# serial_add_scheduler

serial_add_scheduler, signal wires on met1:
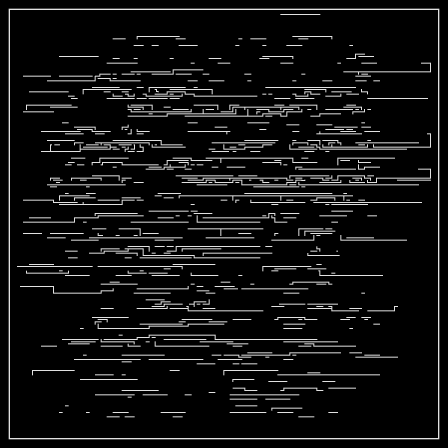

File: src/rtl/serial_add_scheduler.sv
// ============================================================================
// serial_add_scheduler : round-robin shared bit-serial adder (LSB first)
// Revision 1.0
// ============================================================================
`timescale 1ns/1ps
`default_nettype none

module serial_add_scheduler #(
  parameter int WIDTH = 8
) (
  input  logic             clk,
  input  logic             rst_n,
  input  logic             req0,
  input  logic [WIDTH-1:0] a0,
  input  logic [WIDTH-1:0] b0,
  input  logic             req1,
  input  logic [WIDTH-1:0] a1,
  input  logic [WIDTH-1:0] b1,
  output logic             gnt0,
  output logic             gnt1,
  output logic             busy,
  output logic             done,
  output logic [WIDTH-1:0] sum,
  output logic             cout
);

  localparam int CW = $clog2(WIDTH + 1);

  typedef enum logic [1:0] {
    IDLE = 2'd0,
    RUN  = 2'd1,
    DONE = 2'd2
  } state_t;

  state_t           r_state;
  logic [WIDTH-1:0] r_sa;
  logic [WIDTH-1:0] r_sb;
  logic [WIDTH-1:0] r_res;
  logic             r_carry;
  logic [CW-1:0]    r_cnt;
  logic             r_ptr;

  logic w_hs1, w_hc1, w_bit, w_hc2, w_cnext, w_pick1;

  // Two half-adder cells; the OR of their carries forms the full-adder carry.
  assign w_hs1   = r_sa[0] ^ r_sb[0];
  assign w_hc1   = r_sa[0] & r_sb[0];
  assign w_bit   = w_hs1 ^ r_carry;
  assign w_hc2   = w_hs1 & r_carry;
  assign w_cnext = w_hc1 | w_hc2;

  assign w_pick1 = req1 & (~req0 | r_ptr);

  always_ff @(posedge clk or negedge rst_n) begin
    if (!rst_n) begin
      r_state <= IDLE;
      r_sa    <= '0;
      r_sb    <= '0;
      r_res   <= '0;
      r_carry <= 1'b0;
      r_cnt   <= '0;
      r_ptr   <= 1'b0;
      gnt0    <= 1'b0;
      gnt1    <= 1'b0;
      busy    <= 1'b0;
      done    <= 1'b0;
      sum     <= '0;
      cout    <= 1'b0;
    end else begin
      case (r_state)
        IDLE: begin
          done <= 1'b0;
          if (req0 | req1) begin
            gnt0    <= ~w_pick1;
            gnt1    <= w_pick1;
            r_sa    <= w_pick1 ? a1 : a0;
            r_sb    <= w_pick1 ? b1 : b0;
            r_carry <= 1'b0;
            r_cnt   <= '0;
            busy    <= 1'b1;
            r_state <= RUN;
          end
        end
        RUN: begin
          // After WIDTH shifts the result register is complete; publish it.
          if (r_cnt == CW'(WIDTH)) begin
            sum     <= r_res;
            cout    <= r_carry;
            done    <= 1'b1;
            r_state <= DONE;
          end else begin
            r_res   <= {w_bit, r_res[WIDTH-1:1]};
            r_sa    <= r_sa >> 1;
            r_sb    <= r_sb >> 1;
            r_carry <= w_cnext;
            r_cnt   <= r_cnt + CW'(1);
          end
        end
        DONE: begin
          done    <= 1'b0;
          gnt0    <= 1'b0;
          gnt1    <= 1'b0;
          busy    <= 1'b0;
          r_ptr   <= gnt0;
          r_state <= IDLE;
        end
        default: r_state <= IDLE;
      endcase
    end
  end

endmodule

`default_nettype wire

File: config.mk
export PLATFORM = sky130hd
export DESIGN_NAME = serial_add_scheduler
export DESIGN_NICKNAME = d
export VERILOG_FILES = /design/src/rtl/serial_add_scheduler.sv
export SDC_FILE = /design/constraint.sdc
export NUM_CORES = 1
export LEC_CHECK = 0
export ABC_CLOCK_PERIOD_IN_PS = 4900
export CORE_UTILIZATION = 54
export DETAILED_ROUTE_END_ITERATION = 10
export PLACE_DENSITY = 0.85
export SYNTH_ARGS = -nofsm -noshare
export SYNTH_HDL_FRONTEND = slang
export SYNTH_SLANG_ARGS = --single-unit
File: constraint.sdc
create_clock -name clk -period 4.9 [get_ports clk]
set_clock_uncertainty 0.2 [all_clocks]
set_input_delay 0.98 -clock clk [delete_from_list [all_inputs] [get_ports clk]]
set_output_delay 0.98 -clock clk [all_outputs]
set_load 0.01 [all_outputs]
# c1_wait_gen

===== src/rtl/c1_wait_gen.sv =====
// DTACK/wait-state generator for the C1 68K bus: priority zone decode,
// per-zone wait counts, optional external acknowledge and bus-error timeout.
module c1_wait_gen #(
   parameter int ZONES    = 4,
   parameter int CNT_W    = 2,
   parameter int DEF_WAIT = 0,
   parameter int TO_W     = 6,
   parameter int TIMEOUT  = 48
) (
   input  logic                   CLK_68KCLK,
   input  logic                   RESET,
   input  logic                   nAS,
   input  logic [ZONES-1:0]       nZONE,
   input  logic [ZONES*CNT_W-1:0] WAIT_CFG,
   input  logic [ZONES-1:0]       EXT_MODE,
   input  logic                   nEXT_DTACK,
   input  logic                   TIMEOUT_EN,
   output logic                   nDTACK,
   output logic                   nBERR,
   output logic                   BUSY
);

   typedef enum logic [2:0] {
      IDLE,
      COUNT,
      EXTWAIT,
      ACK,
      BERR
   } state_t;

   localparam logic [TO_W-1:0]  TO_LAST   = TO_W'(TIMEOUT - 1);
   localparam logic [CNT_W-1:0] CNT_ONE   = CNT_W'(1);
   localparam logic [CNT_W-1:0] CNT_ZERO  = '0;

   state_t           state;
   state_t           state_nx;
   logic [CNT_W-1:0] cnt;
   logic [CNT_W-1:0] cnt_nx;
   logic             ext_sel;
   logic             ext_sel_nx;
   logic [TO_W-1:0]  tcnt;
   logic [TO_W-1:0]  tcnt_nx;
   logic [TO_W-1:0]  tcnt_inc;
   logic             timeout_hit;
   logic [CNT_W-1:0] hit_wait;
   logic             hit_ext;
   logic             busy_nx;

   // Lowest-index active zone wins; scanning downward lets it overwrite the rest.
   always_comb begin
      hit_wait = CNT_W'(DEF_WAIT);
      hit_ext  = 1'b0;
      for (int i = ZONES - 1; i >= 0; i--) begin
         if (!nZONE[i]) begin
            hit_wait = WAIT_CFG[i*CNT_W +: CNT_W];
            hit_ext  = EXT_MODE[i];
         end
      end
   end

   // The timeout counter parks one short of TIMEOUT so a disabled timeout never wraps.
   assign tcnt_inc    = (tcnt == TO_LAST) ? tcnt : tcnt + 1'b1;
   assign timeout_hit = TIMEOUT_EN && (tcnt == TO_LAST);

   always_comb begin
      state_nx   = state;
      cnt_nx     = cnt;
      ext_sel_nx = ext_sel;
      tcnt_nx    = tcnt;
      case (state)
         IDLE: begin
            if (!nAS) begin
               cnt_nx     = hit_wait;
               ext_sel_nx = hit_ext;
               tcnt_nx    = '0;
               if (hit_wait != CNT_ZERO) begin
                  state_nx = COUNT;
               end else if (hit_ext) begin
                  state_nx = EXTWAIT;
               end else begin
                  state_nx = ACK;
               end
            end
         end
         COUNT: begin
            if (nAS) begin
               state_nx = IDLE;
            end else begin
               cnt_nx  = cnt - 1'b1;
               tcnt_nx = tcnt_inc;
               if ((cnt == CNT_ONE) && !ext_sel) begin
                  state_nx = ACK;
               end else if (timeout_hit) begin
                  state_nx = BERR;
               end else if (cnt == CNT_ONE) begin
                  state_nx = EXTWAIT;
               end
            end
         end
         EXTWAIT: begin
            if (nAS) begin
               state_nx = IDLE;
            end else begin
               tcnt_nx = tcnt_inc;
               if (!nEXT_DTACK) begin
                  state_nx = ACK;
               end else if (timeout_hit) begin
                  state_nx = BERR;
               end
            end
         end
         ACK, BERR: begin
            if (nAS) begin
               state_nx = IDLE;
            end
         end
         default: begin
            state_nx = IDLE;
         end
      endcase
   end

   assign busy_nx = (state_nx == COUNT) || (state_nx == EXTWAIT);

   always_ff @(negedge CLK_68KCLK or posedge RESET) begin
      if (RESET) begin
         state   <= IDLE;
         cnt     <= '0;
         ext_sel <= 1'b0;
         tcnt    <= '0;
         BUSY    <= 1'b0;
      end else begin
         state   <= state_nx;
         cnt     <= cnt_nx;
         ext_sel <= ext_sel_nx;
         tcnt    <= tcnt_nx;
         BUSY    <= busy_nx;
      end
   end

   // Gated with nAS so both strobes release the instant the CPU ends the cycle.
   assign nDTACK = nAS || (state != ACK);
   assign nBERR  = nAS || (state != BERR);

endmodule


===== config.mk =====
export PLATFORM = sky130hd
export DESIGN_NAME = c1_wait_gen
export DESIGN_NICKNAME = d
export VERILOG_FILES = /design/src/rtl/c1_wait_gen.sv
export SDC_FILE = /design/constraint.sdc
export NUM_CORES = 1
export LEC_CHECK = 0
export CAP_MARGIN = 40
export CORE_MARGIN = 4
export CORE_UTILIZATION = 25
export DETAILED_ROUTE_END_ITERATION = 16
export GPL_TIMING_DRIVEN = 0
export PLACE_DENSITY = 0.46
export REMOVE_ABC_BUFFERS = 1
export SLEW_MARGIN = 30
export SYNTH_ARGS = -nofsm -noshare
export SYNTH_HDL_FRONTEND = slang
export SYNTH_SLANG_ARGS = --single-unit

===== constraint.sdc =====
create_clock -name CLK_68KCLK -period 2.6 [get_ports CLK_68KCLK]
set_input_delay 0.52 -clock CLK_68KCLK [delete_from_list [all_inputs] [get_ports CLK_68KCLK]]
set_output_delay 0.52 -clock CLK_68KCLK [all_outputs]
set_load 0.02 [all_outputs]

# instruction_fetch

$ cat src/rtl/common_pkg.sv
// Shared widths, fetch FSM states and PC helpers for the fetch path and instruction memory.
// Pure declarations; no latency or flow control of its own.
package common_pkg;

  localparam int INSTRUCTION_MEMORY_ADDRESS_WIDTH = 16;
  localparam int INSTRUCTION_WIDTH                = 32;
  localparam int PC_WIDTH                         = 32;
  localparam int INSTR_BYTES                      = 4;

  typedef enum logic [1:0] {
    BOOT   = 2'd0,
    RUN    = 2'd1,
    HALTED = 2'd2
  } fetch_state_t;

  // Word index seen by the memory; upper PC bits are dropped, so the index wraps.
  function automatic logic [INSTRUCTION_MEMORY_ADDRESS_WIDTH-1:0] pc_to_word(
    input logic [PC_WIDTH-1:0] pc
  );
    return pc[INSTRUCTION_MEMORY_ADDRESS_WIDTH+1:2];
  endfunction

  function automatic logic [PC_WIDTH-1:0] align_pc(input logic [PC_WIDTH-1:0] pc);
    return {pc[PC_WIDTH-1:2], 2'b00};
  endfunction

endpackage

$ cat src/rtl/fetch_output_slot.sv
// Single-entry valid/ready register holding {pc, instruction}; load is only legal when free_o.
// One-cycle latency from load to vld_o; holds under backpressure, flush drops the entry.
module fetch_output_slot
  import common_pkg::*;
(
  input  logic                         clk,
  input  logic                         rst,
  input  logic                         flush_i,
  input  logic                         load_i,
  input  logic [PC_WIDTH-1:0]          pc_i,
  input  logic [INSTRUCTION_WIDTH-1:0] instr_i,
  input  logic                         rdy_i,
  output logic                         free_o,
  output logic                         vld_o,
  output logic [PC_WIDTH-1:0]          pc_o,
  output logic [INSTRUCTION_WIDTH-1:0] instr_o
);

  logic                         vld_q;
  logic [PC_WIDTH-1:0]          pc_q;
  logic [INSTRUCTION_WIDTH-1:0] instr_q;

  assign free_o = !vld_q || rdy_i;

  // Flush beats a simultaneous accept: the entry is dropped, not delivered twice.
  always_ff @(posedge clk) begin
    if (rst) begin
      vld_q   <= 1'b0;
      pc_q    <= '0;
      instr_q <= '0;
    end else if (flush_i) begin
      vld_q <= 1'b0;
    end else if (load_i) begin
      vld_q   <= 1'b1;
      pc_q    <= pc_i;
      instr_q <= instr_i;
    end else if (free_o) begin
      vld_q <= 1'b0;
    end
  end

  assign vld_o   = vld_q;
  assign pc_o    = pc_q;
  assign instr_o = instr_q;

endmodule

$ cat src/rtl/instruction_fetch.sv
// Fetch stage: PC + BOOT/RUN/HALTED FSM feeding a registered slot to decode, one cycle address->valid.
// Holds PC and slot under backpressure; redirect squashes the slot. FETCH_PERF_COUNTER_EN adds fetch_count.
module instruction_fetch
  import common_pkg::*;
#(
  parameter logic [PC_WIDTH-1:0] RESET_PC = 32'h0000_0000
) (
  input  logic                                        clk,
  input  logic                                        rst,
  output logic [INSTRUCTION_MEMORY_ADDRESS_WIDTH-1:0] instruction_address,
  input  logic [INSTRUCTION_WIDTH-1:0]                instruction_data,
  input  logic                                        redirect_valid,
  input  logic [PC_WIDTH-1:0]                         redirect_pc,
  input  logic                                        halt_req,
  output logic                                        if_valid,
  input  logic                                        if_ready,
  output logic [INSTRUCTION_WIDTH-1:0]                if_instruction,
  output logic [PC_WIDTH-1:0]                         if_pc,
  output logic                                        misaligned,
  output logic [31:0]                                 fetch_count
);

  fetch_state_t        state_q;
  logic [PC_WIDTH-1:0] pc_q;
  logic                misaligned_q;
  logic                slot_free;
  logic                redirect_take;
  logic                capture;

  // BOOT ignores redirects so the first fetch after reset is always RESET_PC.
  assign redirect_take = redirect_valid && (state_q != BOOT);
  assign capture       = (state_q == RUN) && slot_free && !redirect_valid && !halt_req;

  always_ff @(posedge clk) begin
    if (rst) begin
      state_q      <= BOOT;
      pc_q         <= RESET_PC;
      misaligned_q <= 1'b0;
    end else if (redirect_take) begin
      pc_q <= align_pc(redirect_pc);
      if (redirect_pc[1:0] != 2'b00) begin
        misaligned_q <= 1'b1;
      end
      state_q <= halt_req ? HALTED : RUN;
    end else begin
      case (state_q)
        BOOT: state_q <= RUN;
        RUN: begin
          if (halt_req) begin
            state_q <= HALTED;
          end else if (capture) begin
            pc_q <= pc_q + PC_WIDTH'(INSTR_BYTES);
          end
        end
        HALTED: begin
          if (!halt_req) begin
            state_q <= RUN;
          end
        end
        default: state_q <= BOOT;
      endcase
    end
  end

  assign instruction_address = pc_to_word(pc_q);
  assign misaligned          = misaligned_q;

  fetch_output_slot u_slot (
    .clk     (clk),
    .rst     (rst),
    .flush_i (redirect_take),
    .load_i  (capture),
    .pc_i    (pc_q),
    .instr_i (instruction_data),
    .rdy_i   (if_ready),
    .free_o  (slot_free),
    .vld_o   (if_valid),
    .pc_o    (if_pc),
    .instr_o (if_instruction)
  );

`ifdef FETCH_PERF_COUNTER_EN
  logic [31:0] fetch_count_q;

  // A squashed handshake is not a delivered instruction.
  always_ff @(posedge clk) begin
    if (rst) begin
      fetch_count_q <= '0;
    end else if (if_valid && if_ready && !redirect_take) begin
      fetch_count_q <= fetch_count_q + 32'd1;
    end
  end

  assign fetch_count = fetch_count_q;
`else
  assign fetch_count = '0;
`endif

endmodule

$ cat config.mk
export PLATFORM = sky130hd
export DESIGN_NAME = instruction_fetch
export DESIGN_NICKNAME = d
export VERILOG_FILES = /design/src/rtl/common_pkg.sv /design/src/rtl/fetch_output_slot.sv /design/src/rtl/instruction_fetch.sv
export SDC_FILE = /design/constraint.sdc
export NUM_CORES = 1
export LEC_CHECK = 0
export CAP_MARGIN = 30
export CORE_ASPECT_RATIO = 1.1
export CORE_UTILIZATION = 40
export DETAILED_ROUTE_END_ITERATION = 8
export PLACE_DENSITY = 0.86
export SLEW_MARGIN = 20
export SYNTH_ARGS = -nofsm -noshare
export SYNTH_HDL_FRONTEND = slang
export SYNTH_SLANG_ARGS = --single-unit
export TNS_END_PERCENT = 1
$ cat constraint.sdc
create_clock -name clk -period 5.4 [get_ports clk]
set_input_delay 1.08 -clock clk [delete_from_list [all_inputs] [get_ports clk]]
set_output_delay 1.08 -clock clk [all_outputs]
set_load 0.01 [all_outputs]
# apb_master_bridge

<file path="config.mk">
export PLATFORM = sky130hd
export DESIGN_NAME = apb_master_bridge
export DESIGN_NICKNAME = d
export VERILOG_FILES = /design/src/rtl/apb_pkg.sv /design/src/rtl/apb_timeout_counter.sv /design/src/rtl/apb_master_bridge.sv
export SDC_FILE = /design/constraint.sdc
export NUM_CORES = 1
export LEC_CHECK = 0
export CAP_MARGIN = 10
export CORE_MARGIN = 10
export CORE_UTILIZATION = 44
export CTS_CLUSTER_DIAMETER = 50
export DETAILED_ROUTE_END_ITERATION = 7
export GPL_ROUTABILITY_DRIVEN = 0
export PLACE_DENSITY = 0.87
export SETUP_SLACK_MARGIN = 0.5
export SLEW_MARGIN = 30
export SYNTH_ARGS = -nofsm -noshare
export SYNTH_HDL_FRONTEND = slang
export SYNTH_SLANG_ARGS = --single-unit
</file>
<file path="constraint.sdc">
create_clock -name clk -period 4.25 [get_ports clk]
set_input_delay 1.275 -clock clk [delete_from_list [all_inputs] [get_ports clk]]
set_output_delay 1.275 -clock clk [all_outputs]
set_load 0.01 [all_outputs]
</file>
<file path="src/rtl/apb_pkg.sv">
// Shared APB definitions: master FSM state encoding and the default bus widths
// used by both the master bridge and the APB slave memory.
package apb_pkg;

  localparam int APB_ADDR_WIDTH = 8;
  localparam int APB_DATA_WIDTH = 32;
  localparam int APB_SEL_WIDTH  = 4;
  localparam int APB_TIMEOUT    = 16;
  localparam int APB_CNT_WIDTH  = 8;

  typedef enum logic [1:0] {
    ST_IDLE   = 2'd0,
    ST_SETUP  = 2'd1,
    ST_ACCESS = 2'd2,
    ST_RESP   = 2'd3
  } apb_mst_state_t;

endpackage

</file>
<file path="src/rtl/apb_timeout_counter.sv">
// ACCESS-phase wait counter; expire flags the last permitted wait cycle so the
// bridge can abort on the same edge the count would reach TIMEOUT.
module apb_timeout_counter
  import apb_pkg::*;
#(
  parameter int TIMEOUT = APB_TIMEOUT
) (
  input  logic clk,
  input  logic reset,
  input  logic clear,
  input  logic inc,
  output logic expire
);

  logic [APB_CNT_WIDTH-1:0] count;

  always_ff @(posedge clk) begin
    if (reset) begin
      count <= '0;
    end else if (clear) begin
      count <= '0;
    end else if (inc) begin
      count <= count + 8'd1;
    end else begin
      count <= count;
    end
  end

  assign expire = (count == APB_CNT_WIDTH'(TIMEOUT - 1));

endmodule

</file>
<file path="src/rtl/apb_master_bridge.sv">
// Valid/ready command to APB master bridge with one outstanding transfer,
// access timeout and fully registered outputs.
module apb_master_bridge
  import apb_pkg::*;
#(
  parameter int ADDR_WIDTH = APB_ADDR_WIDTH,
  parameter int DATA_WIDTH = APB_DATA_WIDTH,
  parameter int SEL_WIDTH  = APB_SEL_WIDTH,
  parameter int TIMEOUT    = APB_TIMEOUT
) (
  input  logic                           clk,
  input  logic                           reset,
  input  logic                           req_valid,
  output logic                           req_ready,
  input  logic                           req_write,
  input  logic [ADDR_WIDTH-1:0]          req_addr,
  input  logic [DATA_WIDTH-1:0]          req_wdata,
  // One extra code point so out-of-range indices are expressible for power-of-two widths
  input  logic [$clog2(SEL_WIDTH+1)-1:0] req_sel_idx,
  output logic                           resp_valid,
  input  logic                           resp_ready,
  output logic [DATA_WIDTH-1:0]          resp_rdata,
  output logic                           resp_err,
  output logic                           resp_timeout,
  output logic [SEL_WIDTH-1:0]           sel,
  output logic                           enable,
  output logic                           write,
  output logic [ADDR_WIDTH-1:0]          addr,
  output logic [DATA_WIDTH-1:0]          wdata,
  input  logic [DATA_WIDTH-1:0]          rdata,
  input  logic                           ready,
  input  logic                           slv_err
);

  localparam int IDX_W = $clog2(SEL_WIDTH + 1);

  apb_mst_state_t       state;
  logic [SEL_WIDTH-1:0] sel_dec;
  logic                 idx_ok;
  logic                 cnt_clear;
  logic                 cnt_inc;
  logic                 cnt_expire;

  always_comb begin
    sel_dec = '0;
    for (int i = 0; i < SEL_WIDTH; i++) begin
      sel_dec[i] = (req_sel_idx == IDX_W'(i));
    end
  end

  assign idx_ok    = (req_sel_idx < IDX_W'(SEL_WIDTH));
  assign cnt_clear = (state != ST_ACCESS);
  assign cnt_inc   = (state == ST_ACCESS) && !ready;

  apb_timeout_counter #(
    .TIMEOUT (TIMEOUT)
  ) u_timeout (
    .clk    (clk),
    .reset  (reset),
    .clear  (cnt_clear),
    .inc    (cnt_inc),
    .expire (cnt_expire)
  );

  always_ff @(posedge clk) begin
    if (reset) begin
      state        <= ST_IDLE;
      req_ready    <= 1'b1;
      sel          <= '0;
      enable       <= 1'b0;
      write        <= 1'b0;
      addr         <= '0;
      wdata        <= '0;
      resp_valid   <= 1'b0;
      resp_rdata   <= '0;
      resp_err     <= 1'b0;
      resp_timeout <= 1'b0;
    end else begin
      case (state)
        ST_IDLE: begin
          if (req_valid && req_ready) begin
            req_ready <= 1'b0;
            if (idx_ok) begin
              write <= req_write;
              addr  <= req_addr;
              wdata <= req_wdata;
              sel   <= sel_dec;
              state <= ST_SETUP;
            end else begin
              // Bad select never touches the bus; report an error immediately
              resp_valid   <= 1'b1;
              resp_rdata   <= '0;
              resp_err     <= 1'b1;
              resp_timeout <= 1'b0;
              state        <= ST_RESP;
            end
          end
        end
        ST_SETUP: begin
          enable <= 1'b1;
          state  <= ST_ACCESS;
        end
        ST_ACCESS: begin
          // ready takes priority over a simultaneous expiry
          if (ready) begin
            resp_valid   <= 1'b1;
            resp_rdata   <= write ? '0 : rdata;
            resp_err     <= slv_err;
            resp_timeout <= 1'b0;
            sel          <= '0;
            enable       <= 1'b0;
            state        <= ST_RESP;
          end else if (cnt_expire) begin
            resp_valid   <= 1'b1;
            resp_rdata   <= '0;
            resp_err     <= 1'b1;
            resp_timeout <= 1'b1;
            sel          <= '0;
            enable       <= 1'b0;
            state        <= ST_RESP;
          end
        end
        ST_RESP: begin
          if (resp_ready) begin
            resp_valid <= 1'b0;
            req_ready  <= 1'b1;
            state      <= ST_IDLE;
          end
        end
        default: begin
          state      <= ST_IDLE;
          req_ready  <= 1'b1;
          sel        <= '0;
          enable     <= 1'b0;
          resp_valid <= 1'b0;
        end
      endcase
    end
  end

endmodule

</file>
serial_add_scheduler, met2 routing:
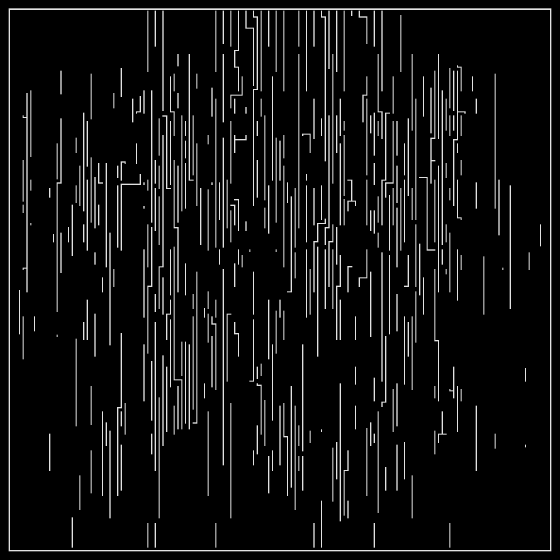
longest straight run = 24.1 um
main direction = vertical
wire length on this layer = 2180 um
GR Util met2: 36.2%
DRT Wirelength: 4320 um
DR vias: 1588

serial_add_scheduler, sequential cells coloured by netlist name:
Bar = 20 um. Other sequential cells in the stronger grey, the rest of the logic in the fainter grey.
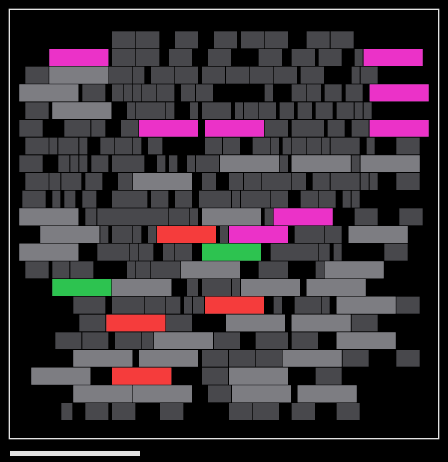
red -> `r_cnt`  # sequential cells 4
magenta -> `r_sb`  # sequential cells 8
green -> `r_state`  # sequential cells 2
not coloured = 31
register area: 0.00113 sq mm
Seq group: 0.658 mW
flop share of the area: 40.9%
Final Util: 73.1%

Notes on 'signal wires on met1' of serial_add_scheduler above:
main direction = horizontal
nets with wire on the layer = 245
Global Route met1 Usage: 28.3%

==> run_results.csv, serial_add_scheduler <==
group,metric,value,unit
placed_design,dp_worst_setup_slack,1670,ps
yosys,logic_family,"AND-OR/OR-AND gates",
run_status,outcome,"complete, no violations",
yosys,synthCells,196,
worst_hold_path,whs_path_depth,2,
final_timing,worst_pin_slew,968,ps
yosys,compound_area_share,20.6,%
power_and_ir_drop,power_frac_seq,39.5,%
run,drv_cap,0,
setup_path,rr_startpoint,"r_cnt[0]",
cells_and_area,nets,278,
yosys,yosys.area_share.simple,9.51,%
clocking,cts-buffers-inserted,5,
floorplanning,num_rows,22,
cells_and_area,clock_area_share,4.22,%
yosys,yosysSeqAreaShare,51.3,%
setup_path,start_kind,"primary input",
grt,grt_pass1_vias,1598,
cells_and_area,comb_share,34.0,%
final_timing,slew_headroom,35.5,%
cells_and_area,layout-drive-gt1-share,15.0,%
power_and_ir_drop,ir_worst_vdd,0.386,mV
setup_path,crit_buf_inv,2,
cells_and_area,stdcell_area,0.00276,sq mm
route,post_drt_wl_per_cell,15.0,um
yosys,most_common_cell,"dfrtp_1",
setup_path,end_kind,"register",
final_timing,hold_viol,0,
yosys,adder_share,2.05,%
power_and_ir_drop,power.share.clock,17.2,%
cells_and_area,bufAreaShareNonClock,17.5,%
power_and_ir_drop,p_clk,0.287,mW
cells_and_area,inv_count,9,
grt,antenna_found_initial,0,
yosys,top_area_share,51.3,%
yosys,synth.distinct_cells,38,
cells_and_area,lay_top_count,"clkdlybuf4s50_1",
route,wl_met3,172,um
yosys,xor_share,0.797,%
route,drc,0,
clocking,postCtsSetupBuffers,0,
worst_hold_path,holdPathEnd,"r_sb[6]",
yosys,ys.flops,45,
final_timing,setup_viol,0,
grt,grt_pass1_wl,7080,um
clocking,hold_buffers,0,
cells_and_area,logic_area,936,sq um
clocking,path_clk_slew,80,ps
power_and_ir_drop,p_per_area,605,mW/mm^2
yosys,enable_flop_cells,0,
grt,grt_max_degree,46,
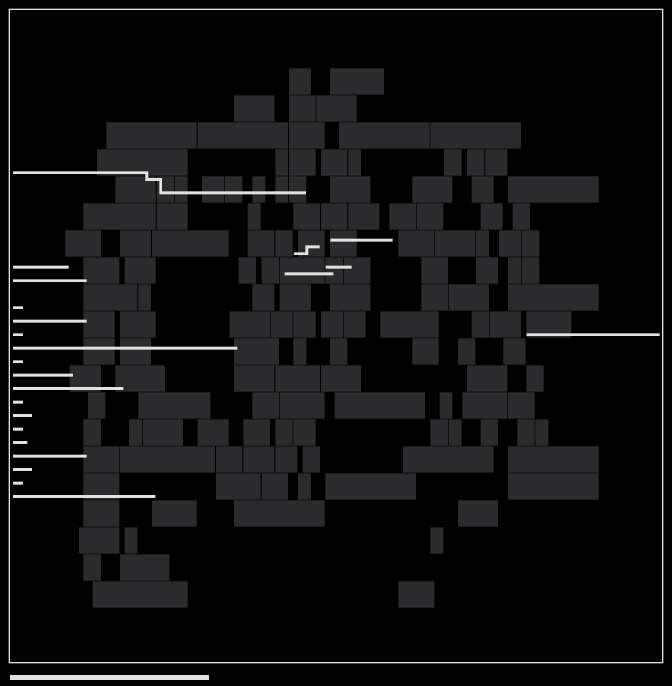
c1_wait_gen: metal 3
Bar = 20 um.
longest straight run = 22.3 um
main direction = horizontal
wire length on this layer = 148 um
nets with wire on the layer = 23
M3 GR Usage: 4.79%
DR vias: 895
DRT Wirelength: 2400 um

c1_wait_gen, met2 routing:
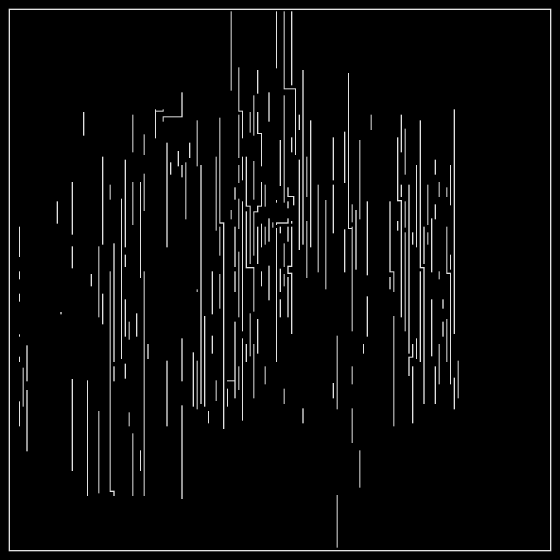
longest straight run = 28.9 um
main direction = vertical
GR Util met2: 20.9%

==> run_results.csv, c1_wait_gen <==
group,metric,value,unit
setup_path,path_max_fanout,3,
cells_and_area,largest-register,"tcnt",
clocking,clock.latency.late_pin,280,ps
cells_and_area,largestClassByArea,"multi-input combinational cells",
run_status,violations,"setup timing",
floorplanning,nWellTaps,44,
cells_and_area,nets,166,
cells_and_area,layout-drive-gt1-share,38.7,%
worst_hold_path,min-delay-path-class,"reg2reg",
setup_path,crit_family,"flip-flops",
final_timing,grt_setup_unrepaired,"yes",
grt,grt_pass1_vias,945,
cells_and_area,final_cells,186,
yosys,yosysCellCount,99,
yosys,yosys-top-cells-count,"dfrtn_1, o21ai_0, nand2_1",
route,drtIter0Drc,35,
setup_path,worstRegToRegCells,6,
setup_path,crit_chain,"nor2_2, nand3b_1, buf_6",
setup_path,start_kind,"register",
power_and_ir_drop,p_sw_share,39.0,%
run,drv_cap,0,
cells_and_area,bufAreaShareNonClock,27.6,%
yosys,ys.flops,13,
setup_path,cpMaxStageDelayCell,"dfrtn_1",
setup_path,slowest_delay,390,ps
yosys,compound_area_share,25.1,%
cells_and_area,sh_seq_area,22.4,%
run_status,outcome,"finished, violations left",
final_timing,fin_tns_setup,-838,ps
yosys,yosys_warnings,0,
power_and_ir_drop,power.share.clock,12.9,%
final_timing,setup_viol,6,
floorplanning,die_y,65.7,um
yosys,largest_area_cell,"dfrtn_1",
cells_and_area,postLayoutCoreUtil,46.4,%
grt,grt_util_met1,14.7,%
cells_and_area,largest_reg_flops,6,
cells_and_area,flops,13,
run,warnings,27,
setup_path,r2r_end,"tcnt[4]",
clocking,clockBufferDepth,2,
yosys,synthCells,99,
yosys,top_area_share,39.1,%
cells_and_area,logic_area,627,sq um
route,ant_nets,0,
floorplanning,core-area,0.00313,sq mm
final_timing,holdWs,461,ps
yosys,synth.distinct_cells,35,
clocking,path_clk_slew,60,ps
final_timing,finalClockSkew,1.11,ps
placed_design,place.gp.congestion,0.784,
power_and_ir_drop,power_leakage,0.657,nW
grt,grt_max_degree,14,
yosys,adder_share,3.01,%
setup_path,end_kind,"output pin",
final_timing,hold_viol,0,
final_timing,fin_ws,-308,ps
power_and_ir_drop,power_frac_seq,31.8,%
power_and_ir_drop,p_per_area,693,mW/mm^2
route,routed-wl-met2,1210,um
placed_design,hpwl,1650,um
clocking,htreeDepth,1,
route,via_per_inst,4.81,
floorplanning,die_width,65.7,um
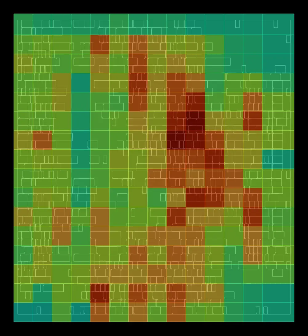
instruction_fetch: congestion heat map
Global Route met1 Usage: 24.4%
Final Util: 57.8%
M3 GR Usage: 5.36%
Global Route Usage Sum: 20.7%

instruction_fetch, sequential cells coloured by netlist name:
Bar = 20 um. Other sequential cells in the stronger grey, the rest of the logic in the fainter grey.
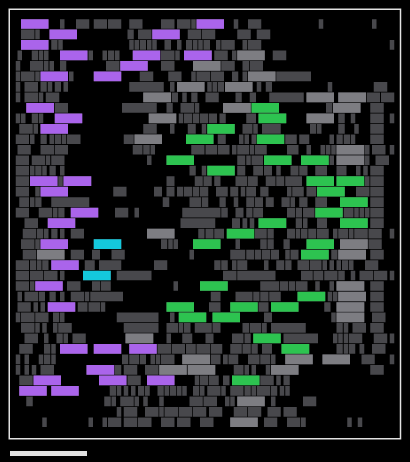
cyan -> `state_q`  # sequential cells 2
green -> `pc_q`  # sequential cells 30
purple -> `u_slot.instr_o`  # sequential cells 32
not coloured = 32
register area: 0.00192 sq mm
Seq group: 0.773 mW
flop share of the area: 31.8%

==> run_results.csv, instruction_fetch <==
group,metric,value,unit
yosys,adder_share,0.289,%
setup_path,start_kind,"primary input",
cells_and_area,largestClassByArea,"multi-input combinational cells",
yosys,compound_area_share,16.5,%
final_timing,fin_crit,3460,ps
power_and_ir_drop,p_sw_share,24.6,%
cells_and_area,comb_share,33.7,%
final_timing,slew_headroom,48.9,%
floorplanning,die_area,0.0112,sq mm
setup_path,end_kind,"register",
setup_path,crit_required,5640,ps
final_timing,fmax,289,MHz
yosys,xor_share,2.83,%
power_and_ir_drop,power.net_switching,0.402,mW
final_timing,hold_viol,0,
power_and_ir_drop,pwr-share-comb,12.7,%
clocking,cts_tree,"built",
setup_path,critPathKind,"in2reg",
yosys,synthFlopType,"dfxtp_1",
route,wl_met3,698,um
cells_and_area,fill_cells,943,
placed_design,hpwl,8180,um
setup_path,startpoint,"redirect_valid",
power_and_ir_drop,power_frac_seq,47.3,%
route,topRoutingLayerUsed,"met4",
grt,grt_max_degree,98,
yosys,mux_share,0,%
yosys,avgSynthCellArea,7.92,sq um
cells_and_area,layout-drive-gt1-share,4.65,%
floorplanning,nWellTaps,143,
setup_path,path_max_fanout,16,
cells_and_area,nets,731,
run_status,outcome,"complete, no violations",
yosys,most_common_cell,"nand2_1",
cells_and_area,antenna_cells,0,
power_and_ir_drop,power_leakage,2.04,nW
cells_and_area,lay_top_count,"clkdlybuf4s50_1",
setup_path,cpMaxStageDelayCell,"clkdlybuf4s50_1",
route,via_per_inst,5.07,
power_and_ir_drop,powerComb,0.207,mW
setup_path,rrSetupSlack,2850,ps
power_and_ir_drop,p_per_area,271,mW/mm^2
worst_hold_path,worstHoldStart,"u_slot.instr_o[21]",
route,num_vias,4099,
apb_master_bridge, signal wires on met4:
Bar = 20 um.
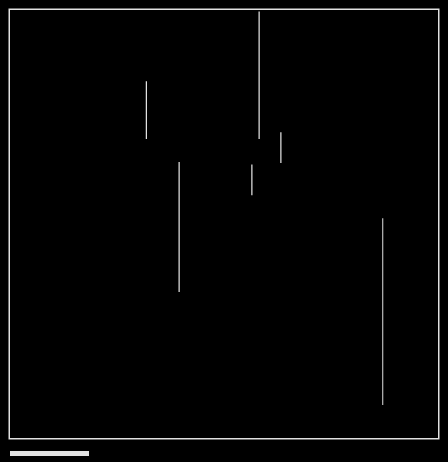
nets with wire on the layer = 4
main direction = vertical
DR vias: 3154
DRT Wirelength: 10500 um

apb_master_bridge, congestion heat map:
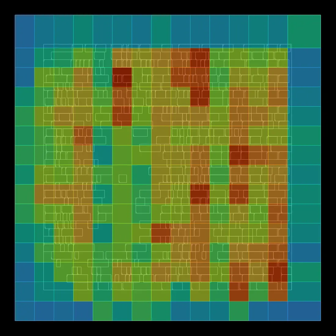
GRT busiest layer: met2
Global Route Usage Sum: 17.2%
M3 GR Usage: 8.03%
Final Util: 69.2%
WL/cell: 16.9 um

==> run_results.csv, apb_master_bridge <==
group,metric,value,unit
run_status,outcome,"complete, no violations",
floorplanning,io_pins,164,
cells_and_area,mostFrequentLayoutCells,"clkdlybuf4s50_1, dfxtp_1, nand2_1",
grt,antenna_found_initial,0,
worst_hold_path,holdPathEnd,"wdata[17]",
route,drc,0,
power_and_ir_drop,intPower,1.50,mW
yosys,yosys.area_share.simple,17.1,%
yosys,yosysCellCount,360,
floorplanning,die_area,0.0117,sq mm
setup_path,endpoint,"resp_rdata[31]",
cells_and_area,layout-drive-gt1-share,11.3,%
worst_hold_path,min-delay-path-class,"reg2reg",
setup_path,cpMaxStageDelayCell,"nor2b_1",
route,wl_met3,1200,um
route,dr.pass1.iters,4,
grt,grt_util_met1,19.7,%
route,via_per_inst,5.07,
clocking,cts.sinks,92,
power_and_ir_drop,power.share.clock,27.5,%
grt,grt_pass1_vias,3047,
yosys,synthArstFlopShare,0,%
power_and_ir_drop,power.net_switching,0.638,mW
yosys,most_common_cell,"dfxtp_1",
placed_design,dp_worst_setup_slack,1000,ps
setup_path,rr_startpoint,"state[0]",
clocking,clockBufferDepth,2,
power_and_ir_drop,pwr-share-comb,26.7,%
setup_path,r2r_end,"resp_rdata[31]",
final_timing,hold_viol,0,
clocking,path_clk_slew,90,ps
floorplanning,core-area,0.00765,sq mm
yosys,yosysSeqAreaShare,53.7,%
cells_and_area,syn_to_final_growth,54.3,%
final_timing,fin_crit,2900,ps
final_timing,fin_tns_setup,0,ps
yosys,enable_flop_cells,0,
final_timing,setup_viol,0,
yosys,largest_area_cell,"dfxtp_1",
cells_and_area,multiInputCombCellCount,239,
final_timing,fin_ws,1350,ps
power_and_ir_drop,ir_worst_vdd,0.247,mV
power_and_ir_drop,power,2.14,mW
power_and_ir_drop,p_per_area,405,mW/mm^2

# mult_shift_add

mult_shift_add, met2 routing:
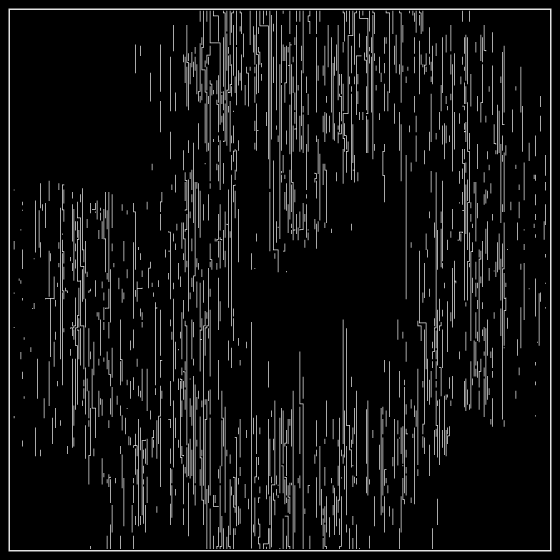

## config.mk

```make
export PLATFORM = sky130hd
export DESIGN_NAME = mult_shift_add
export DESIGN_NICKNAME = d
export VERILOG_FILES = /design/src/rtl/mult_shift_add.sv
export SDC_FILE = /design/constraint.sdc
export NUM_CORES = 1
export LEC_CHECK = 0
export CAP_MARGIN = 20
export CORE_MARGIN = 2
export CORE_UTILIZATION = 35
export CTS_CLUSTER_DIAMETER = 30
export DETAILED_ROUTE_END_ITERATION = 10
export GPL_ROUTABILITY_DRIVEN = 0
export PLACE_DENSITY = 0.67
export SKIP_CTS_REPAIR_TIMING = 1
export SYNTH_ARGS = -nofsm -noshare
export SYNTH_HDL_FRONTEND = slang
export SYNTH_SLANG_ARGS = --single-unit
```

## constraint.sdc

```tcl
create_clock -name clk -period 13.5 [get_ports clk]
set_input_delay 2.7 -clock clk [delete_from_list [all_inputs] [get_ports clk]]
set_output_delay 2.7 -clock clk [all_outputs]
set_load 0.02 [all_outputs]
```

## src/rtl/mult_shift_add.sv

```systemverilog
// mult_shift_add: multi-cycle shift-and-add multiplier for MIPS MULT/MULTU.
// Latency: start accepted at edge N, done pulses in cycle N+WIDTH+1 with hi/lo valid from that edge.
// Backpressure: none queued; start is ignored while busy (RUN/FIN) and only sampled in IDLE.
//
// Build option: define SIGNED_MULT_EN to honour is_signed (MULT + MULTU). Without it every
// operation is unsigned, is_signed is ignored and the abs/negate logic is not built.
//
// Ports:
//   clk        rising-edge clock
//   rst_n      asynchronous active-low reset (clears FSM, datapath and hi/lo)
//   start      request, sampled only in IDLE
//   is_signed  1 = MULT (two's complement), 0 = MULTU
//   op_a/op_b  multiplicand (rs) / multiplier (rt), WIDTH bits, sampled on accept only
//   busy       high in RUN and FIN
//   done       one-cycle pulse in the cycle hi/lo take their new value
//   hi/lo      upper/lower WIDTH bits of the 2*WIDTH product

// One-bit full adder cell; the multiplier chains WIDTH of these into a ripple adder.
module full_adder (
  input  logic i_a,
  input  logic i_b,
  input  logic i_cin,
  output logic o_s,
  output logic o_cout
);
  assign o_s    = i_a ^ i_b ^ i_cin;
  assign o_cout = (i_a & i_b) | (i_cin & (i_a ^ i_b));
endmodule

module mult_shift_add #(
  parameter int WIDTH = 32
) (
  input  logic             clk,
  input  logic             rst_n,
  input  logic             start,
  input  logic             is_signed,
  input  logic [WIDTH-1:0] op_a,
  input  logic [WIDTH-1:0] op_b,
  output logic             busy,
  output logic             done,
  output logic [WIDTH-1:0] hi,
  output logic [WIDTH-1:0] lo
);
  localparam int CW = (WIDTH > 1) ? $clog2(WIDTH) : 1;
  localparam int PW = 2 * WIDTH;

  typedef enum logic [1:0] {
    S_IDLE = 2'd0,
    S_RUN  = 2'd1,
    S_FIN  = 2'd2
  } state_t;

  state_t r_state;
  state_t w_state_nxt;

  logic [WIDTH-1:0] r_acc;
  logic [WIDTH-1:0] r_mcand;
  logic [WIDTH-1:0] r_mplier;
  logic [CW-1:0]    r_count;
  logic [WIDTH-1:0] r_hi;
  logic [WIDTH-1:0] r_lo;

  logic             w_accept;
  logic             w_last;
  logic [WIDTH-1:0] w_mag_a;
  logic [WIDTH-1:0] w_mag_b;
  logic             w_neg;
  logic [WIDTH-1:0] w_addend;
  logic [WIDTH-1:0] w_sum;
  logic [WIDTH:0]   w_carry;
  logic [PW-1:0]    w_prod_shift;
  logic [PW-1:0]    w_prod;

  assign w_accept = (r_state == S_IDLE) && start;
  assign w_last   = (r_state == S_RUN) && (r_count == CW'(WIDTH - 1));

`ifdef SIGNED_MULT_EN
  logic r_neg;

  // Magnitudes are treated as unsigned, so |most-negative| = 2^(WIDTH-1) still multiplies correctly.
  assign w_mag_a = (is_signed && op_a[WIDTH-1]) ? (~op_a + WIDTH'(1)) : op_a;
  assign w_mag_b = (is_signed && op_b[WIDTH-1]) ? (~op_b + WIDTH'(1)) : op_b;
  assign w_neg   = is_signed & (op_a[WIDTH-1] ^ op_b[WIDTH-1]);
  // Carry out of the negation falls off the top: arithmetic is modulo 2^PW.
  assign w_prod  = r_neg ? (~w_prod_shift + PW'(1)) : w_prod_shift;

  always_ff @(posedge clk or negedge rst_n) begin
    if (!rst_n) begin
      r_neg <= 1'b0;
    end else if (w_accept) begin
      r_neg <= w_neg;
    end
  end
`else
  logic w_is_signed_unused;

  assign w_is_signed_unused = is_signed;
  assign w_mag_a = op_a;
  assign w_mag_b = op_b;
  assign w_neg   = 1'b0;
  assign w_prod  = w_prod_shift;
`endif

  // Partial-product add: acc + (mplier[0] ? mcand : 0) through the full_adder chain.
  assign w_addend   = r_mplier[0] ? r_mcand : '0;
  assign w_carry[0] = 1'b0;

  for (genvar g = 0; g < WIDTH; g++) begin : g_fa
    full_adder u_fa (
      .i_a    (r_acc[g]),
      .i_b    (w_addend[g]),
      .i_cin  (w_carry[g]),
      .o_s    (w_sum[g]),
      .o_cout (w_carry[g+1])
    );
  end

  // Carry and sum become the new accumulator; the consumed multiplier bit drops off the bottom.
  assign w_prod_shift = {w_carry[WIDTH], w_sum, r_mplier[WIDTH-1:1]};

  always_comb begin
    w_state_nxt = r_state;
    case (r_state)
      S_IDLE:  if (start) w_state_nxt = S_RUN;
      S_RUN:   if (w_last) w_state_nxt = S_FIN;
      S_FIN:   w_state_nxt = S_IDLE;
      default: w_state_nxt = S_IDLE;
    endcase
  end

  always_ff @(posedge clk or negedge rst_n) begin
    if (!rst_n) begin
      r_state <= S_IDLE;
    end else begin
      r_state <= w_state_nxt;
    end
  end

  always_ff @(posedge clk or negedge rst_n) begin
    if (!rst_n) begin
      r_acc    <= '0;
      r_mcand  <= '0;
      r_mplier <= '0;
      r_count  <= '0;
    end else if (w_accept) begin
      r_acc    <= '0;
      r_mcand  <= w_mag_a;
      r_mplier <= w_mag_b;
      r_count  <= '0;
    end else if (r_state == S_RUN) begin
      {r_acc, r_mplier} <= w_prod_shift;
      r_count           <= r_count + CW'(1);
    end
  end

  // hi/lo are loaded on the final RUN edge from the fully shifted (and sign-fixed) product,
  // so they change in one step exactly as the FIN/done cycle begins.
  always_ff @(posedge clk or negedge rst_n) begin
    if (!rst_n) begin
      r_hi <= '0;
      r_lo <= '0;
    end else if (w_last) begin
      r_hi <= w_prod[PW-1:WIDTH];
      r_lo <= w_prod[WIDTH-1:0];
    end
  end

  assign busy = (r_state != S_IDLE);
  assign done = (r_state == S_FIN);
  assign hi   = r_hi;
  assign lo   = r_lo;

endmodule

```

# sinaleira_ctrl_temporizada

--- src/rtl/sinaleira_pkg.sv ---
// Shared types for the timed traffic-light controller: phase codes, lamp codes
// and the Moore lamp decode used by the top level.
package sinaleira_pkg;

    typedef enum logic [2:0] {
        A_GRN  = 3'd0,
        A_YEL  = 3'd1,
        RED_AB = 3'd2,
        B_GRN  = 3'd3,
        B_YEL  = 3'd4,
        RED_BA = 3'd5,
        PED    = 3'd6
    } state_t;

    localparam logic [1:0] VERDE    = 2'b00;
    localparam logic [1:0] AMARELO  = 2'b01;
    localparam logic [1:0] VERMELHO = 2'b10;

    typedef struct packed {
        logic [1:0] la;
        logic [1:0] lb;
        logic       walk;
    } lamps_t;

    // Unknown codes show all-red so a corrupted phase never lights a green.
    function automatic lamps_t decode_lamps(input state_t s);
        lamps_t l;
        l = '{la: VERMELHO, lb: VERMELHO, walk: 1'b0};
        case (s)
            A_GRN:   l.la = VERDE;
            A_YEL:   l.la = AMARELO;
            B_GRN:   l.lb = VERDE;
            B_YEL:   l.lb = AMARELO;
            PED:     l.walk = 1'b1;
            default: l = '{la: VERMELHO, lb: VERMELHO, walk: 1'b0};
        endcase
        return l;
    endfunction

endpackage

--- src/rtl/phase_timer.sv ---
// Tick counter for the current phase: synchronous clear on phase change,
// counts enabled ticks and sticks at all-ones instead of wrapping.
module phase_timer #(
    parameter int CNT_W = 5
) (
    input  logic             clk,
    input  logic             rst,
    input  logic             clear,
    input  logic             en,
    output logic [CNT_W-1:0] tmr
);

    localparam logic [CNT_W-1:0] TMR_MAX = '1;

    always_ff @(posedge clk or posedge rst) begin
        if (rst) begin
            tmr <= '0;
        end else if (clear) begin
            tmr <= '0;
        end else if (en && tmr != TMR_MAX) begin
            tmr <= tmr + CNT_W'(1);
        end
    end

endmodule

--- src/rtl/sinaleira_ctrl_temporizada.sv ---
// Two-street traffic-light controller with pedestrian phase, advanced by a slow
// tick. Lamps are decoded from the phase register alone; phase is exported for debug.
module sinaleira_ctrl_temporizada
    import sinaleira_pkg::*;
#(
    parameter int TMIN_GREEN = 8,
    parameter int TMAX_GREEN = 30,
    parameter int TYELLOW    = 3,
    parameter int TALLRED    = 1,
    parameter int TWALK      = 6,
    parameter int CNT_W      = 5
) (
    input  logic       clk,
    input  logic       rst,
    input  logic       tick,
    input  logic       TA,
    input  logic       TB,
    input  logic       ped_btn,
    output logic [1:0] LA,
    output logic [1:0] LB,
    output logic       walk,
    output logic [2:0] phase
);

    // Last tmr value of each timed phase; the move happens on the tick seen there.
    localparam logic [CNT_W-1:0] MIN_LAST  = CNT_W'(TMIN_GREEN - 1);
    localparam logic [CNT_W-1:0] MAX_LAST  = CNT_W'(TMAX_GREEN - 1);
    localparam logic [CNT_W-1:0] YEL_LAST  = CNT_W'(TYELLOW - 1);
    localparam logic [CNT_W-1:0] RED_LAST  = CNT_W'(TALLRED - 1);
    localparam logic [CNT_W-1:0] WALK_LAST = CNT_W'(TWALK - 1);

    state_t           state_q;
    state_t           state_d;
    logic [CNT_W-1:0] tmr;
    logic             ped_pend;
    logic             nxt_b;
    logic             dem_a;
    logic             dem_b;
    logic             state_chg;
    logic             ped_entry;
    lamps_t           lamps;

    assign dem_a     = TB | ped_pend;
    assign dem_b     = TA | ped_pend;
    assign state_chg = (state_d != state_q);
    assign ped_entry = (state_d == PED) && (state_q != PED);

    phase_timer #(
        .CNT_W(CNT_W)
    ) u_timer (
        .clk  (clk),
        .rst  (rst),
        .clear(state_chg),
        .en   (tick),
        .tmr  (tmr)
    );

    always_ff @(posedge clk or posedge rst) begin
        if (rst) begin
            state_q <= A_GRN;
        end else begin
            state_q <= state_d;
        end
    end

    always_comb begin
        state_d = state_q;
        case (state_q)
            A_GRN:
                if (tick && tmr >= MIN_LAST && dem_a && (!TA || tmr >= MAX_LAST))
                    state_d = A_YEL;
            A_YEL:
                if (tick && tmr == YEL_LAST)
                    state_d = RED_AB;
            RED_AB:
                if (tick && tmr == RED_LAST)
                    state_d = ped_pend ? PED : B_GRN;
            B_GRN:
                if (tick && tmr >= MIN_LAST && dem_b && (!TB || tmr >= MAX_LAST))
                    state_d = B_YEL;
            B_YEL:
                if (tick && tmr == YEL_LAST)
                    state_d = RED_BA;
            RED_BA:
                if (tick && tmr == RED_LAST)
                    state_d = ped_pend ? PED : A_GRN;
            PED:
                if (tick && tmr == WALK_LAST)
                    state_d = nxt_b ? B_GRN : A_GRN;
            default:
                state_d = A_GRN;
        endcase
    end

    // Request is remembered until the walk phase actually starts; presses during walk are dropped.
    always_ff @(posedge clk or posedge rst) begin
        if (rst) begin
            ped_pend <= 1'b0;
        end else if (ped_entry) begin
            ped_pend <= 1'b0;
        end else if (ped_btn && state_q != PED) begin
            ped_pend <= 1'b1;
        end
    end

    // Remembers which street gets green after the walk, so the rotation is not lost.
    always_ff @(posedge clk or posedge rst) begin
        if (rst) begin
            nxt_b <= 1'b0;
        end else if (ped_entry) begin
            nxt_b <= (state_q == RED_AB);
        end
    end

    assign lamps = decode_lamps(state_q);
    assign LA    = lamps.la;
    assign LB    = lamps.lb;
    assign walk  = lamps.walk;
    assign phase = state_q;

endmodule
--- config.mk ---
export PLATFORM = sky130hd
export DESIGN_NAME = sinaleira_ctrl_temporizada
export DESIGN_NICKNAME = d
export VERILOG_FILES = /design/src/rtl/sinaleira_pkg.sv /design/src/rtl/phase_timer.sv /design/src/rtl/sinaleira_ctrl_temporizada.sv
export SDC_FILE = /design/constraint.sdc
export NUM_CORES = 1
export LEC_CHECK = 0
export ABC_CLOCK_PERIOD_IN_PS = 2000
export CORE_UTILIZATION = 53
export CTS_CLUSTER_DIAMETER = 80
export CTS_CLUSTER_SIZE = 16
export DETAILED_ROUTE_END_ITERATION = 8
export PLACE_DENSITY_LB_ADDON = 0.3
export SYNTH_ARGS = -nofsm -noshare
export SYNTH_HDL_FRONTEND = slang
export SYNTH_SLANG_ARGS = --single-unit
--- constraint.sdc ---
create_clock -name clk -period 2 [get_ports clk]
set_input_delay 0.4 -clock clk [delete_from_list [all_inputs] [get_ports clk]]
set_output_delay 0.4 -clock clk [all_outputs]
set_load 0.1 [all_outputs]
sinaleira_ctrl_temporizada, congestion heat map:
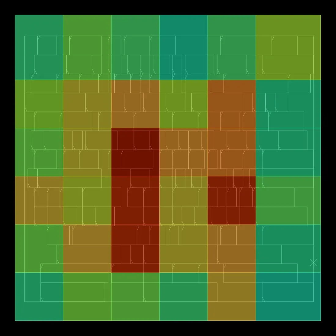
GRT busiest layer: met2
WL/cell: 15.9 um
M3 GR Usage: 5.00%
Global Route met1 Usage: 30.2%
GR Util met2: 48.7%

==> run_results.csv, sinaleira_ctrl_temporizada <==
group,metric,value,unit
clocking,postCtsSetupBuffers,0,
clocking,htreeDepth,1,
final_timing,grt_setup_unrepaired,"yes",
setup_path,path_depth,6,
yosys,yosys_warnings,0,
clocking,cts_resized,0,
yosys,largest_area_cell,"dfrtp_1",
grt,grt_max_degree,17,
yosys,logic_family,"simple AND/OR/NAND/NOR gates",
setup_path,crit_chain,"ha_1, a2111oi_1, nor2_1, nand4_1, o21ai_1, or3_1",
final_timing,drv_slew,0,
power_and_ir_drop,power.share.clock,8.4,%
clocking,clock.latency.late_pin,270,ps
placed_design,dp_worst_setup_slack,-137,ps
yosys,synthArstFlopShare,100,%
power_and_ir_drop,p_sw_share,55.1,%
setup_path,cpMaxStageDelayCell,"dfrtp_2",
cells_and_area,sh_seq_area,21.0,%
cells_and_area,bufAreaShareNonClock,19.8,%
cells_and_area,buffers,18,
cells_and_area,multiInputCombCellCount,92,
placed_design,place.gp.congestion,0.856,
yosys,synth.distinct_cells,42,
final_timing,holdWs,407,ps
yosys,yosysCellCount,114,
cells_and_area,seqCellArea,263,sq um
cells_and_area,inv_count,5,
yosys,top_area_share,27.0,%
yosys,floorplan.nets,125,
route,drc,1,
clocking,cts_tree,"built",
route,ant_nets,0,
setup_path,rr_startpoint,"u_timer.tmr[1]",
power_and_ir_drop,largestPowerGroup,"combinational logic",
final_timing,fin_tns_setup,0,ps
setup_path,critPathKind,"reg2reg",
yosys,compound_area_share,18.8,%
route,wl_met1,906,um
run_status,violations,"DRC",
yosys,mux_share,1.08,%
setup_path,path_max_fanout,6,
run_status,outcome,"finished, violations left",
final_timing,fin_crit_sh,98.3,%
cells_and_area,postLayoutCoreUtil,79.4,%
mult_shift_add, metal 3:
Bar = 50 um.
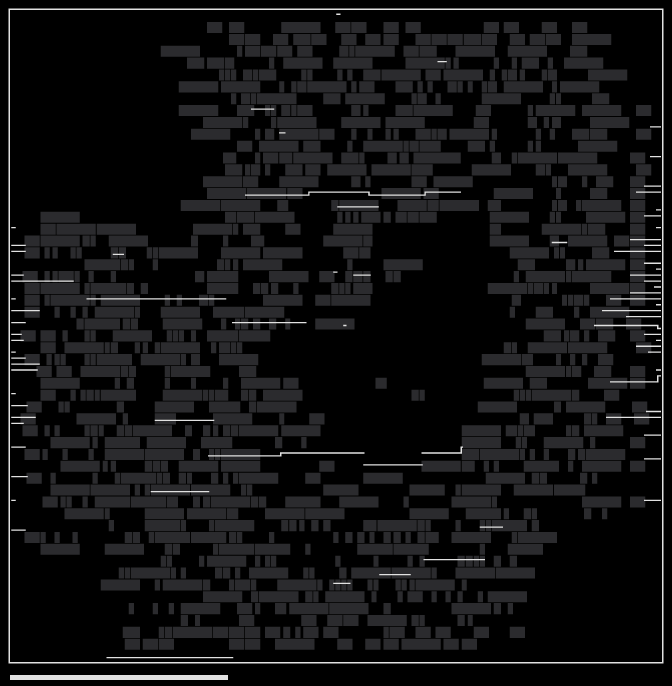
share of all routed wire = 3.2%
longest straight run = 31.7 um
wire length on this layer = 511 um
nets with wire on the layer = 67
main direction = horizontal
DR vias: 5188
M3 GR Usage: 3.05%
DRT Wirelength: 16000 um

## Picture notes: 'met2 routing' of mult_shift_add
main direction = vertical
share of all routed wire = 50%
longest straight run = 62.6 um
wire length on this layer = 8010 um
nets with wire on the layer = 746
GR Util met2: 25.3%

==> run_results.csv, mult_shift_add <==
group,metric,value,unit
cells_and_area,mostFrequentLayoutCells,"nand2_1, dfrtp_1, clkdlybuf4s50_1",
setup_path,path_max_fanout,2,
cells_and_area,logic_area,0.00290,sq mm
yosys,xor_share,0,%
route,routed-wl-met2,8010,um
yosys,avgSynthCellArea,10.3,sq um
cells_and_area,stdcell_area,0.00950,sq mm
clocking,cts_tree,"built",
floorplanning,die_width,150,um
run,warnings,29,
setup_path,r2r_end,"hi[30]",
power_and_ir_drop,ir_worst_vdd,0.0857,mV
setup_path,path_depth,39,
run_status,outcome,"complete, no violations",
setup_path,crit_family,"adder cells",
power_and_ir_drop,largestPowerGroup,"combinational logic",
yosys,mux_share,5.45,%
yosys,enable_flop_cells,0,
clocking,htreeDepth,4,
power_and_ir_drop,power,2.39,mW
power_and_ir_drop,p_sw_share,37.7,%
cells_and_area,fill_cells,2023,
yosys,synthFlopType,"dfrtp_1",
yosys,most_common_cell,"nand2_1",
final_timing,hold_viol,0,
placed_design,dp_cells,1084,
power_and_ir_drop,power.net_switching,0.900,mW
power_and_ir_drop,power_frac_seq,37.4,%
route,topRoutingLayerUsed,"met4",
route,via_per_inst,4.65,
cells_and_area,inv_count,34,
yosys,yosys.area_share.simple,16.5,%
grt,grt_pass1_vias,5270,
power_and_ir_drop,power.share.clock,20.0,%
cells_and_area,clock_area_share,6.09,%
cells_and_area,lay_top_count,"nand2_1",
power_and_ir_drop,p_clk,0.478,mW
power_and_ir_drop,intPower,1.49,mW
grt,grt_max_degree,105,
floorplanning,die_area,0.0224,sq mm
grt,grt_busiest_layer,"met2",
cells_and_area,final_cells,1116,
final_timing,fmax,77.0,MHz
setup_path,rr_startpoint,"r_mcand[0]",
cells_and_area,flops,167,
setup_path,cpMaxStageDelayCell,"fa_1",
final_timing,drv_slew,0,
power_and_ir_drop,pwr-share-comb,42.6,%
worst_hold_path,min-delay-path-class,"reg2reg",
final_timing,worst_pin_slew,1060,ps
cells_and_area,sh_seq_area,44.0,%
worst_hold_path,worstHoldStart,"r_mcand[26]",
route,post_drt_wl_per_cell,14.3,um
yosys,synth.distinct_cells,29,
setup_path,cp_common_cell,"fa_2",
route,drtIter0Drc,216,
setup_path,crit_required,13760,ps

# uba_intarb

uba_intarb, sequential cells coloured by netlist name:
Bar = 20 um. Other sequential cells in the stronger grey, the rest of the logic in the fainter grey.
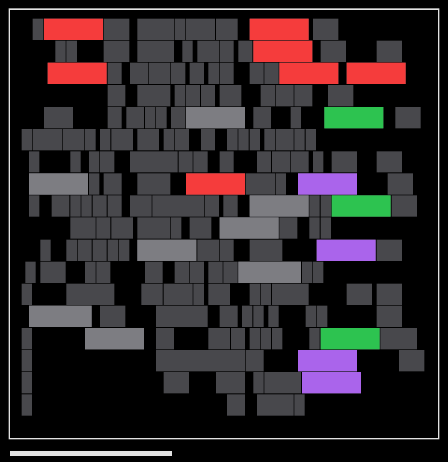

File: config.mk
export PLATFORM = sky130hd
export DESIGN_NAME = uba_intarb
export DESIGN_NICKNAME = d
export VERILOG_FILES = /design/src/rtl/uba_intarb.sv
export SDC_FILE = /design/constraint.sdc
export NUM_CORES = 1
export LEC_CHECK = 0
export ABC_AREA = 1
export CAP_MARGIN = 20
export CORE_MARGIN = 1
export CORE_UTILIZATION = 43
export CTS_CLUSTER_SIZE = 30
export DETAILED_ROUTE_END_ITERATION = 10
export PLACE_DENSITY = 0.78
export SKIP_LAST_GASP = 1
export SLEW_MARGIN = 20
export SYNTH_ARGS = -nofsm -noshare
export SYNTH_HDL_FRONTEND = slang
export SYNTH_SLANG_ARGS = --single-unit
File: constraint.sdc
create_clock -name clk -period 1.3 [get_ports clk]
set_input_delay 0.325 -clock clk [delete_from_list [all_inputs] [get_ports clk]]
set_output_delay 0.325 -clock clk [all_outputs]
set_load 0.01 [all_outputs]
File: src/rtl/uba_intarb.sv
// uba_intarb: Unibus adapter interrupt arbiter.
//
// Collects up to four device interrupt requests and presents a single
// PI-level request to the backplane. When the CPU asks for a vector, it
// returns the vector of the latched device and pulses that device's
// acknowledge. A vector request with no interrupt pending is answered
// passively with a zero vector.
//
// Build option: define UBA_INTARB_RR_EN for round-robin arbitration.
// Without it, fixed priority applies (device 0 highest) and the
// round-robin pointer register does not exist.
//
// All outputs come straight from flops. A reset sampled on the edge
// that would start the acknowledge cycle therefore suppresses that
// acknowledge completely, and every output reads zero afterwards.

module uba_intarb #(
    parameter logic [17:0] VECT0 = 18'o000254,  // vector for device 0
    parameter logic [17:0] VECT1 = 18'o000224,  // vector for device 1
    parameter logic [17:0] VECT2 = 18'o000000,  // vector for device 2
    parameter logic [17:0] VECT3 = 18'o000000   // vector for device 3
) (
    input  logic        clk,
    input  logic        rst,
    input  logic        devRESET,
    input  logic [2:0]  ubaPIA,
    input  logic [3:0]  devIRQ,
    output logic [3:0]  devIACK,
    input  logic        busVECTREQ,
    output logic [6:0]  busINTR,
    output logic        busVECTACK,
    output logic [17:0] busVECT
);

    typedef enum logic [1:0] {
        StIdle,
        StReq,
        StAck,
        StWait
    } state_e;

    state_e      state_q, state_d;
    logic [1:0]  dev_q,   dev_d;     // latched winning device
    logic [2:0]  pia_q,   pia_d;     // PI level latched when leaving IDLE
    logic [3:0]  iack_q,  iack_d;
    logic [6:0]  intr_q,  intr_d;
    logic        vack_q,  vack_d;
    logic [17:0] vect_q,  vect_d;

    logic [1:0]  win_idx;            // arbitration winner among devIRQ

`ifdef UBA_INTARB_RR_EN
    logic [1:0]  rr_q, rr_d;         // device searched first
    logic [1:0]  rr_cand;
    logic        rr_found;

    // Round-robin search starting at the pointer, wrapping 3 -> 0.
    always_comb begin
        win_idx  = 2'd0;
        rr_cand  = 2'd0;
        rr_found = 1'b0;
        for (int k = 0; k < 4; k++) begin
            rr_cand = rr_q + 2'(k);
            if (!rr_found && devIRQ[rr_cand]) begin
                win_idx  = rr_cand;
                rr_found = 1'b1;
            end
        end
    end
`else
    // Fixed priority: lowest set index wins, so scan downwards.
    always_comb begin
        win_idx = 2'd0;
        for (int i = 3; i >= 0; i--) begin
            if (devIRQ[i]) begin
                win_idx = 2'(i);
            end
        end
    end
`endif

    // Vector table lookup for a device index.
    function automatic logic [17:0] vect_of(input logic [1:0] idx);
        logic [17:0] v;
        unique case (idx)
            2'd0:    v = VECT0;
            2'd1:    v = VECT1;
            2'd2:    v = VECT2;
            default: v = VECT3;
        endcase
        return v;
    endfunction

    // Next-state and next-output decode; outputs default to zero so
    // every strobe lasts exactly one cycle.
    always_comb begin
        state_d = state_q;
        dev_d   = dev_q;
        pia_d   = pia_q;
        iack_d  = 4'd0;
        intr_d  = 7'd0;
        vack_d  = 1'b0;
        vect_d  = 18'd0;
`ifdef UBA_INTARB_RR_EN
        rr_d    = rr_q;
`endif
        unique case (state_q)
            StIdle: begin
                if (busVECTREQ) begin
                    // Vector read not aimed at us: passive zero-vector release.
                    vack_d  = 1'b1;
                    state_d = StWait;
                end else if ((devIRQ != 4'd0) && (ubaPIA != 3'd0)) begin
                    dev_d   = win_idx;
                    pia_d   = ubaPIA;
                    intr_d  = 7'b1 << (ubaPIA - 3'd1);
                    state_d = StReq;
                end
            end
            StReq: begin
                if ((ubaPIA == 3'd0) || !devIRQ[dev_q]) begin
                    // Request withdrawn or level disabled: re-arbitrate from IDLE.
                    state_d = StIdle;
                end else if (busVECTREQ) begin
                    vack_d  = 1'b1;
                    vect_d  = vect_of(dev_q);
                    iack_d  = 4'b0001 << dev_q;
                    state_d = StAck;
`ifdef UBA_INTARB_RR_EN
                    rr_d    = dev_q + 2'd1;
`endif
                end else begin
                    // Level stays on the latched PIA even if ubaPIA changes.
                    intr_d  = 7'b1 << (pia_q - 3'd1);
                end
            end
            StAck: begin
                state_d = StWait;
            end
            StWait: begin
                // Hold until the CPU drops its request so the device's
                // cleared IRQ is seen before the next arbitration.
                if (!busVECTREQ) begin
                    state_d = StIdle;
                end
            end
            default: begin
                state_d = StIdle;
            end
        endcase
    end

    // State and output registers with synchronous reset from either source.
    always_ff @(posedge clk) begin
        if (rst || devRESET) begin
            state_q <= StIdle;
            dev_q   <= 2'd0;
            pia_q   <= 3'd0;
            iack_q  <= 4'd0;
            intr_q  <= 7'd0;
            vack_q  <= 1'b0;
            vect_q  <= 18'd0;
`ifdef UBA_INTARB_RR_EN
            rr_q    <= 2'd0;
`endif
        end else begin
            state_q <= state_d;
            dev_q   <= dev_d;
            pia_q   <= pia_d;
            iack_q  <= iack_d;
            intr_q  <= intr_d;
            vack_q  <= vack_d;
            vect_q  <= vect_d;
`ifdef UBA_INTARB_RR_EN
            rr_q    <= rr_d;
`endif
        end
    end

    assign devIACK    = iack_q;
    assign busINTR    = intr_q;
    assign busVECTACK = vack_q;
    assign busVECT    = vect_q;

endmodule

# if_stage

<file path="src/rtl/riscv_pkg.sv">
// Shared definitions for the pipeline front end.
//   NOP_INSTR        : canonical bubble encoding (addi x0, x0, 0)
//   RESET_PC_DEFAULT : default PC loaded on reset
//   fetch_state_t    : instruction-fetch sequencer states
package riscv_pkg;

  localparam logic [31:0] NOP_INSTR        = 32'h0000_0013;
  localparam logic [31:0] RESET_PC_DEFAULT = 32'h0000_0000;

  // REQ : no fetch outstanding, a request goes out at PCF
  // WAIT: one fetch outstanding, its address is PCF
  // HOLD: word returned while stalled, parked in the hold register
  // DROP: outstanding fetch belongs to a redirected path, discard it
  typedef enum logic [1:0] {
    REQ  = 2'd0,
    WAIT = 2'd1,
    HOLD = 2'd2,
    DROP = 2'd3
  } fetch_state_t;

endpackage

</file>
<file path="src/rtl/if_id_reg.sv">
// IF/ID pipeline register.
//   clk_i, rst_i            : clock, async active-high reset
//   flush_i                 : load a bubble (highest priority)
//   stall_i                 : hold current contents
//   load_i                  : capture {instr_i, pc_i, pc_plus4_i} as valid
//   instr_o/pc_o/pc_plus4_o : register contents
//   valid_o                 : register holds a real instruction
// With none of flush/stall/load a bubble is loaded.
module if_id_reg
  import riscv_pkg::*;
#(
  parameter int DATA_WIDTH = 32
) (
  input  logic                  clk_i,
  input  logic                  rst_i,
  input  logic                  flush_i,
  input  logic                  stall_i,
  input  logic                  load_i,
  input  logic [DATA_WIDTH-1:0] instr_i,
  input  logic [DATA_WIDTH-1:0] pc_i,
  input  logic [DATA_WIDTH-1:0] pc_plus4_i,
  output logic [DATA_WIDTH-1:0] instr_o,
  output logic [DATA_WIDTH-1:0] pc_o,
  output logic [DATA_WIDTH-1:0] pc_plus4_o,
  output logic                  valid_o
);

  localparam logic [DATA_WIDTH-1:0] NOP = DATA_WIDTH'(NOP_INSTR);

  always_ff @(posedge clk_i or posedge rst_i) begin
    if (rst_i) begin
      instr_o    <= NOP;
      pc_o       <= '0;
      pc_plus4_o <= '0;
      valid_o    <= 1'b0;
    end else if (flush_i) begin
      instr_o    <= NOP;
      pc_o       <= '0;
      pc_plus4_o <= '0;
      valid_o    <= 1'b0;
    end else if (stall_i) begin
      // hold
    end else if (load_i) begin
      instr_o    <= instr_i;
      pc_o       <= pc_i;
      pc_plus4_o <= pc_plus4_i;
      valid_o    <= 1'b1;
    end else begin
      instr_o    <= NOP;
      pc_o       <= '0;
      pc_plus4_o <= '0;
      valid_o    <= 1'b0;
    end
  end

endmodule

</file>
<file path="src/rtl/if_stage.sv">
// Instruction-fetch stage: PC register, single-outstanding fetch
// sequencer, hold register and the IF/ID pipeline register.
//   clk_i, rst_i                   : clock, async active-high reset
//   PCNext_i                       : next PC from the next-PC mux
//   PCSrcE_i                       : taken branch/jump in EX
//   StallF_i, StallD_i, FlushD_i   : hazard unit controls
//   IMemReq_o, IMemAddr_o          : fetch request (accepted same cycle)
//   IMemRspValid_i, IMemRdata_i    : fetch response, >=1 cycle later
//   PCF_o, PCPlus4F_o              : current PC and PC+4 (to next-PC mux)
//   InstrD_o, PCD_o, PCPlus4D_o    : IF/ID contents
//   ValidD_o                       : IF/ID holds a real instruction
//   FetchBusy_o                    : no instruction delivered this cycle
module if_stage
  import riscv_pkg::*;
#(
  parameter int                    DATA_WIDTH = 32,
  parameter logic [DATA_WIDTH-1:0] RESET_PC   = DATA_WIDTH'(RESET_PC_DEFAULT)
) (
  input  logic                  clk_i,
  input  logic                  rst_i,
  input  logic [DATA_WIDTH-1:0] PCNext_i,
  input  logic                  PCSrcE_i,
  input  logic                  StallF_i,
  input  logic                  StallD_i,
  input  logic                  FlushD_i,
  output logic                  IMemReq_o,
  output logic [DATA_WIDTH-1:0] IMemAddr_o,
  input  logic                  IMemRspValid_i,
  input  logic [DATA_WIDTH-1:0] IMemRdata_i,
  output logic [DATA_WIDTH-1:0] PCF_o,
  output logic [DATA_WIDTH-1:0] PCPlus4F_o,
  output logic [DATA_WIDTH-1:0] InstrD_o,
  output logic [DATA_WIDTH-1:0] PCD_o,
  output logic [DATA_WIDTH-1:0] PCPlus4D_o,
  output logic                  ValidD_o,
  output logic                  FetchBusy_o
);

  fetch_state_t          state_q, state_d;
  logic [DATA_WIDTH-1:0] pc_q, pc_d;
  logic [DATA_WIDTH-1:0] hold_q, hold_d;
  logic [DATA_WIDTH-1:0] word;
  logic [DATA_WIDTH-1:0] addr;
  logic                  req;
  logic                  deliver;
  logic                  stall;

  assign stall = StallF_i | StallD_i;

  always_ff @(posedge clk_i or posedge rst_i) begin
    if (rst_i) begin
      state_q <= REQ;
      pc_q    <= RESET_PC;
      hold_q  <= '0;
    end else begin
      state_q <= state_d;
      pc_q    <= pc_d;
      hold_q  <= hold_d;
    end
  end

  always_comb begin
    state_d = state_q;
    pc_d    = pc_q;
    hold_d  = hold_q;
    req     = 1'b0;
    addr    = pc_q;
    word    = hold_q;
    deliver = 1'b0;
    case (state_q)
      REQ: begin
        // any response seen here is a protocol error or stale; ignored
        if (PCSrcE_i) begin
          pc_d = PCNext_i;
        end else begin
          req     = 1'b1;
          state_d = WAIT;
        end
      end
      WAIT: begin
        if (IMemRspValid_i) begin
          word = IMemRdata_i;
          if (PCSrcE_i) begin
            // redirect beats the returning word
            pc_d = PCNext_i;
            req  = 1'b1;
            addr = PCNext_i;
          end else if (stall) begin
            hold_d  = IMemRdata_i;
            state_d = HOLD;
          end else begin
            deliver = 1'b1;
          end
        end else if (PCSrcE_i) begin
          pc_d    = PCNext_i;
          state_d = DROP;
        end
      end
      HOLD: begin
        if (PCSrcE_i) begin
          pc_d    = PCNext_i;
          req     = 1'b1;
          addr    = PCNext_i;
          state_d = WAIT;
        end else if (!stall) begin
          deliver = 1'b1;
        end
      end
      DROP: begin
        if (IMemRspValid_i) begin
          // wrong-path word retired; refetch at the redirected PC,
          // which may itself be moving this cycle
          req     = 1'b1;
          state_d = WAIT;
          if (PCSrcE_i) begin
            pc_d = PCNext_i;
            addr = PCNext_i;
          end
        end else if (PCSrcE_i) begin
          pc_d = PCNext_i;
        end
      end
      default: state_d = REQ;
    endcase
    // delivery always advances the PC and chains the next fetch
    if (deliver) begin
      pc_d    = PCNext_i;
      req     = 1'b1;
      addr    = PCNext_i;
      state_d = WAIT;
    end
  end

  // state reads REQ during reset; keep the memory port quiet
  assign IMemReq_o   = req & ~rst_i;
  assign IMemAddr_o  = addr;
  assign PCF_o       = pc_q;
  assign PCPlus4F_o  = pc_q + DATA_WIDTH'(4);
  assign FetchBusy_o = ~deliver;

  if_id_reg #(
    .DATA_WIDTH (DATA_WIDTH)
  ) u_if_id (
    .clk_i      (clk_i),
    .rst_i      (rst_i),
    .flush_i    (FlushD_i),
    .stall_i    (StallD_i),
    .load_i     (deliver),
    .instr_i    (word),
    .pc_i       (pc_q),
    .pc_plus4_i (PCPlus4F_o),
    .instr_o    (InstrD_o),
    .pc_o       (PCD_o),
    .pc_plus4_o (PCPlus4D_o),
    .valid_o    (ValidD_o)
  );

endmodule

</file>
<file path="config.mk">
export PLATFORM = sky130hd
export DESIGN_NAME = if_stage
export DESIGN_NICKNAME = d
export VERILOG_FILES = /design/src/rtl/riscv_pkg.sv /design/src/rtl/if_id_reg.sv /design/src/rtl/if_stage.sv
export SDC_FILE = /design/constraint.sdc
export NUM_CORES = 1
export LEC_CHECK = 0
export CORE_ASPECT_RATIO = 0.75
export CORE_MARGIN = 2
export CORE_UTILIZATION = 35
export DETAILED_ROUTE_END_ITERATION = 7
export PLACE_DENSITY = 0.65
export SYNTH_ARGS = -nofsm -noshare
export SYNTH_HDL_FRONTEND = slang
export SYNTH_SLANG_ARGS = --single-unit
</file>
<file path="constraint.sdc">
create_clock -name clk_i -period 5.69 [get_ports clk_i]
set_clock_uncertainty 0.15 [all_clocks]
set_input_delay 1.4225 -clock clk_i [delete_from_list [all_inputs] [get_ports clk_i]]
set_output_delay 1.4225 -clock clk_i [all_outputs]
set_load 0.01 [all_outputs]
</file>
# ex_muldiv

$ cat src/rtl/ex_muldiv.sv
// ============================================================================
// Module   : ex_muldiv
// Purpose  : Iterative RV32M multiply/divide unit in EX; stalls IF..EX while busy.
//            Optional macro FAST_MUL_EN: single-cycle multiply in IDLE.
// Revision : 1.0
// ============================================================================
`default_nettype none

module ex_muldiv (
   input  logic        clk,
   input  logic        rst,
   input  logic [7:0]  aluop_i,
   input  logic [31:0] reg1_i,
   input  logic [31:0] reg2_i,
   input  logic [4:0]  wd_i,
   input  logic        wreg_i,
   input  logic [5:0]  stall,
   input  logic        flush_i,
   output logic        stallreq_o,
   output logic        busy_o,
   output logic        valid_o,
   output logic [31:0] result_o,
   output logic [4:0]  wd_o,
   output logic        wreg_o
);

   localparam logic [7:0] c_INST_MUL    = 8'h30;
   localparam logic [7:0] c_INST_MULH   = 8'h31;
   localparam logic [7:0] c_INST_MULHSU = 8'h32;
   localparam logic [7:0] c_INST_MULHU  = 8'h33;
   localparam logic [7:0] c_INST_DIV    = 8'h34;
   localparam logic [7:0] c_INST_DIVU   = 8'h35;
   localparam logic [7:0] c_INST_REM    = 8'h36;
   localparam logic [7:0] c_INST_REMU   = 8'h37;
   localparam logic       c_NOSTOP      = 1'b0;

   typedef enum logic [1:0] {
      S_IDLE = 2'd0,
      S_MUL  = 2'd1,
      S_DIV  = 2'd2,
      S_DONE = 2'd3
   } state_t;

   state_t      r_state, w_next;
   logic [31:0] r_a, r_b, r_quot, r_rem;
   logic [63:0] r_prod;
   logic [4:0]  r_cnt, r_wd;
   logic [7:0]  r_op;
   logic        r_sign1, r_sign2, r_wreg;

   logic        w_is_mul, w_is_div, w_s1, w_s2, w_neg1, w_neg2;
   logic        w_div0, w_ovf, w_mul_iter, w_fast_hit;
   logic [31:0] w_abs1, w_abs2, w_fast_res, w_q_fix, w_r_fix, w_done_res;
   logic [63:0] w_addend, w_p_fix;
   logic [32:0] w_shift, w_diff;
   logic        w_ge;
   logic        w_unused_stall;

   assign w_unused_stall = ^{stall[5:3], stall[1:0]};

   assign w_is_mul = aluop_i inside {c_INST_MUL, c_INST_MULH, c_INST_MULHSU, c_INST_MULHU};
   assign w_is_div = aluop_i inside {c_INST_DIV, c_INST_DIVU, c_INST_REM, c_INST_REMU};
   assign w_s1     = aluop_i inside {c_INST_MUL, c_INST_MULH, c_INST_MULHSU, c_INST_DIV, c_INST_REM};
   assign w_s2     = aluop_i inside {c_INST_MUL, c_INST_MULH, c_INST_DIV, c_INST_REM};
   assign w_neg1   = w_s1 & reg1_i[31];
   assign w_neg2   = w_s2 & reg2_i[31];
   assign w_abs1   = w_neg1 ? (~reg1_i + 32'd1) : reg1_i;
   assign w_abs2   = w_neg2 ? (~reg2_i + 32'd1) : reg2_i;
   assign w_div0   = (reg2_i == 32'd0);
   assign w_ovf    = w_s2 && (reg1_i == 32'h8000_0000) && (reg2_i == 32'hFFFF_FFFF);

`ifdef FAST_MUL_EN
   // Sign-extended 64-bit operands give the exact 33x33 signed product in the low 64 bits.
   logic [63:0] w_fa, w_fb, w_fp;
   assign w_fa       = {{32{w_neg1}}, reg1_i};
   assign w_fb       = {{32{w_neg2}}, reg2_i};
   assign w_fp       = w_fa * w_fb;
   assign w_fast_res = (aluop_i == c_INST_MUL) ? w_fp[31:0] : w_fp[63:32];
   assign w_fast_hit = w_is_mul;
   assign w_mul_iter = 1'b0;
`else
   assign w_fast_res = 32'd0;
   assign w_fast_hit = 1'b0;
   assign w_mul_iter = w_is_mul;
`endif

   assign w_addend = r_b[r_cnt] ? ({32'd0, r_a} << r_cnt) : 64'd0;
   assign w_shift  = {r_rem, r_quot[31]};
   assign w_ge     = (w_shift >= {1'b0, r_b});
   assign w_diff   = w_shift - {1'b0, r_b};

   assign w_p_fix  = (r_sign1 ^ r_sign2) ? (~r_prod + 64'd1) : r_prod;
   assign w_q_fix  = (r_sign1 ^ r_sign2) ? (~r_quot + 32'd1) : r_quot;
   assign w_r_fix  = r_sign1 ? (~r_rem + 32'd1) : r_rem;

   always_comb begin
      w_done_res = w_r_fix;
      case (r_op)
         c_INST_MUL:                              w_done_res = w_p_fix[31:0];
         c_INST_MULH, c_INST_MULHSU, c_INST_MULHU: w_done_res = w_p_fix[63:32];
         c_INST_DIV, c_INST_DIVU:                 w_done_res = w_q_fix;
         default:                                 w_done_res = w_r_fix;
      endcase
   end

   always_ff @(posedge clk or negedge rst) begin
      if (!rst) r_state <= S_IDLE;
      else      r_state <= w_next;
   end

   always_comb begin
      w_next     = r_state;
      stallreq_o = 1'b0;
      busy_o     = (r_state != S_IDLE);
      valid_o    = 1'b0;
      result_o   = 32'd0;
      wd_o       = 5'd0;
      wreg_o     = 1'b0;
      case (r_state)
         S_IDLE: begin
            if (w_mul_iter)    w_next = S_MUL;
            else if (w_is_div) w_next = (w_div0 || w_ovf) ? S_DONE : S_DIV;
            // Gate with reset so a held M op cannot raise outputs during reset.
            if (rst && !flush_i) begin
               stallreq_o = w_mul_iter | w_is_div;
               if (w_fast_hit) begin
                  valid_o  = 1'b1;
                  result_o = w_fast_res;
                  wd_o     = wd_i;
                  wreg_o   = wreg_i;
               end
            end
         end
         S_MUL, S_DIV: begin
            stallreq_o = 1'b1;
            if (r_cnt == 5'd31) w_next = S_DONE;
         end
         S_DONE: begin
            if (stall[2] == c_NOSTOP) w_next = S_IDLE;
            if (!flush_i) begin
               valid_o  = 1'b1;
               result_o = w_done_res;
               wd_o     = r_wd;
               wreg_o   = r_wreg;
            end
         end
         default: w_next = S_IDLE;
      endcase
      if (flush_i) w_next = S_IDLE;
   end

   always_ff @(posedge clk or negedge rst) begin
      if (!rst) begin
         r_a <= '0; r_b <= '0; r_quot <= '0; r_rem <= '0; r_prod <= '0;
         r_cnt <= '0; r_wd <= '0; r_op <= '0;
         r_sign1 <= 1'b0; r_sign2 <= 1'b0; r_wreg <= 1'b0;
      end else begin
         case (r_state)
            S_IDLE: begin
               if (!flush_i && (w_mul_iter || w_is_div)) begin
                  r_a     <= w_abs1;
                  r_b     <= w_abs2;
                  r_quot  <= w_abs1;
                  r_rem   <= 32'd0;
                  r_prod  <= 64'd0;
                  r_cnt   <= 5'd0;
                  r_sign1 <= w_neg1;
                  r_sign2 <= w_neg2;
                  r_op    <= aluop_i;
                  r_wd    <= wd_i;
                  r_wreg  <= wreg_i;
                  // Special cases load final raw values; cleared signs bypass correction.
                  if (w_is_div && (w_div0 || w_ovf)) begin
                     r_quot  <= w_div0 ? 32'hFFFF_FFFF : 32'h8000_0000;
                     r_rem   <= w_div0 ? reg1_i : 32'd0;
                     r_sign1 <= 1'b0;
                     r_sign2 <= 1'b0;
                  end
               end
            end
            S_MUL: begin
               r_prod <= r_prod + w_addend;
               r_cnt  <= r_cnt + 5'd1;
            end
            S_DIV: begin
               r_rem  <= w_ge ? w_diff[31:0] : w_shift[31:0];
               r_quot <= {r_quot[30:0], w_ge};
               r_cnt  <= r_cnt + 5'd1;
            end
            default: ;
         endcase
      end
   end

endmodule

`default_nettype wire
$ cat config.mk
export PLATFORM = sky130hd
export DESIGN_NAME = ex_muldiv
export DESIGN_NICKNAME = d
export VERILOG_FILES = /design/src/rtl/ex_muldiv.sv
export SDC_FILE = /design/constraint.sdc
export NUM_CORES = 1
export LEC_CHECK = 0
export ABC_CLOCK_PERIOD_IN_PS = 8000
export CORE_MARGIN = 2
export CORE_UTILIZATION = 45
export CTS_CLUSTER_DIAMETER = 50
export DETAILED_ROUTE_END_ITERATION = 8
export DONT_BUFFER_PORTS = 1
export MAX_ROUTING_LAYER = met4
export PLACE_DENSITY = 0.66
export SKIP_LAST_GASP = 1
export SYNTH_ARGS = -nofsm -noshare
export SYNTH_HDL_FRONTEND = slang
export SYNTH_SLANG_ARGS = --single-unit
$ cat constraint.sdc
create_clock -name clk -period 8 [get_ports clk]
set_input_delay 1.6 -clock clk [delete_from_list [all_inputs] [get_ports clk]]
set_output_delay 1.6 -clock clk [all_outputs]
set_load 0.02 [all_outputs]
# multicycle_sequencer

--- config.mk ---
export PLATFORM = sky130hd
export DESIGN_NAME = multicycle_sequencer
export DESIGN_NICKNAME = d
export VERILOG_FILES = /design/src/rtl/multicycle_sequencer.sv
export SDC_FILE = /design/constraint.sdc
export NUM_CORES = 1
export LEC_CHECK = 0
export CAP_MARGIN = 25
export CORE_UTILIZATION = 45
export CTS_BUF_LIST = sky130_fd_sc_hd__clkbuf_16
export DETAILED_ROUTE_END_ITERATION = 8
export GPL_ROUTABILITY_DRIVEN = 0
export PLACE_DENSITY = 0.74
export SLEW_MARGIN = 15
export SYNTH_ARGS = -nofsm -noshare
export SYNTH_HDL_FRONTEND = slang
export SYNTH_SLANG_ARGS = --single-unit
--- constraint.sdc ---
create_clock -name clk -period 2.3 [get_ports clk]
set_input_delay 0.69 -clock clk [delete_from_list [all_inputs] [get_ports clk]]
set_output_delay 0.69 -clock clk [all_outputs]
set_load 0.02 [all_outputs]
--- src/rtl/multicycle_sequencer.sv ---
// Multi-cycle control sequencer: steps each instruction through FETCH/DECODE/EXECUTE/MEMORY/WRITEBACK,
// gates the raw write enables so each fires once per instruction, and keeps busy-cycle/retire counters.
module multicycle_sequencer #(
    parameter int WORDSIZE    = 64,
    parameter int CNT_WIDTH   = 32,
    parameter int MEM_TIMEOUT = 15
) (
    input  logic                 clk,
    input  logic                 rst_n,
    input  logic                 start,
    input  logic                 halt_req,
    input  logic [6:0]           opcode,
    input  logic                 cu_rf_write_en,
    input  logic                 cu_dm_write_en,
    input  logic                 dm_ready,
    output logic                 ir_load,
    output logic                 pc_en,
    output logic                 rf_write_en,
    output logic                 dm_req,
    output logic                 dm_write_en,
    output logic                 busy,
    output logic                 halted,
    output logic                 error,
    output logic [2:0]           state,
    output logic [CNT_WIDTH-1:0] cycle_count,
    output logic [CNT_WIDTH-1:0] instr_retired
);

    typedef enum logic [2:0] {
        S_IDLE      = 3'd0,
        S_FETCH     = 3'd1,
        S_DECODE    = 3'd2,
        S_EXECUTE   = 3'd3,
        S_MEMORY    = 3'd4,
        S_WRITEBACK = 3'd5,
        S_HALT      = 3'd6,
        S_ERROR     = 3'd7
    } state_t;

    typedef enum logic [1:0] {
        CLS_R     = 2'd0,
        CLS_I     = 2'd1,
        CLS_LOAD  = 2'd2,
        CLS_STORE = 2'd3
    } op_class_t;

    // The wait counter only has to reach MEM_TIMEOUT-1; the cycle after that is the timeout.
    localparam int WAIT_W = (MEM_TIMEOUT > 2) ? $clog2(MEM_TIMEOUT) : 1;
    localparam logic [WAIT_W-1:0] WAIT_LAST = (MEM_TIMEOUT > 0) ? WAIT_W'(MEM_TIMEOUT - 1) : '0;

    if (WORDSIZE < 1 || CNT_WIDTH < 1) begin : g_bad_params
        $error("multicycle_sequencer: WORDSIZE and CNT_WIDTH must be positive");
    end

    state_t                 state_q, state_d;
    op_class_t              op_q, op_d;
    logic [WAIT_W-1:0]      wait_q, wait_d;
    logic                   halt_pending_q, halt_pending_d;
    logic [CNT_WIDTH-1:0]   cycle_q, cycle_d;
    logic [CNT_WIDTH-1:0]   retired_q, retired_d;

    logic      opcode_legal;
    op_class_t opcode_class;
    logic      is_store;
    logic      is_mem;
    logic      mem_done;
    state_t    retire_next;

    always_comb begin
        opcode_legal = 1'b1;
        opcode_class = CLS_R;
        case (opcode)
            7'b0110011: opcode_class = CLS_R;
            7'b0010011: opcode_class = CLS_I;
            7'b0000011: opcode_class = CLS_LOAD;
            7'b0100011: opcode_class = CLS_STORE;
            default:    opcode_legal = 1'b0;
        endcase
    end

    assign is_store = (op_q == CLS_STORE);
    assign is_mem   = (op_q == CLS_LOAD) || (op_q == CLS_STORE);
    assign mem_done = (state_q == S_MEMORY) && dm_ready;

    // Moore outputs from state_q; the store completion terms also look at dm_ready.
    assign state         = state_q;
    assign ir_load       = (state_q == S_FETCH);
    assign dm_req        = (state_q == S_MEMORY);
    assign rf_write_en   = (state_q == S_WRITEBACK) && cu_rf_write_en;
    assign dm_write_en   = mem_done && is_store && cu_dm_write_en;
    assign pc_en         = (state_q == S_WRITEBACK) || (mem_done && is_store);
    assign busy          = (state_q != S_IDLE) && (state_q != S_HALT) && (state_q != S_ERROR);
    assign halted        = (state_q == S_HALT);
    assign error         = (state_q == S_ERROR);
    assign cycle_count   = cycle_q;
    assign instr_retired = retired_q;

    always_comb begin
        state_d        = state_q;
        op_d           = op_q;
        wait_d         = wait_q;
        halt_pending_d = halt_pending_q | halt_req;
        // A halt request raised in the retire cycle itself still stops at this boundary.
        retire_next    = (halt_pending_q || halt_req) ? S_HALT : S_FETCH;

        case (state_q)
            S_IDLE: begin
                if (start) begin
                    state_d = S_FETCH;
                end
            end
            S_FETCH: state_d = S_DECODE;
            S_DECODE: begin
                if (opcode_legal) begin
                    op_d    = opcode_class;
                    state_d = S_EXECUTE;
                end else begin
                    state_d = S_ERROR;
                end
            end
            S_EXECUTE: begin
                wait_d  = '0;
                state_d = is_mem ? S_MEMORY : S_WRITEBACK;
            end
            S_MEMORY: begin
                if (dm_ready) begin
                    state_d = is_store ? retire_next : S_WRITEBACK;
                end else if (MEM_TIMEOUT > 0 && wait_q == WAIT_LAST) begin
                    state_d = S_ERROR;
                end else begin
                    wait_d = wait_q + 1'b1;
                end
            end
            S_WRITEBACK: state_d = retire_next;
            default: state_d = state_q;
        endcase

        cycle_d   = busy  ? cycle_q + 1'b1   : cycle_q;
        retired_d = pc_en ? retired_q + 1'b1 : retired_q;
    end

    always_ff @(posedge clk) begin
        if (!rst_n) begin
            state_q        <= S_IDLE;
            op_q           <= CLS_R;
            wait_q         <= '0;
            halt_pending_q <= 1'b0;
            cycle_q        <= '0;
            retired_q      <= '0;
        end else begin
            state_q        <= state_d;
            op_q           <= op_d;
            wait_q         <= wait_d;
            halt_pending_q <= halt_pending_d;
            cycle_q        <= cycle_d;
            retired_q      <= retired_d;
        end
    end

endmodule

if_stage, congestion heat map:
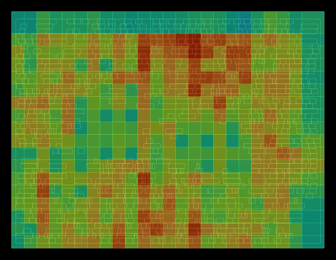
WL/cell: 19.8 um
GR Util met2: 30.4%
Final Util: 53.1%

if_stage, signal wires on met4:
Bar = 50 um.
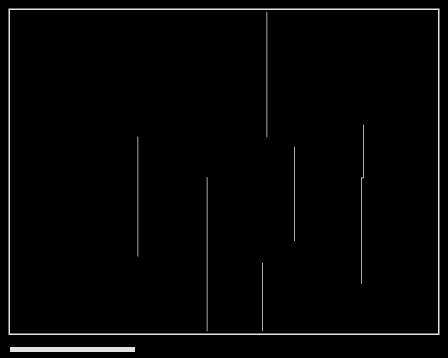
main direction = vertical
share of all routed wire = 1.3%
DR vias: 5799
DRT Wirelength: 22500 um

==> run_results.csv, if_stage <==
group,metric,value,unit
placed_design,dpl_cell_area,0.0102,sq mm
yosys,yosysCellCount,601,
cells_and_area,multiInputCombCellCount,381,
yosys,top_area_share,54.1,%
cells_and_area,syn_to_final_growth,48.0,%
setup_path,crit_buf_inv,3,
route,ant_nets,0,
clocking,cts_tree,"built",
cells_and_area,comb_share,28.1,%
yosys,enable_flop_cells,0,
worst_hold_path,worstHoldStart,"u_if_id.pc_plus4_o[2]",
cells_and_area,lay_top_count,"clkdlybuf4s50_1",
placed_design,port_buffers,265,
route,drc,0,
run_status,outcome,"complete, no violations",
route,topRoutingLayerUsed,"met4",
cells_and_area,mostFrequentLayoutCells,"clkdlybuf4s50_1, dfrtp_1, a22o_1",
route,dr.pass1.iters,5,
grt,grt_pass1_wl,34100,um
setup_path,start_kind,"primary input",
cells_and_area,sh_seq_area,37.3,%
placed_design,dp_worst_setup_slack,424,ps
clocking,postCtsSetupBuffers,0,
clocking,cts_resized,0,
grt,grt_max_degree,99,
route,routed-wl-met2,10100,um
cells_and_area,clock_area_share,5.25,%
route,drtIter0Drc,370,
final_timing,fin_tns_setup,0,ps
multicycle_sequencer, metal 3:
Bar = 20 um.
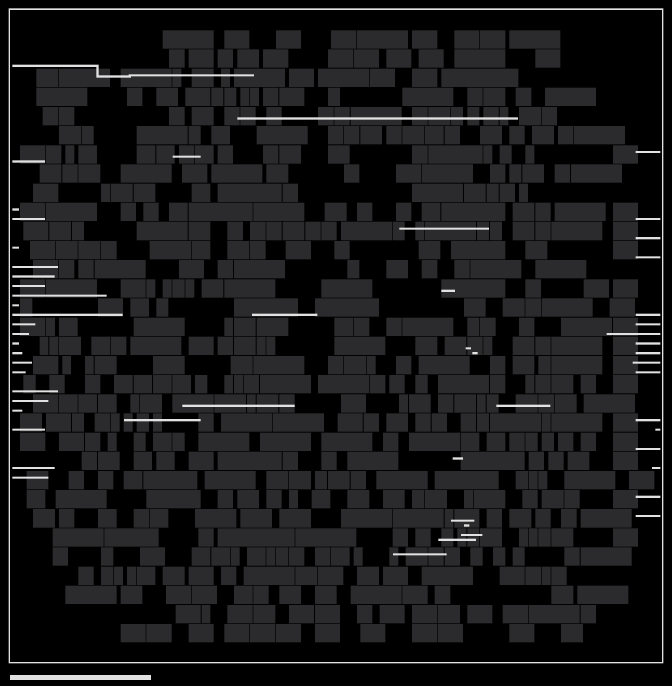
nets with wire on the layer = 50
share of all routed wire = 3.7%
longest straight run = 39.6 um
main direction = horizontal
DR vias: 3191
DRT Wirelength: 8120 um

==> run_results.csv, multicycle_sequencer <==
group,metric,value,unit
power_and_ir_drop,power_leakage,1.90,nW
grt,grt_usage,19.8,%
grt,overflow,0,
yosys,synthArstFlopShare,0,%
yosys,enable_flop_cells,0,
yosys,compound_area_share,4.24,%
final_timing,fin_ws,86.9,ps
placed_design,dpl_cell_area,0.00481,sq mm
yosys,yosys.area_share.simple,36.0,%
power_and_ir_drop,pwr-share-comb,13.7,%
floorplanning,die_width,92.6,um
yosys,top_area_share,40.1,%
cells_and_area,lay_top_count,"clkdlybuf4s50_1",
setup_path,path_depth,4,
placed_design,dp_worst_setup_slack,-502,ps
yosys,floorplan.nets,428,
grt,grt_busiest_layer,"met2",
clocking,postCtsSetupBuffers,1,
setup_path,slowest_delay,450,ps
clocking,hold_buffers,0,
run_status,outcome,"complete, no violations",
worst_hold_path,whs_path_depth,2,
cells_and_area,syn_to_final_growth,39.2,%
grt,grt_pass1_vias,2966,
grt,antenna_found_initial,0,
yosys,yosys-top-cells-area,"dfxtp_1, xnor2_1, and2_1",
setup_path,crit_buf_inv,3,
yosys,ys_area,0.00369,sq mm
cells_and_area,largestClassByArea,"multi-input combinational cells",
route,drtIter0Drc,92,
final_timing,drv_slew,0,
setup_path,rr_startpoint,"state[0]",
cells_and_area,mostFrequentLayoutCells,"clkdlybuf4s50_1, dfxtp_1, and2_1",
cells_and_area,stdcell_area,0.00514,sq mm
ex_muldiv, signal wires on met4:
Bar = 50 um.
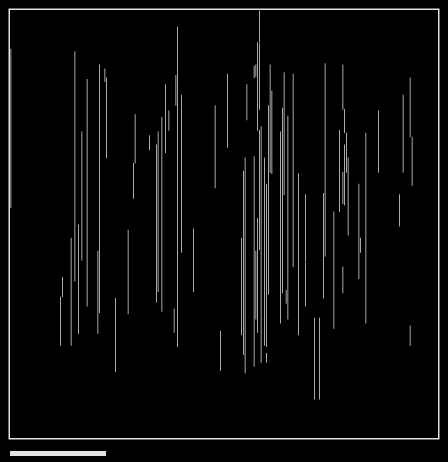
wire length on this layer = 4180 um
longest straight run = 166 um
nets with wire on the layer = 62
main direction = vertical
share of all routed wire = 5.3%
DR vias: 21100
DRT Wirelength: 79100 um

==> run_results.csv, ex_muldiv <==
group,metric,value,unit
yosys,yosys_warnings,0,
cells_and_area,sh_seq_area,23.3,%
cells_and_area,inv_count,82,
placed_design,dpl_cell_area,0.0218,sq mm
final_timing,setup_viol,0,
placed_design,place.gp.congestion,0.999,
final_timing,hold_viol,0,
placed_design,port_buffers,0,
worst_hold_path,whs_path_depth,2,
cells_and_area,comb_share,65.5,%
final_timing,fin_crit,6620,ps
grt,grt_pass1_wl,121000,um
cells_and_area,num-clock-buffers,48,
route,wl_met1,32600,um
cells_and_area,bufAreaShareNonClock,1.07,%
power_and_ir_drop,power_leakage,9.66,nW
yosys,enable_flop_cells,0,
worst_hold_path,holdPathEnd,"r_wd[1]",
route,dr.pass1.iters,8,
cells_and_area,antenna_cells,0,
yosys,avgSynthCellArea,7.66,sq um
final_timing,fin_crit_sh,82.7,%
run_status,outcome,"complete, no violations",
grt,grt_util_met1,39.4,%
yosys,logic_family,"AND-OR/OR-AND gates",
final_timing,slew_headroom,12.0,%
route,routed-wl-met2,36700,um
cells_and_area,largest_reg_flops,64,
route,via_per_inst,6.38,
power_and_ir_drop,p_sw_share,51.4,%
run,drv_cap,0,
clocking,postCtsSetupBuffers,0,
floorplanning,die_y,222,um
route,ant_nets,0,
power_and_ir_drop,power_frac_seq,23.2,%
cells_and_area,nets,2876,
yosys,compound_area_share,26.6,%
setup_path,end_kind,"output pin",
clocking,cts.sinks,215,
power_and_ir_drop,p_per_area,391,mW/mm^2
floorplanning,die_area,0.0492,sq mm
grt,grt_pass1_vias,20300,
cells_and_area,lay_top_count,"nand2_1",
route,wl_met3,5690,um
uba_intarb, met2 routing:
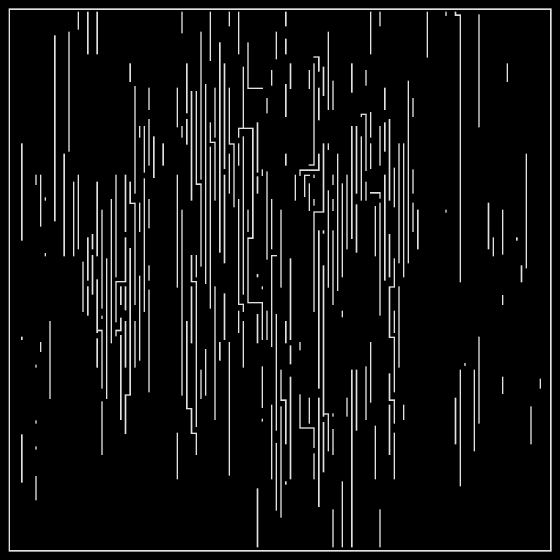
share of all routed wire = 50%
main direction = vertical
wire length on this layer = 1330 um
longest straight run = 26.0 um
nets with wire on the layer = 172
DRT Wirelength: 2640 um
GR Util met2: 34.4%
DR vias: 1080

Notes on 'sequential cells coloured by netlist name' of uba_intarb above:
green -> `busVECT`  # sequential cells 3
purple -> `devIACK`  # sequential cells 4
red -> `busINTR`  # sequential cells 7
register area: 443 sq um
flop share of the area: 28.7%
Final Util: 62.9%
Seq group: 0.707 mW

==> run_results.csv, uba_intarb <==
group,metric,value,unit
run_status,outcome,"finished, violations left",
run_status,violations,"DRC",
cells_and_area,bufAreaShareNonClock,23.1,%
setup_path,start_kind,"primary input",
power_and_ir_drop,ir_worst_vdd,0.976,mV
yosys,largest_area_cell,"dfxtp_1",
cells_and_area,final_cells,219,
clocking,cts_tree,"built",
grt,antenna_found_initial,0,
cells_and_area,multiInputCombCellCount,103,
cells_and_area,syn_to_final_growth,39.8,%
setup_path,path_depth,8,
yosys,yosys-top-cells-count,"dfxtp_1, nor2_1, a21oi_1",
route,drc,1,
placed_design,place.gp.congestion,0.813,
grt,grt_util_met1,21.9,%
power_and_ir_drop,largestPowerGroup,"sequential cells",
setup_path,startpoint,"ubaPIA[2]",
setup_path,crit_family,"buffers and inverters",
yosys,compound_area_share,11.9,%
setup_path,cp_common_cell,"nand2_2",
yosys,yosysCellCount,148,
power_and_ir_drop,intPower,1.11,mW
worst_hold_path,whs_path_depth,4,
run,warnings,28,
route,via_per_inst,4.93,
final_timing,fin_tns_setup,0,ps
yosys,avgSynthCellArea,7.46,sq um
final_timing,drv_slew,0,
final_timing,holdWs,383,ps
final_timing,fin_ws,4.18,ps
clocking,cts_root_buf,"clkbuf_4",
yosys,yosysSeqAreaShare,39.9,%
clocking,postCtsSetupBuffers,3,
yosys,syn-cell-area,0.00110,sq mm
setup_path,rr_startpoint,"state_q[1]",
worst_hold_path,worstHoldStart,"ubaPIA[1]",
yosys,synthCells,148,
cells_and_area,nets,201,
worst_hold_path,min-delay-path-class,"in2reg",
setup_path,end_kind,"register",
power_and_ir_drop,powerComb,0.262,mW
yosys,mux_share,0,%
cells_and_area,largestClassByArea,"multi-input combinational cells",
route,post_drt_wl_per_cell,12.0,um
floorplanning,io_pins,41,
setup_path,worstRegToRegCells,6,
final_timing,setup_viol,0,
grt,grt_usage,19.5,%
power_and_ir_drop,pwr-share-comb,17.3,%
clocking,cts_resized,21,
yosys,enable_flop_cells,0,
route,drtIter0Drc,35,
clocking,path_clk_slew,140,ps
clocking,htreeDepth,1,
setup_path,crit_chain,"clkdlybuf4s50_1, inv_2, nand2_2, nand2_2, a21oi_2, nand3_1, nand2_1, nor2_1",
setup_path,rrSetupSlack,50,ps
cells_and_area,stdcell_area,0.00154,sq mm
route,dr.pass1.iters,7,
setup_path,endpoint,"state_q[1]",
yosys,logic_family,"simple AND/OR/NAND/NOR gates",
cells_and_area,clock_area_share,3.40,%
yosys,ys.flops,22,
cells_and_area,flops,22,
yosys,synth.distinct_cells,21,
floorplanning,die_area,0.00278,sq mm
final_timing,finalClockSkew,14.0,ps
cells_and_area,logic_area,572,sq um
setup_path,crit_required,1550,ps


==> gallery <==
Signal wires on met1.
(a)
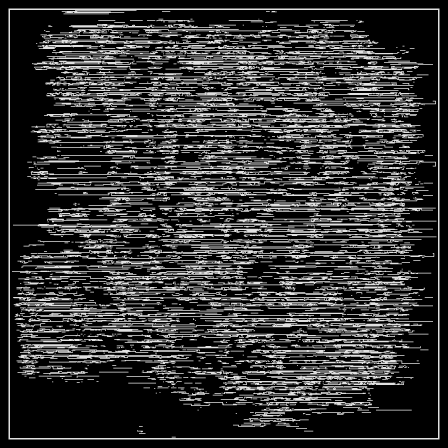
(b)
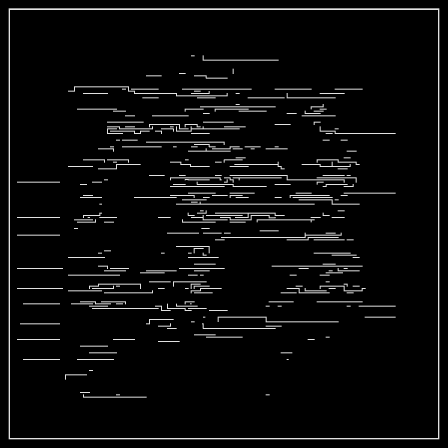
(c)
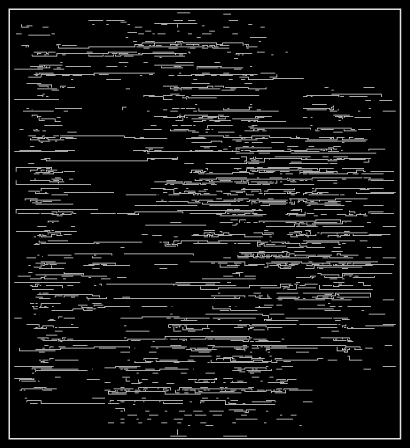
(d)
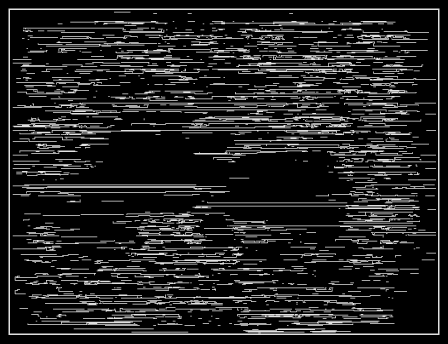
(e)
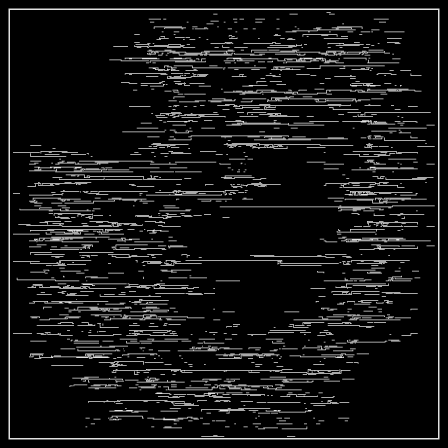
(f)
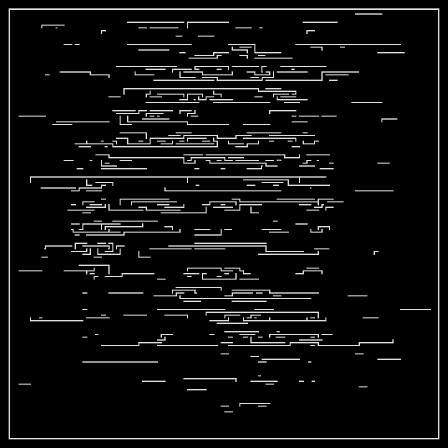
instruction_fetch is (c).
c1_wait_gen is (b).
ex_muldiv is (a).
mult_shift_add is (e).
uba_intarb is (f).
if_stage is (d).

Key to (f):
nets with wire on the layer = 171
wire length on this layer = 1060 um


## Gallery

Signal wires on met1.
Plate I
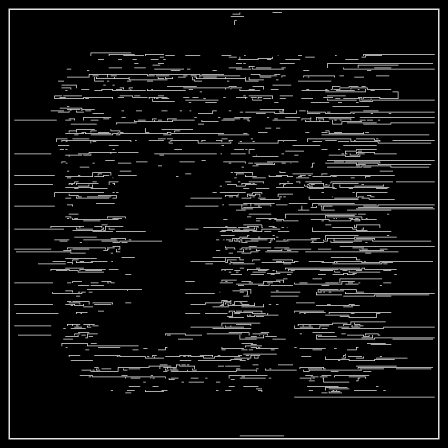
Plate II
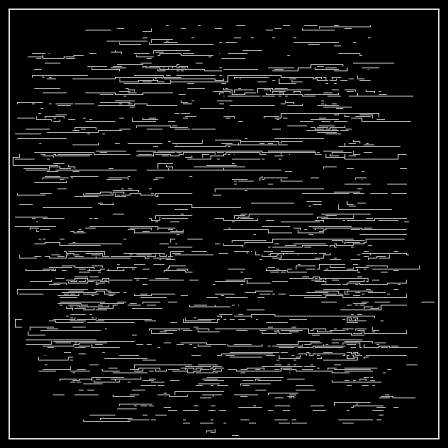
Plate III
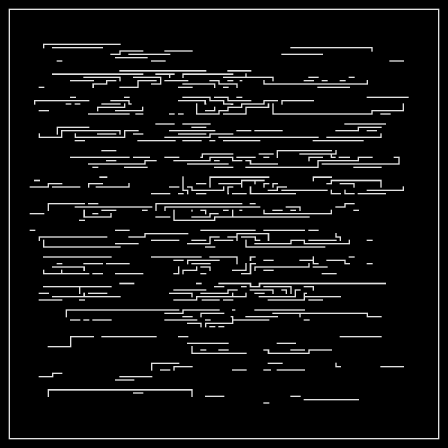
| from | picture |
|---|---|
| sinaleira_ctrl_temporizada | Plate III |
| apb_master_bridge | Plate I |
| multicycle_sequencer | Plate II |

Key to Plate III:
longest straight run = 14.7 um
nets with wire on the layer = 119
share of all routed wire = 39%
main direction = horizontal
wire length on this layer = 907 um

Power figures rest on the tool's default switching activity, not on a simulated workload.
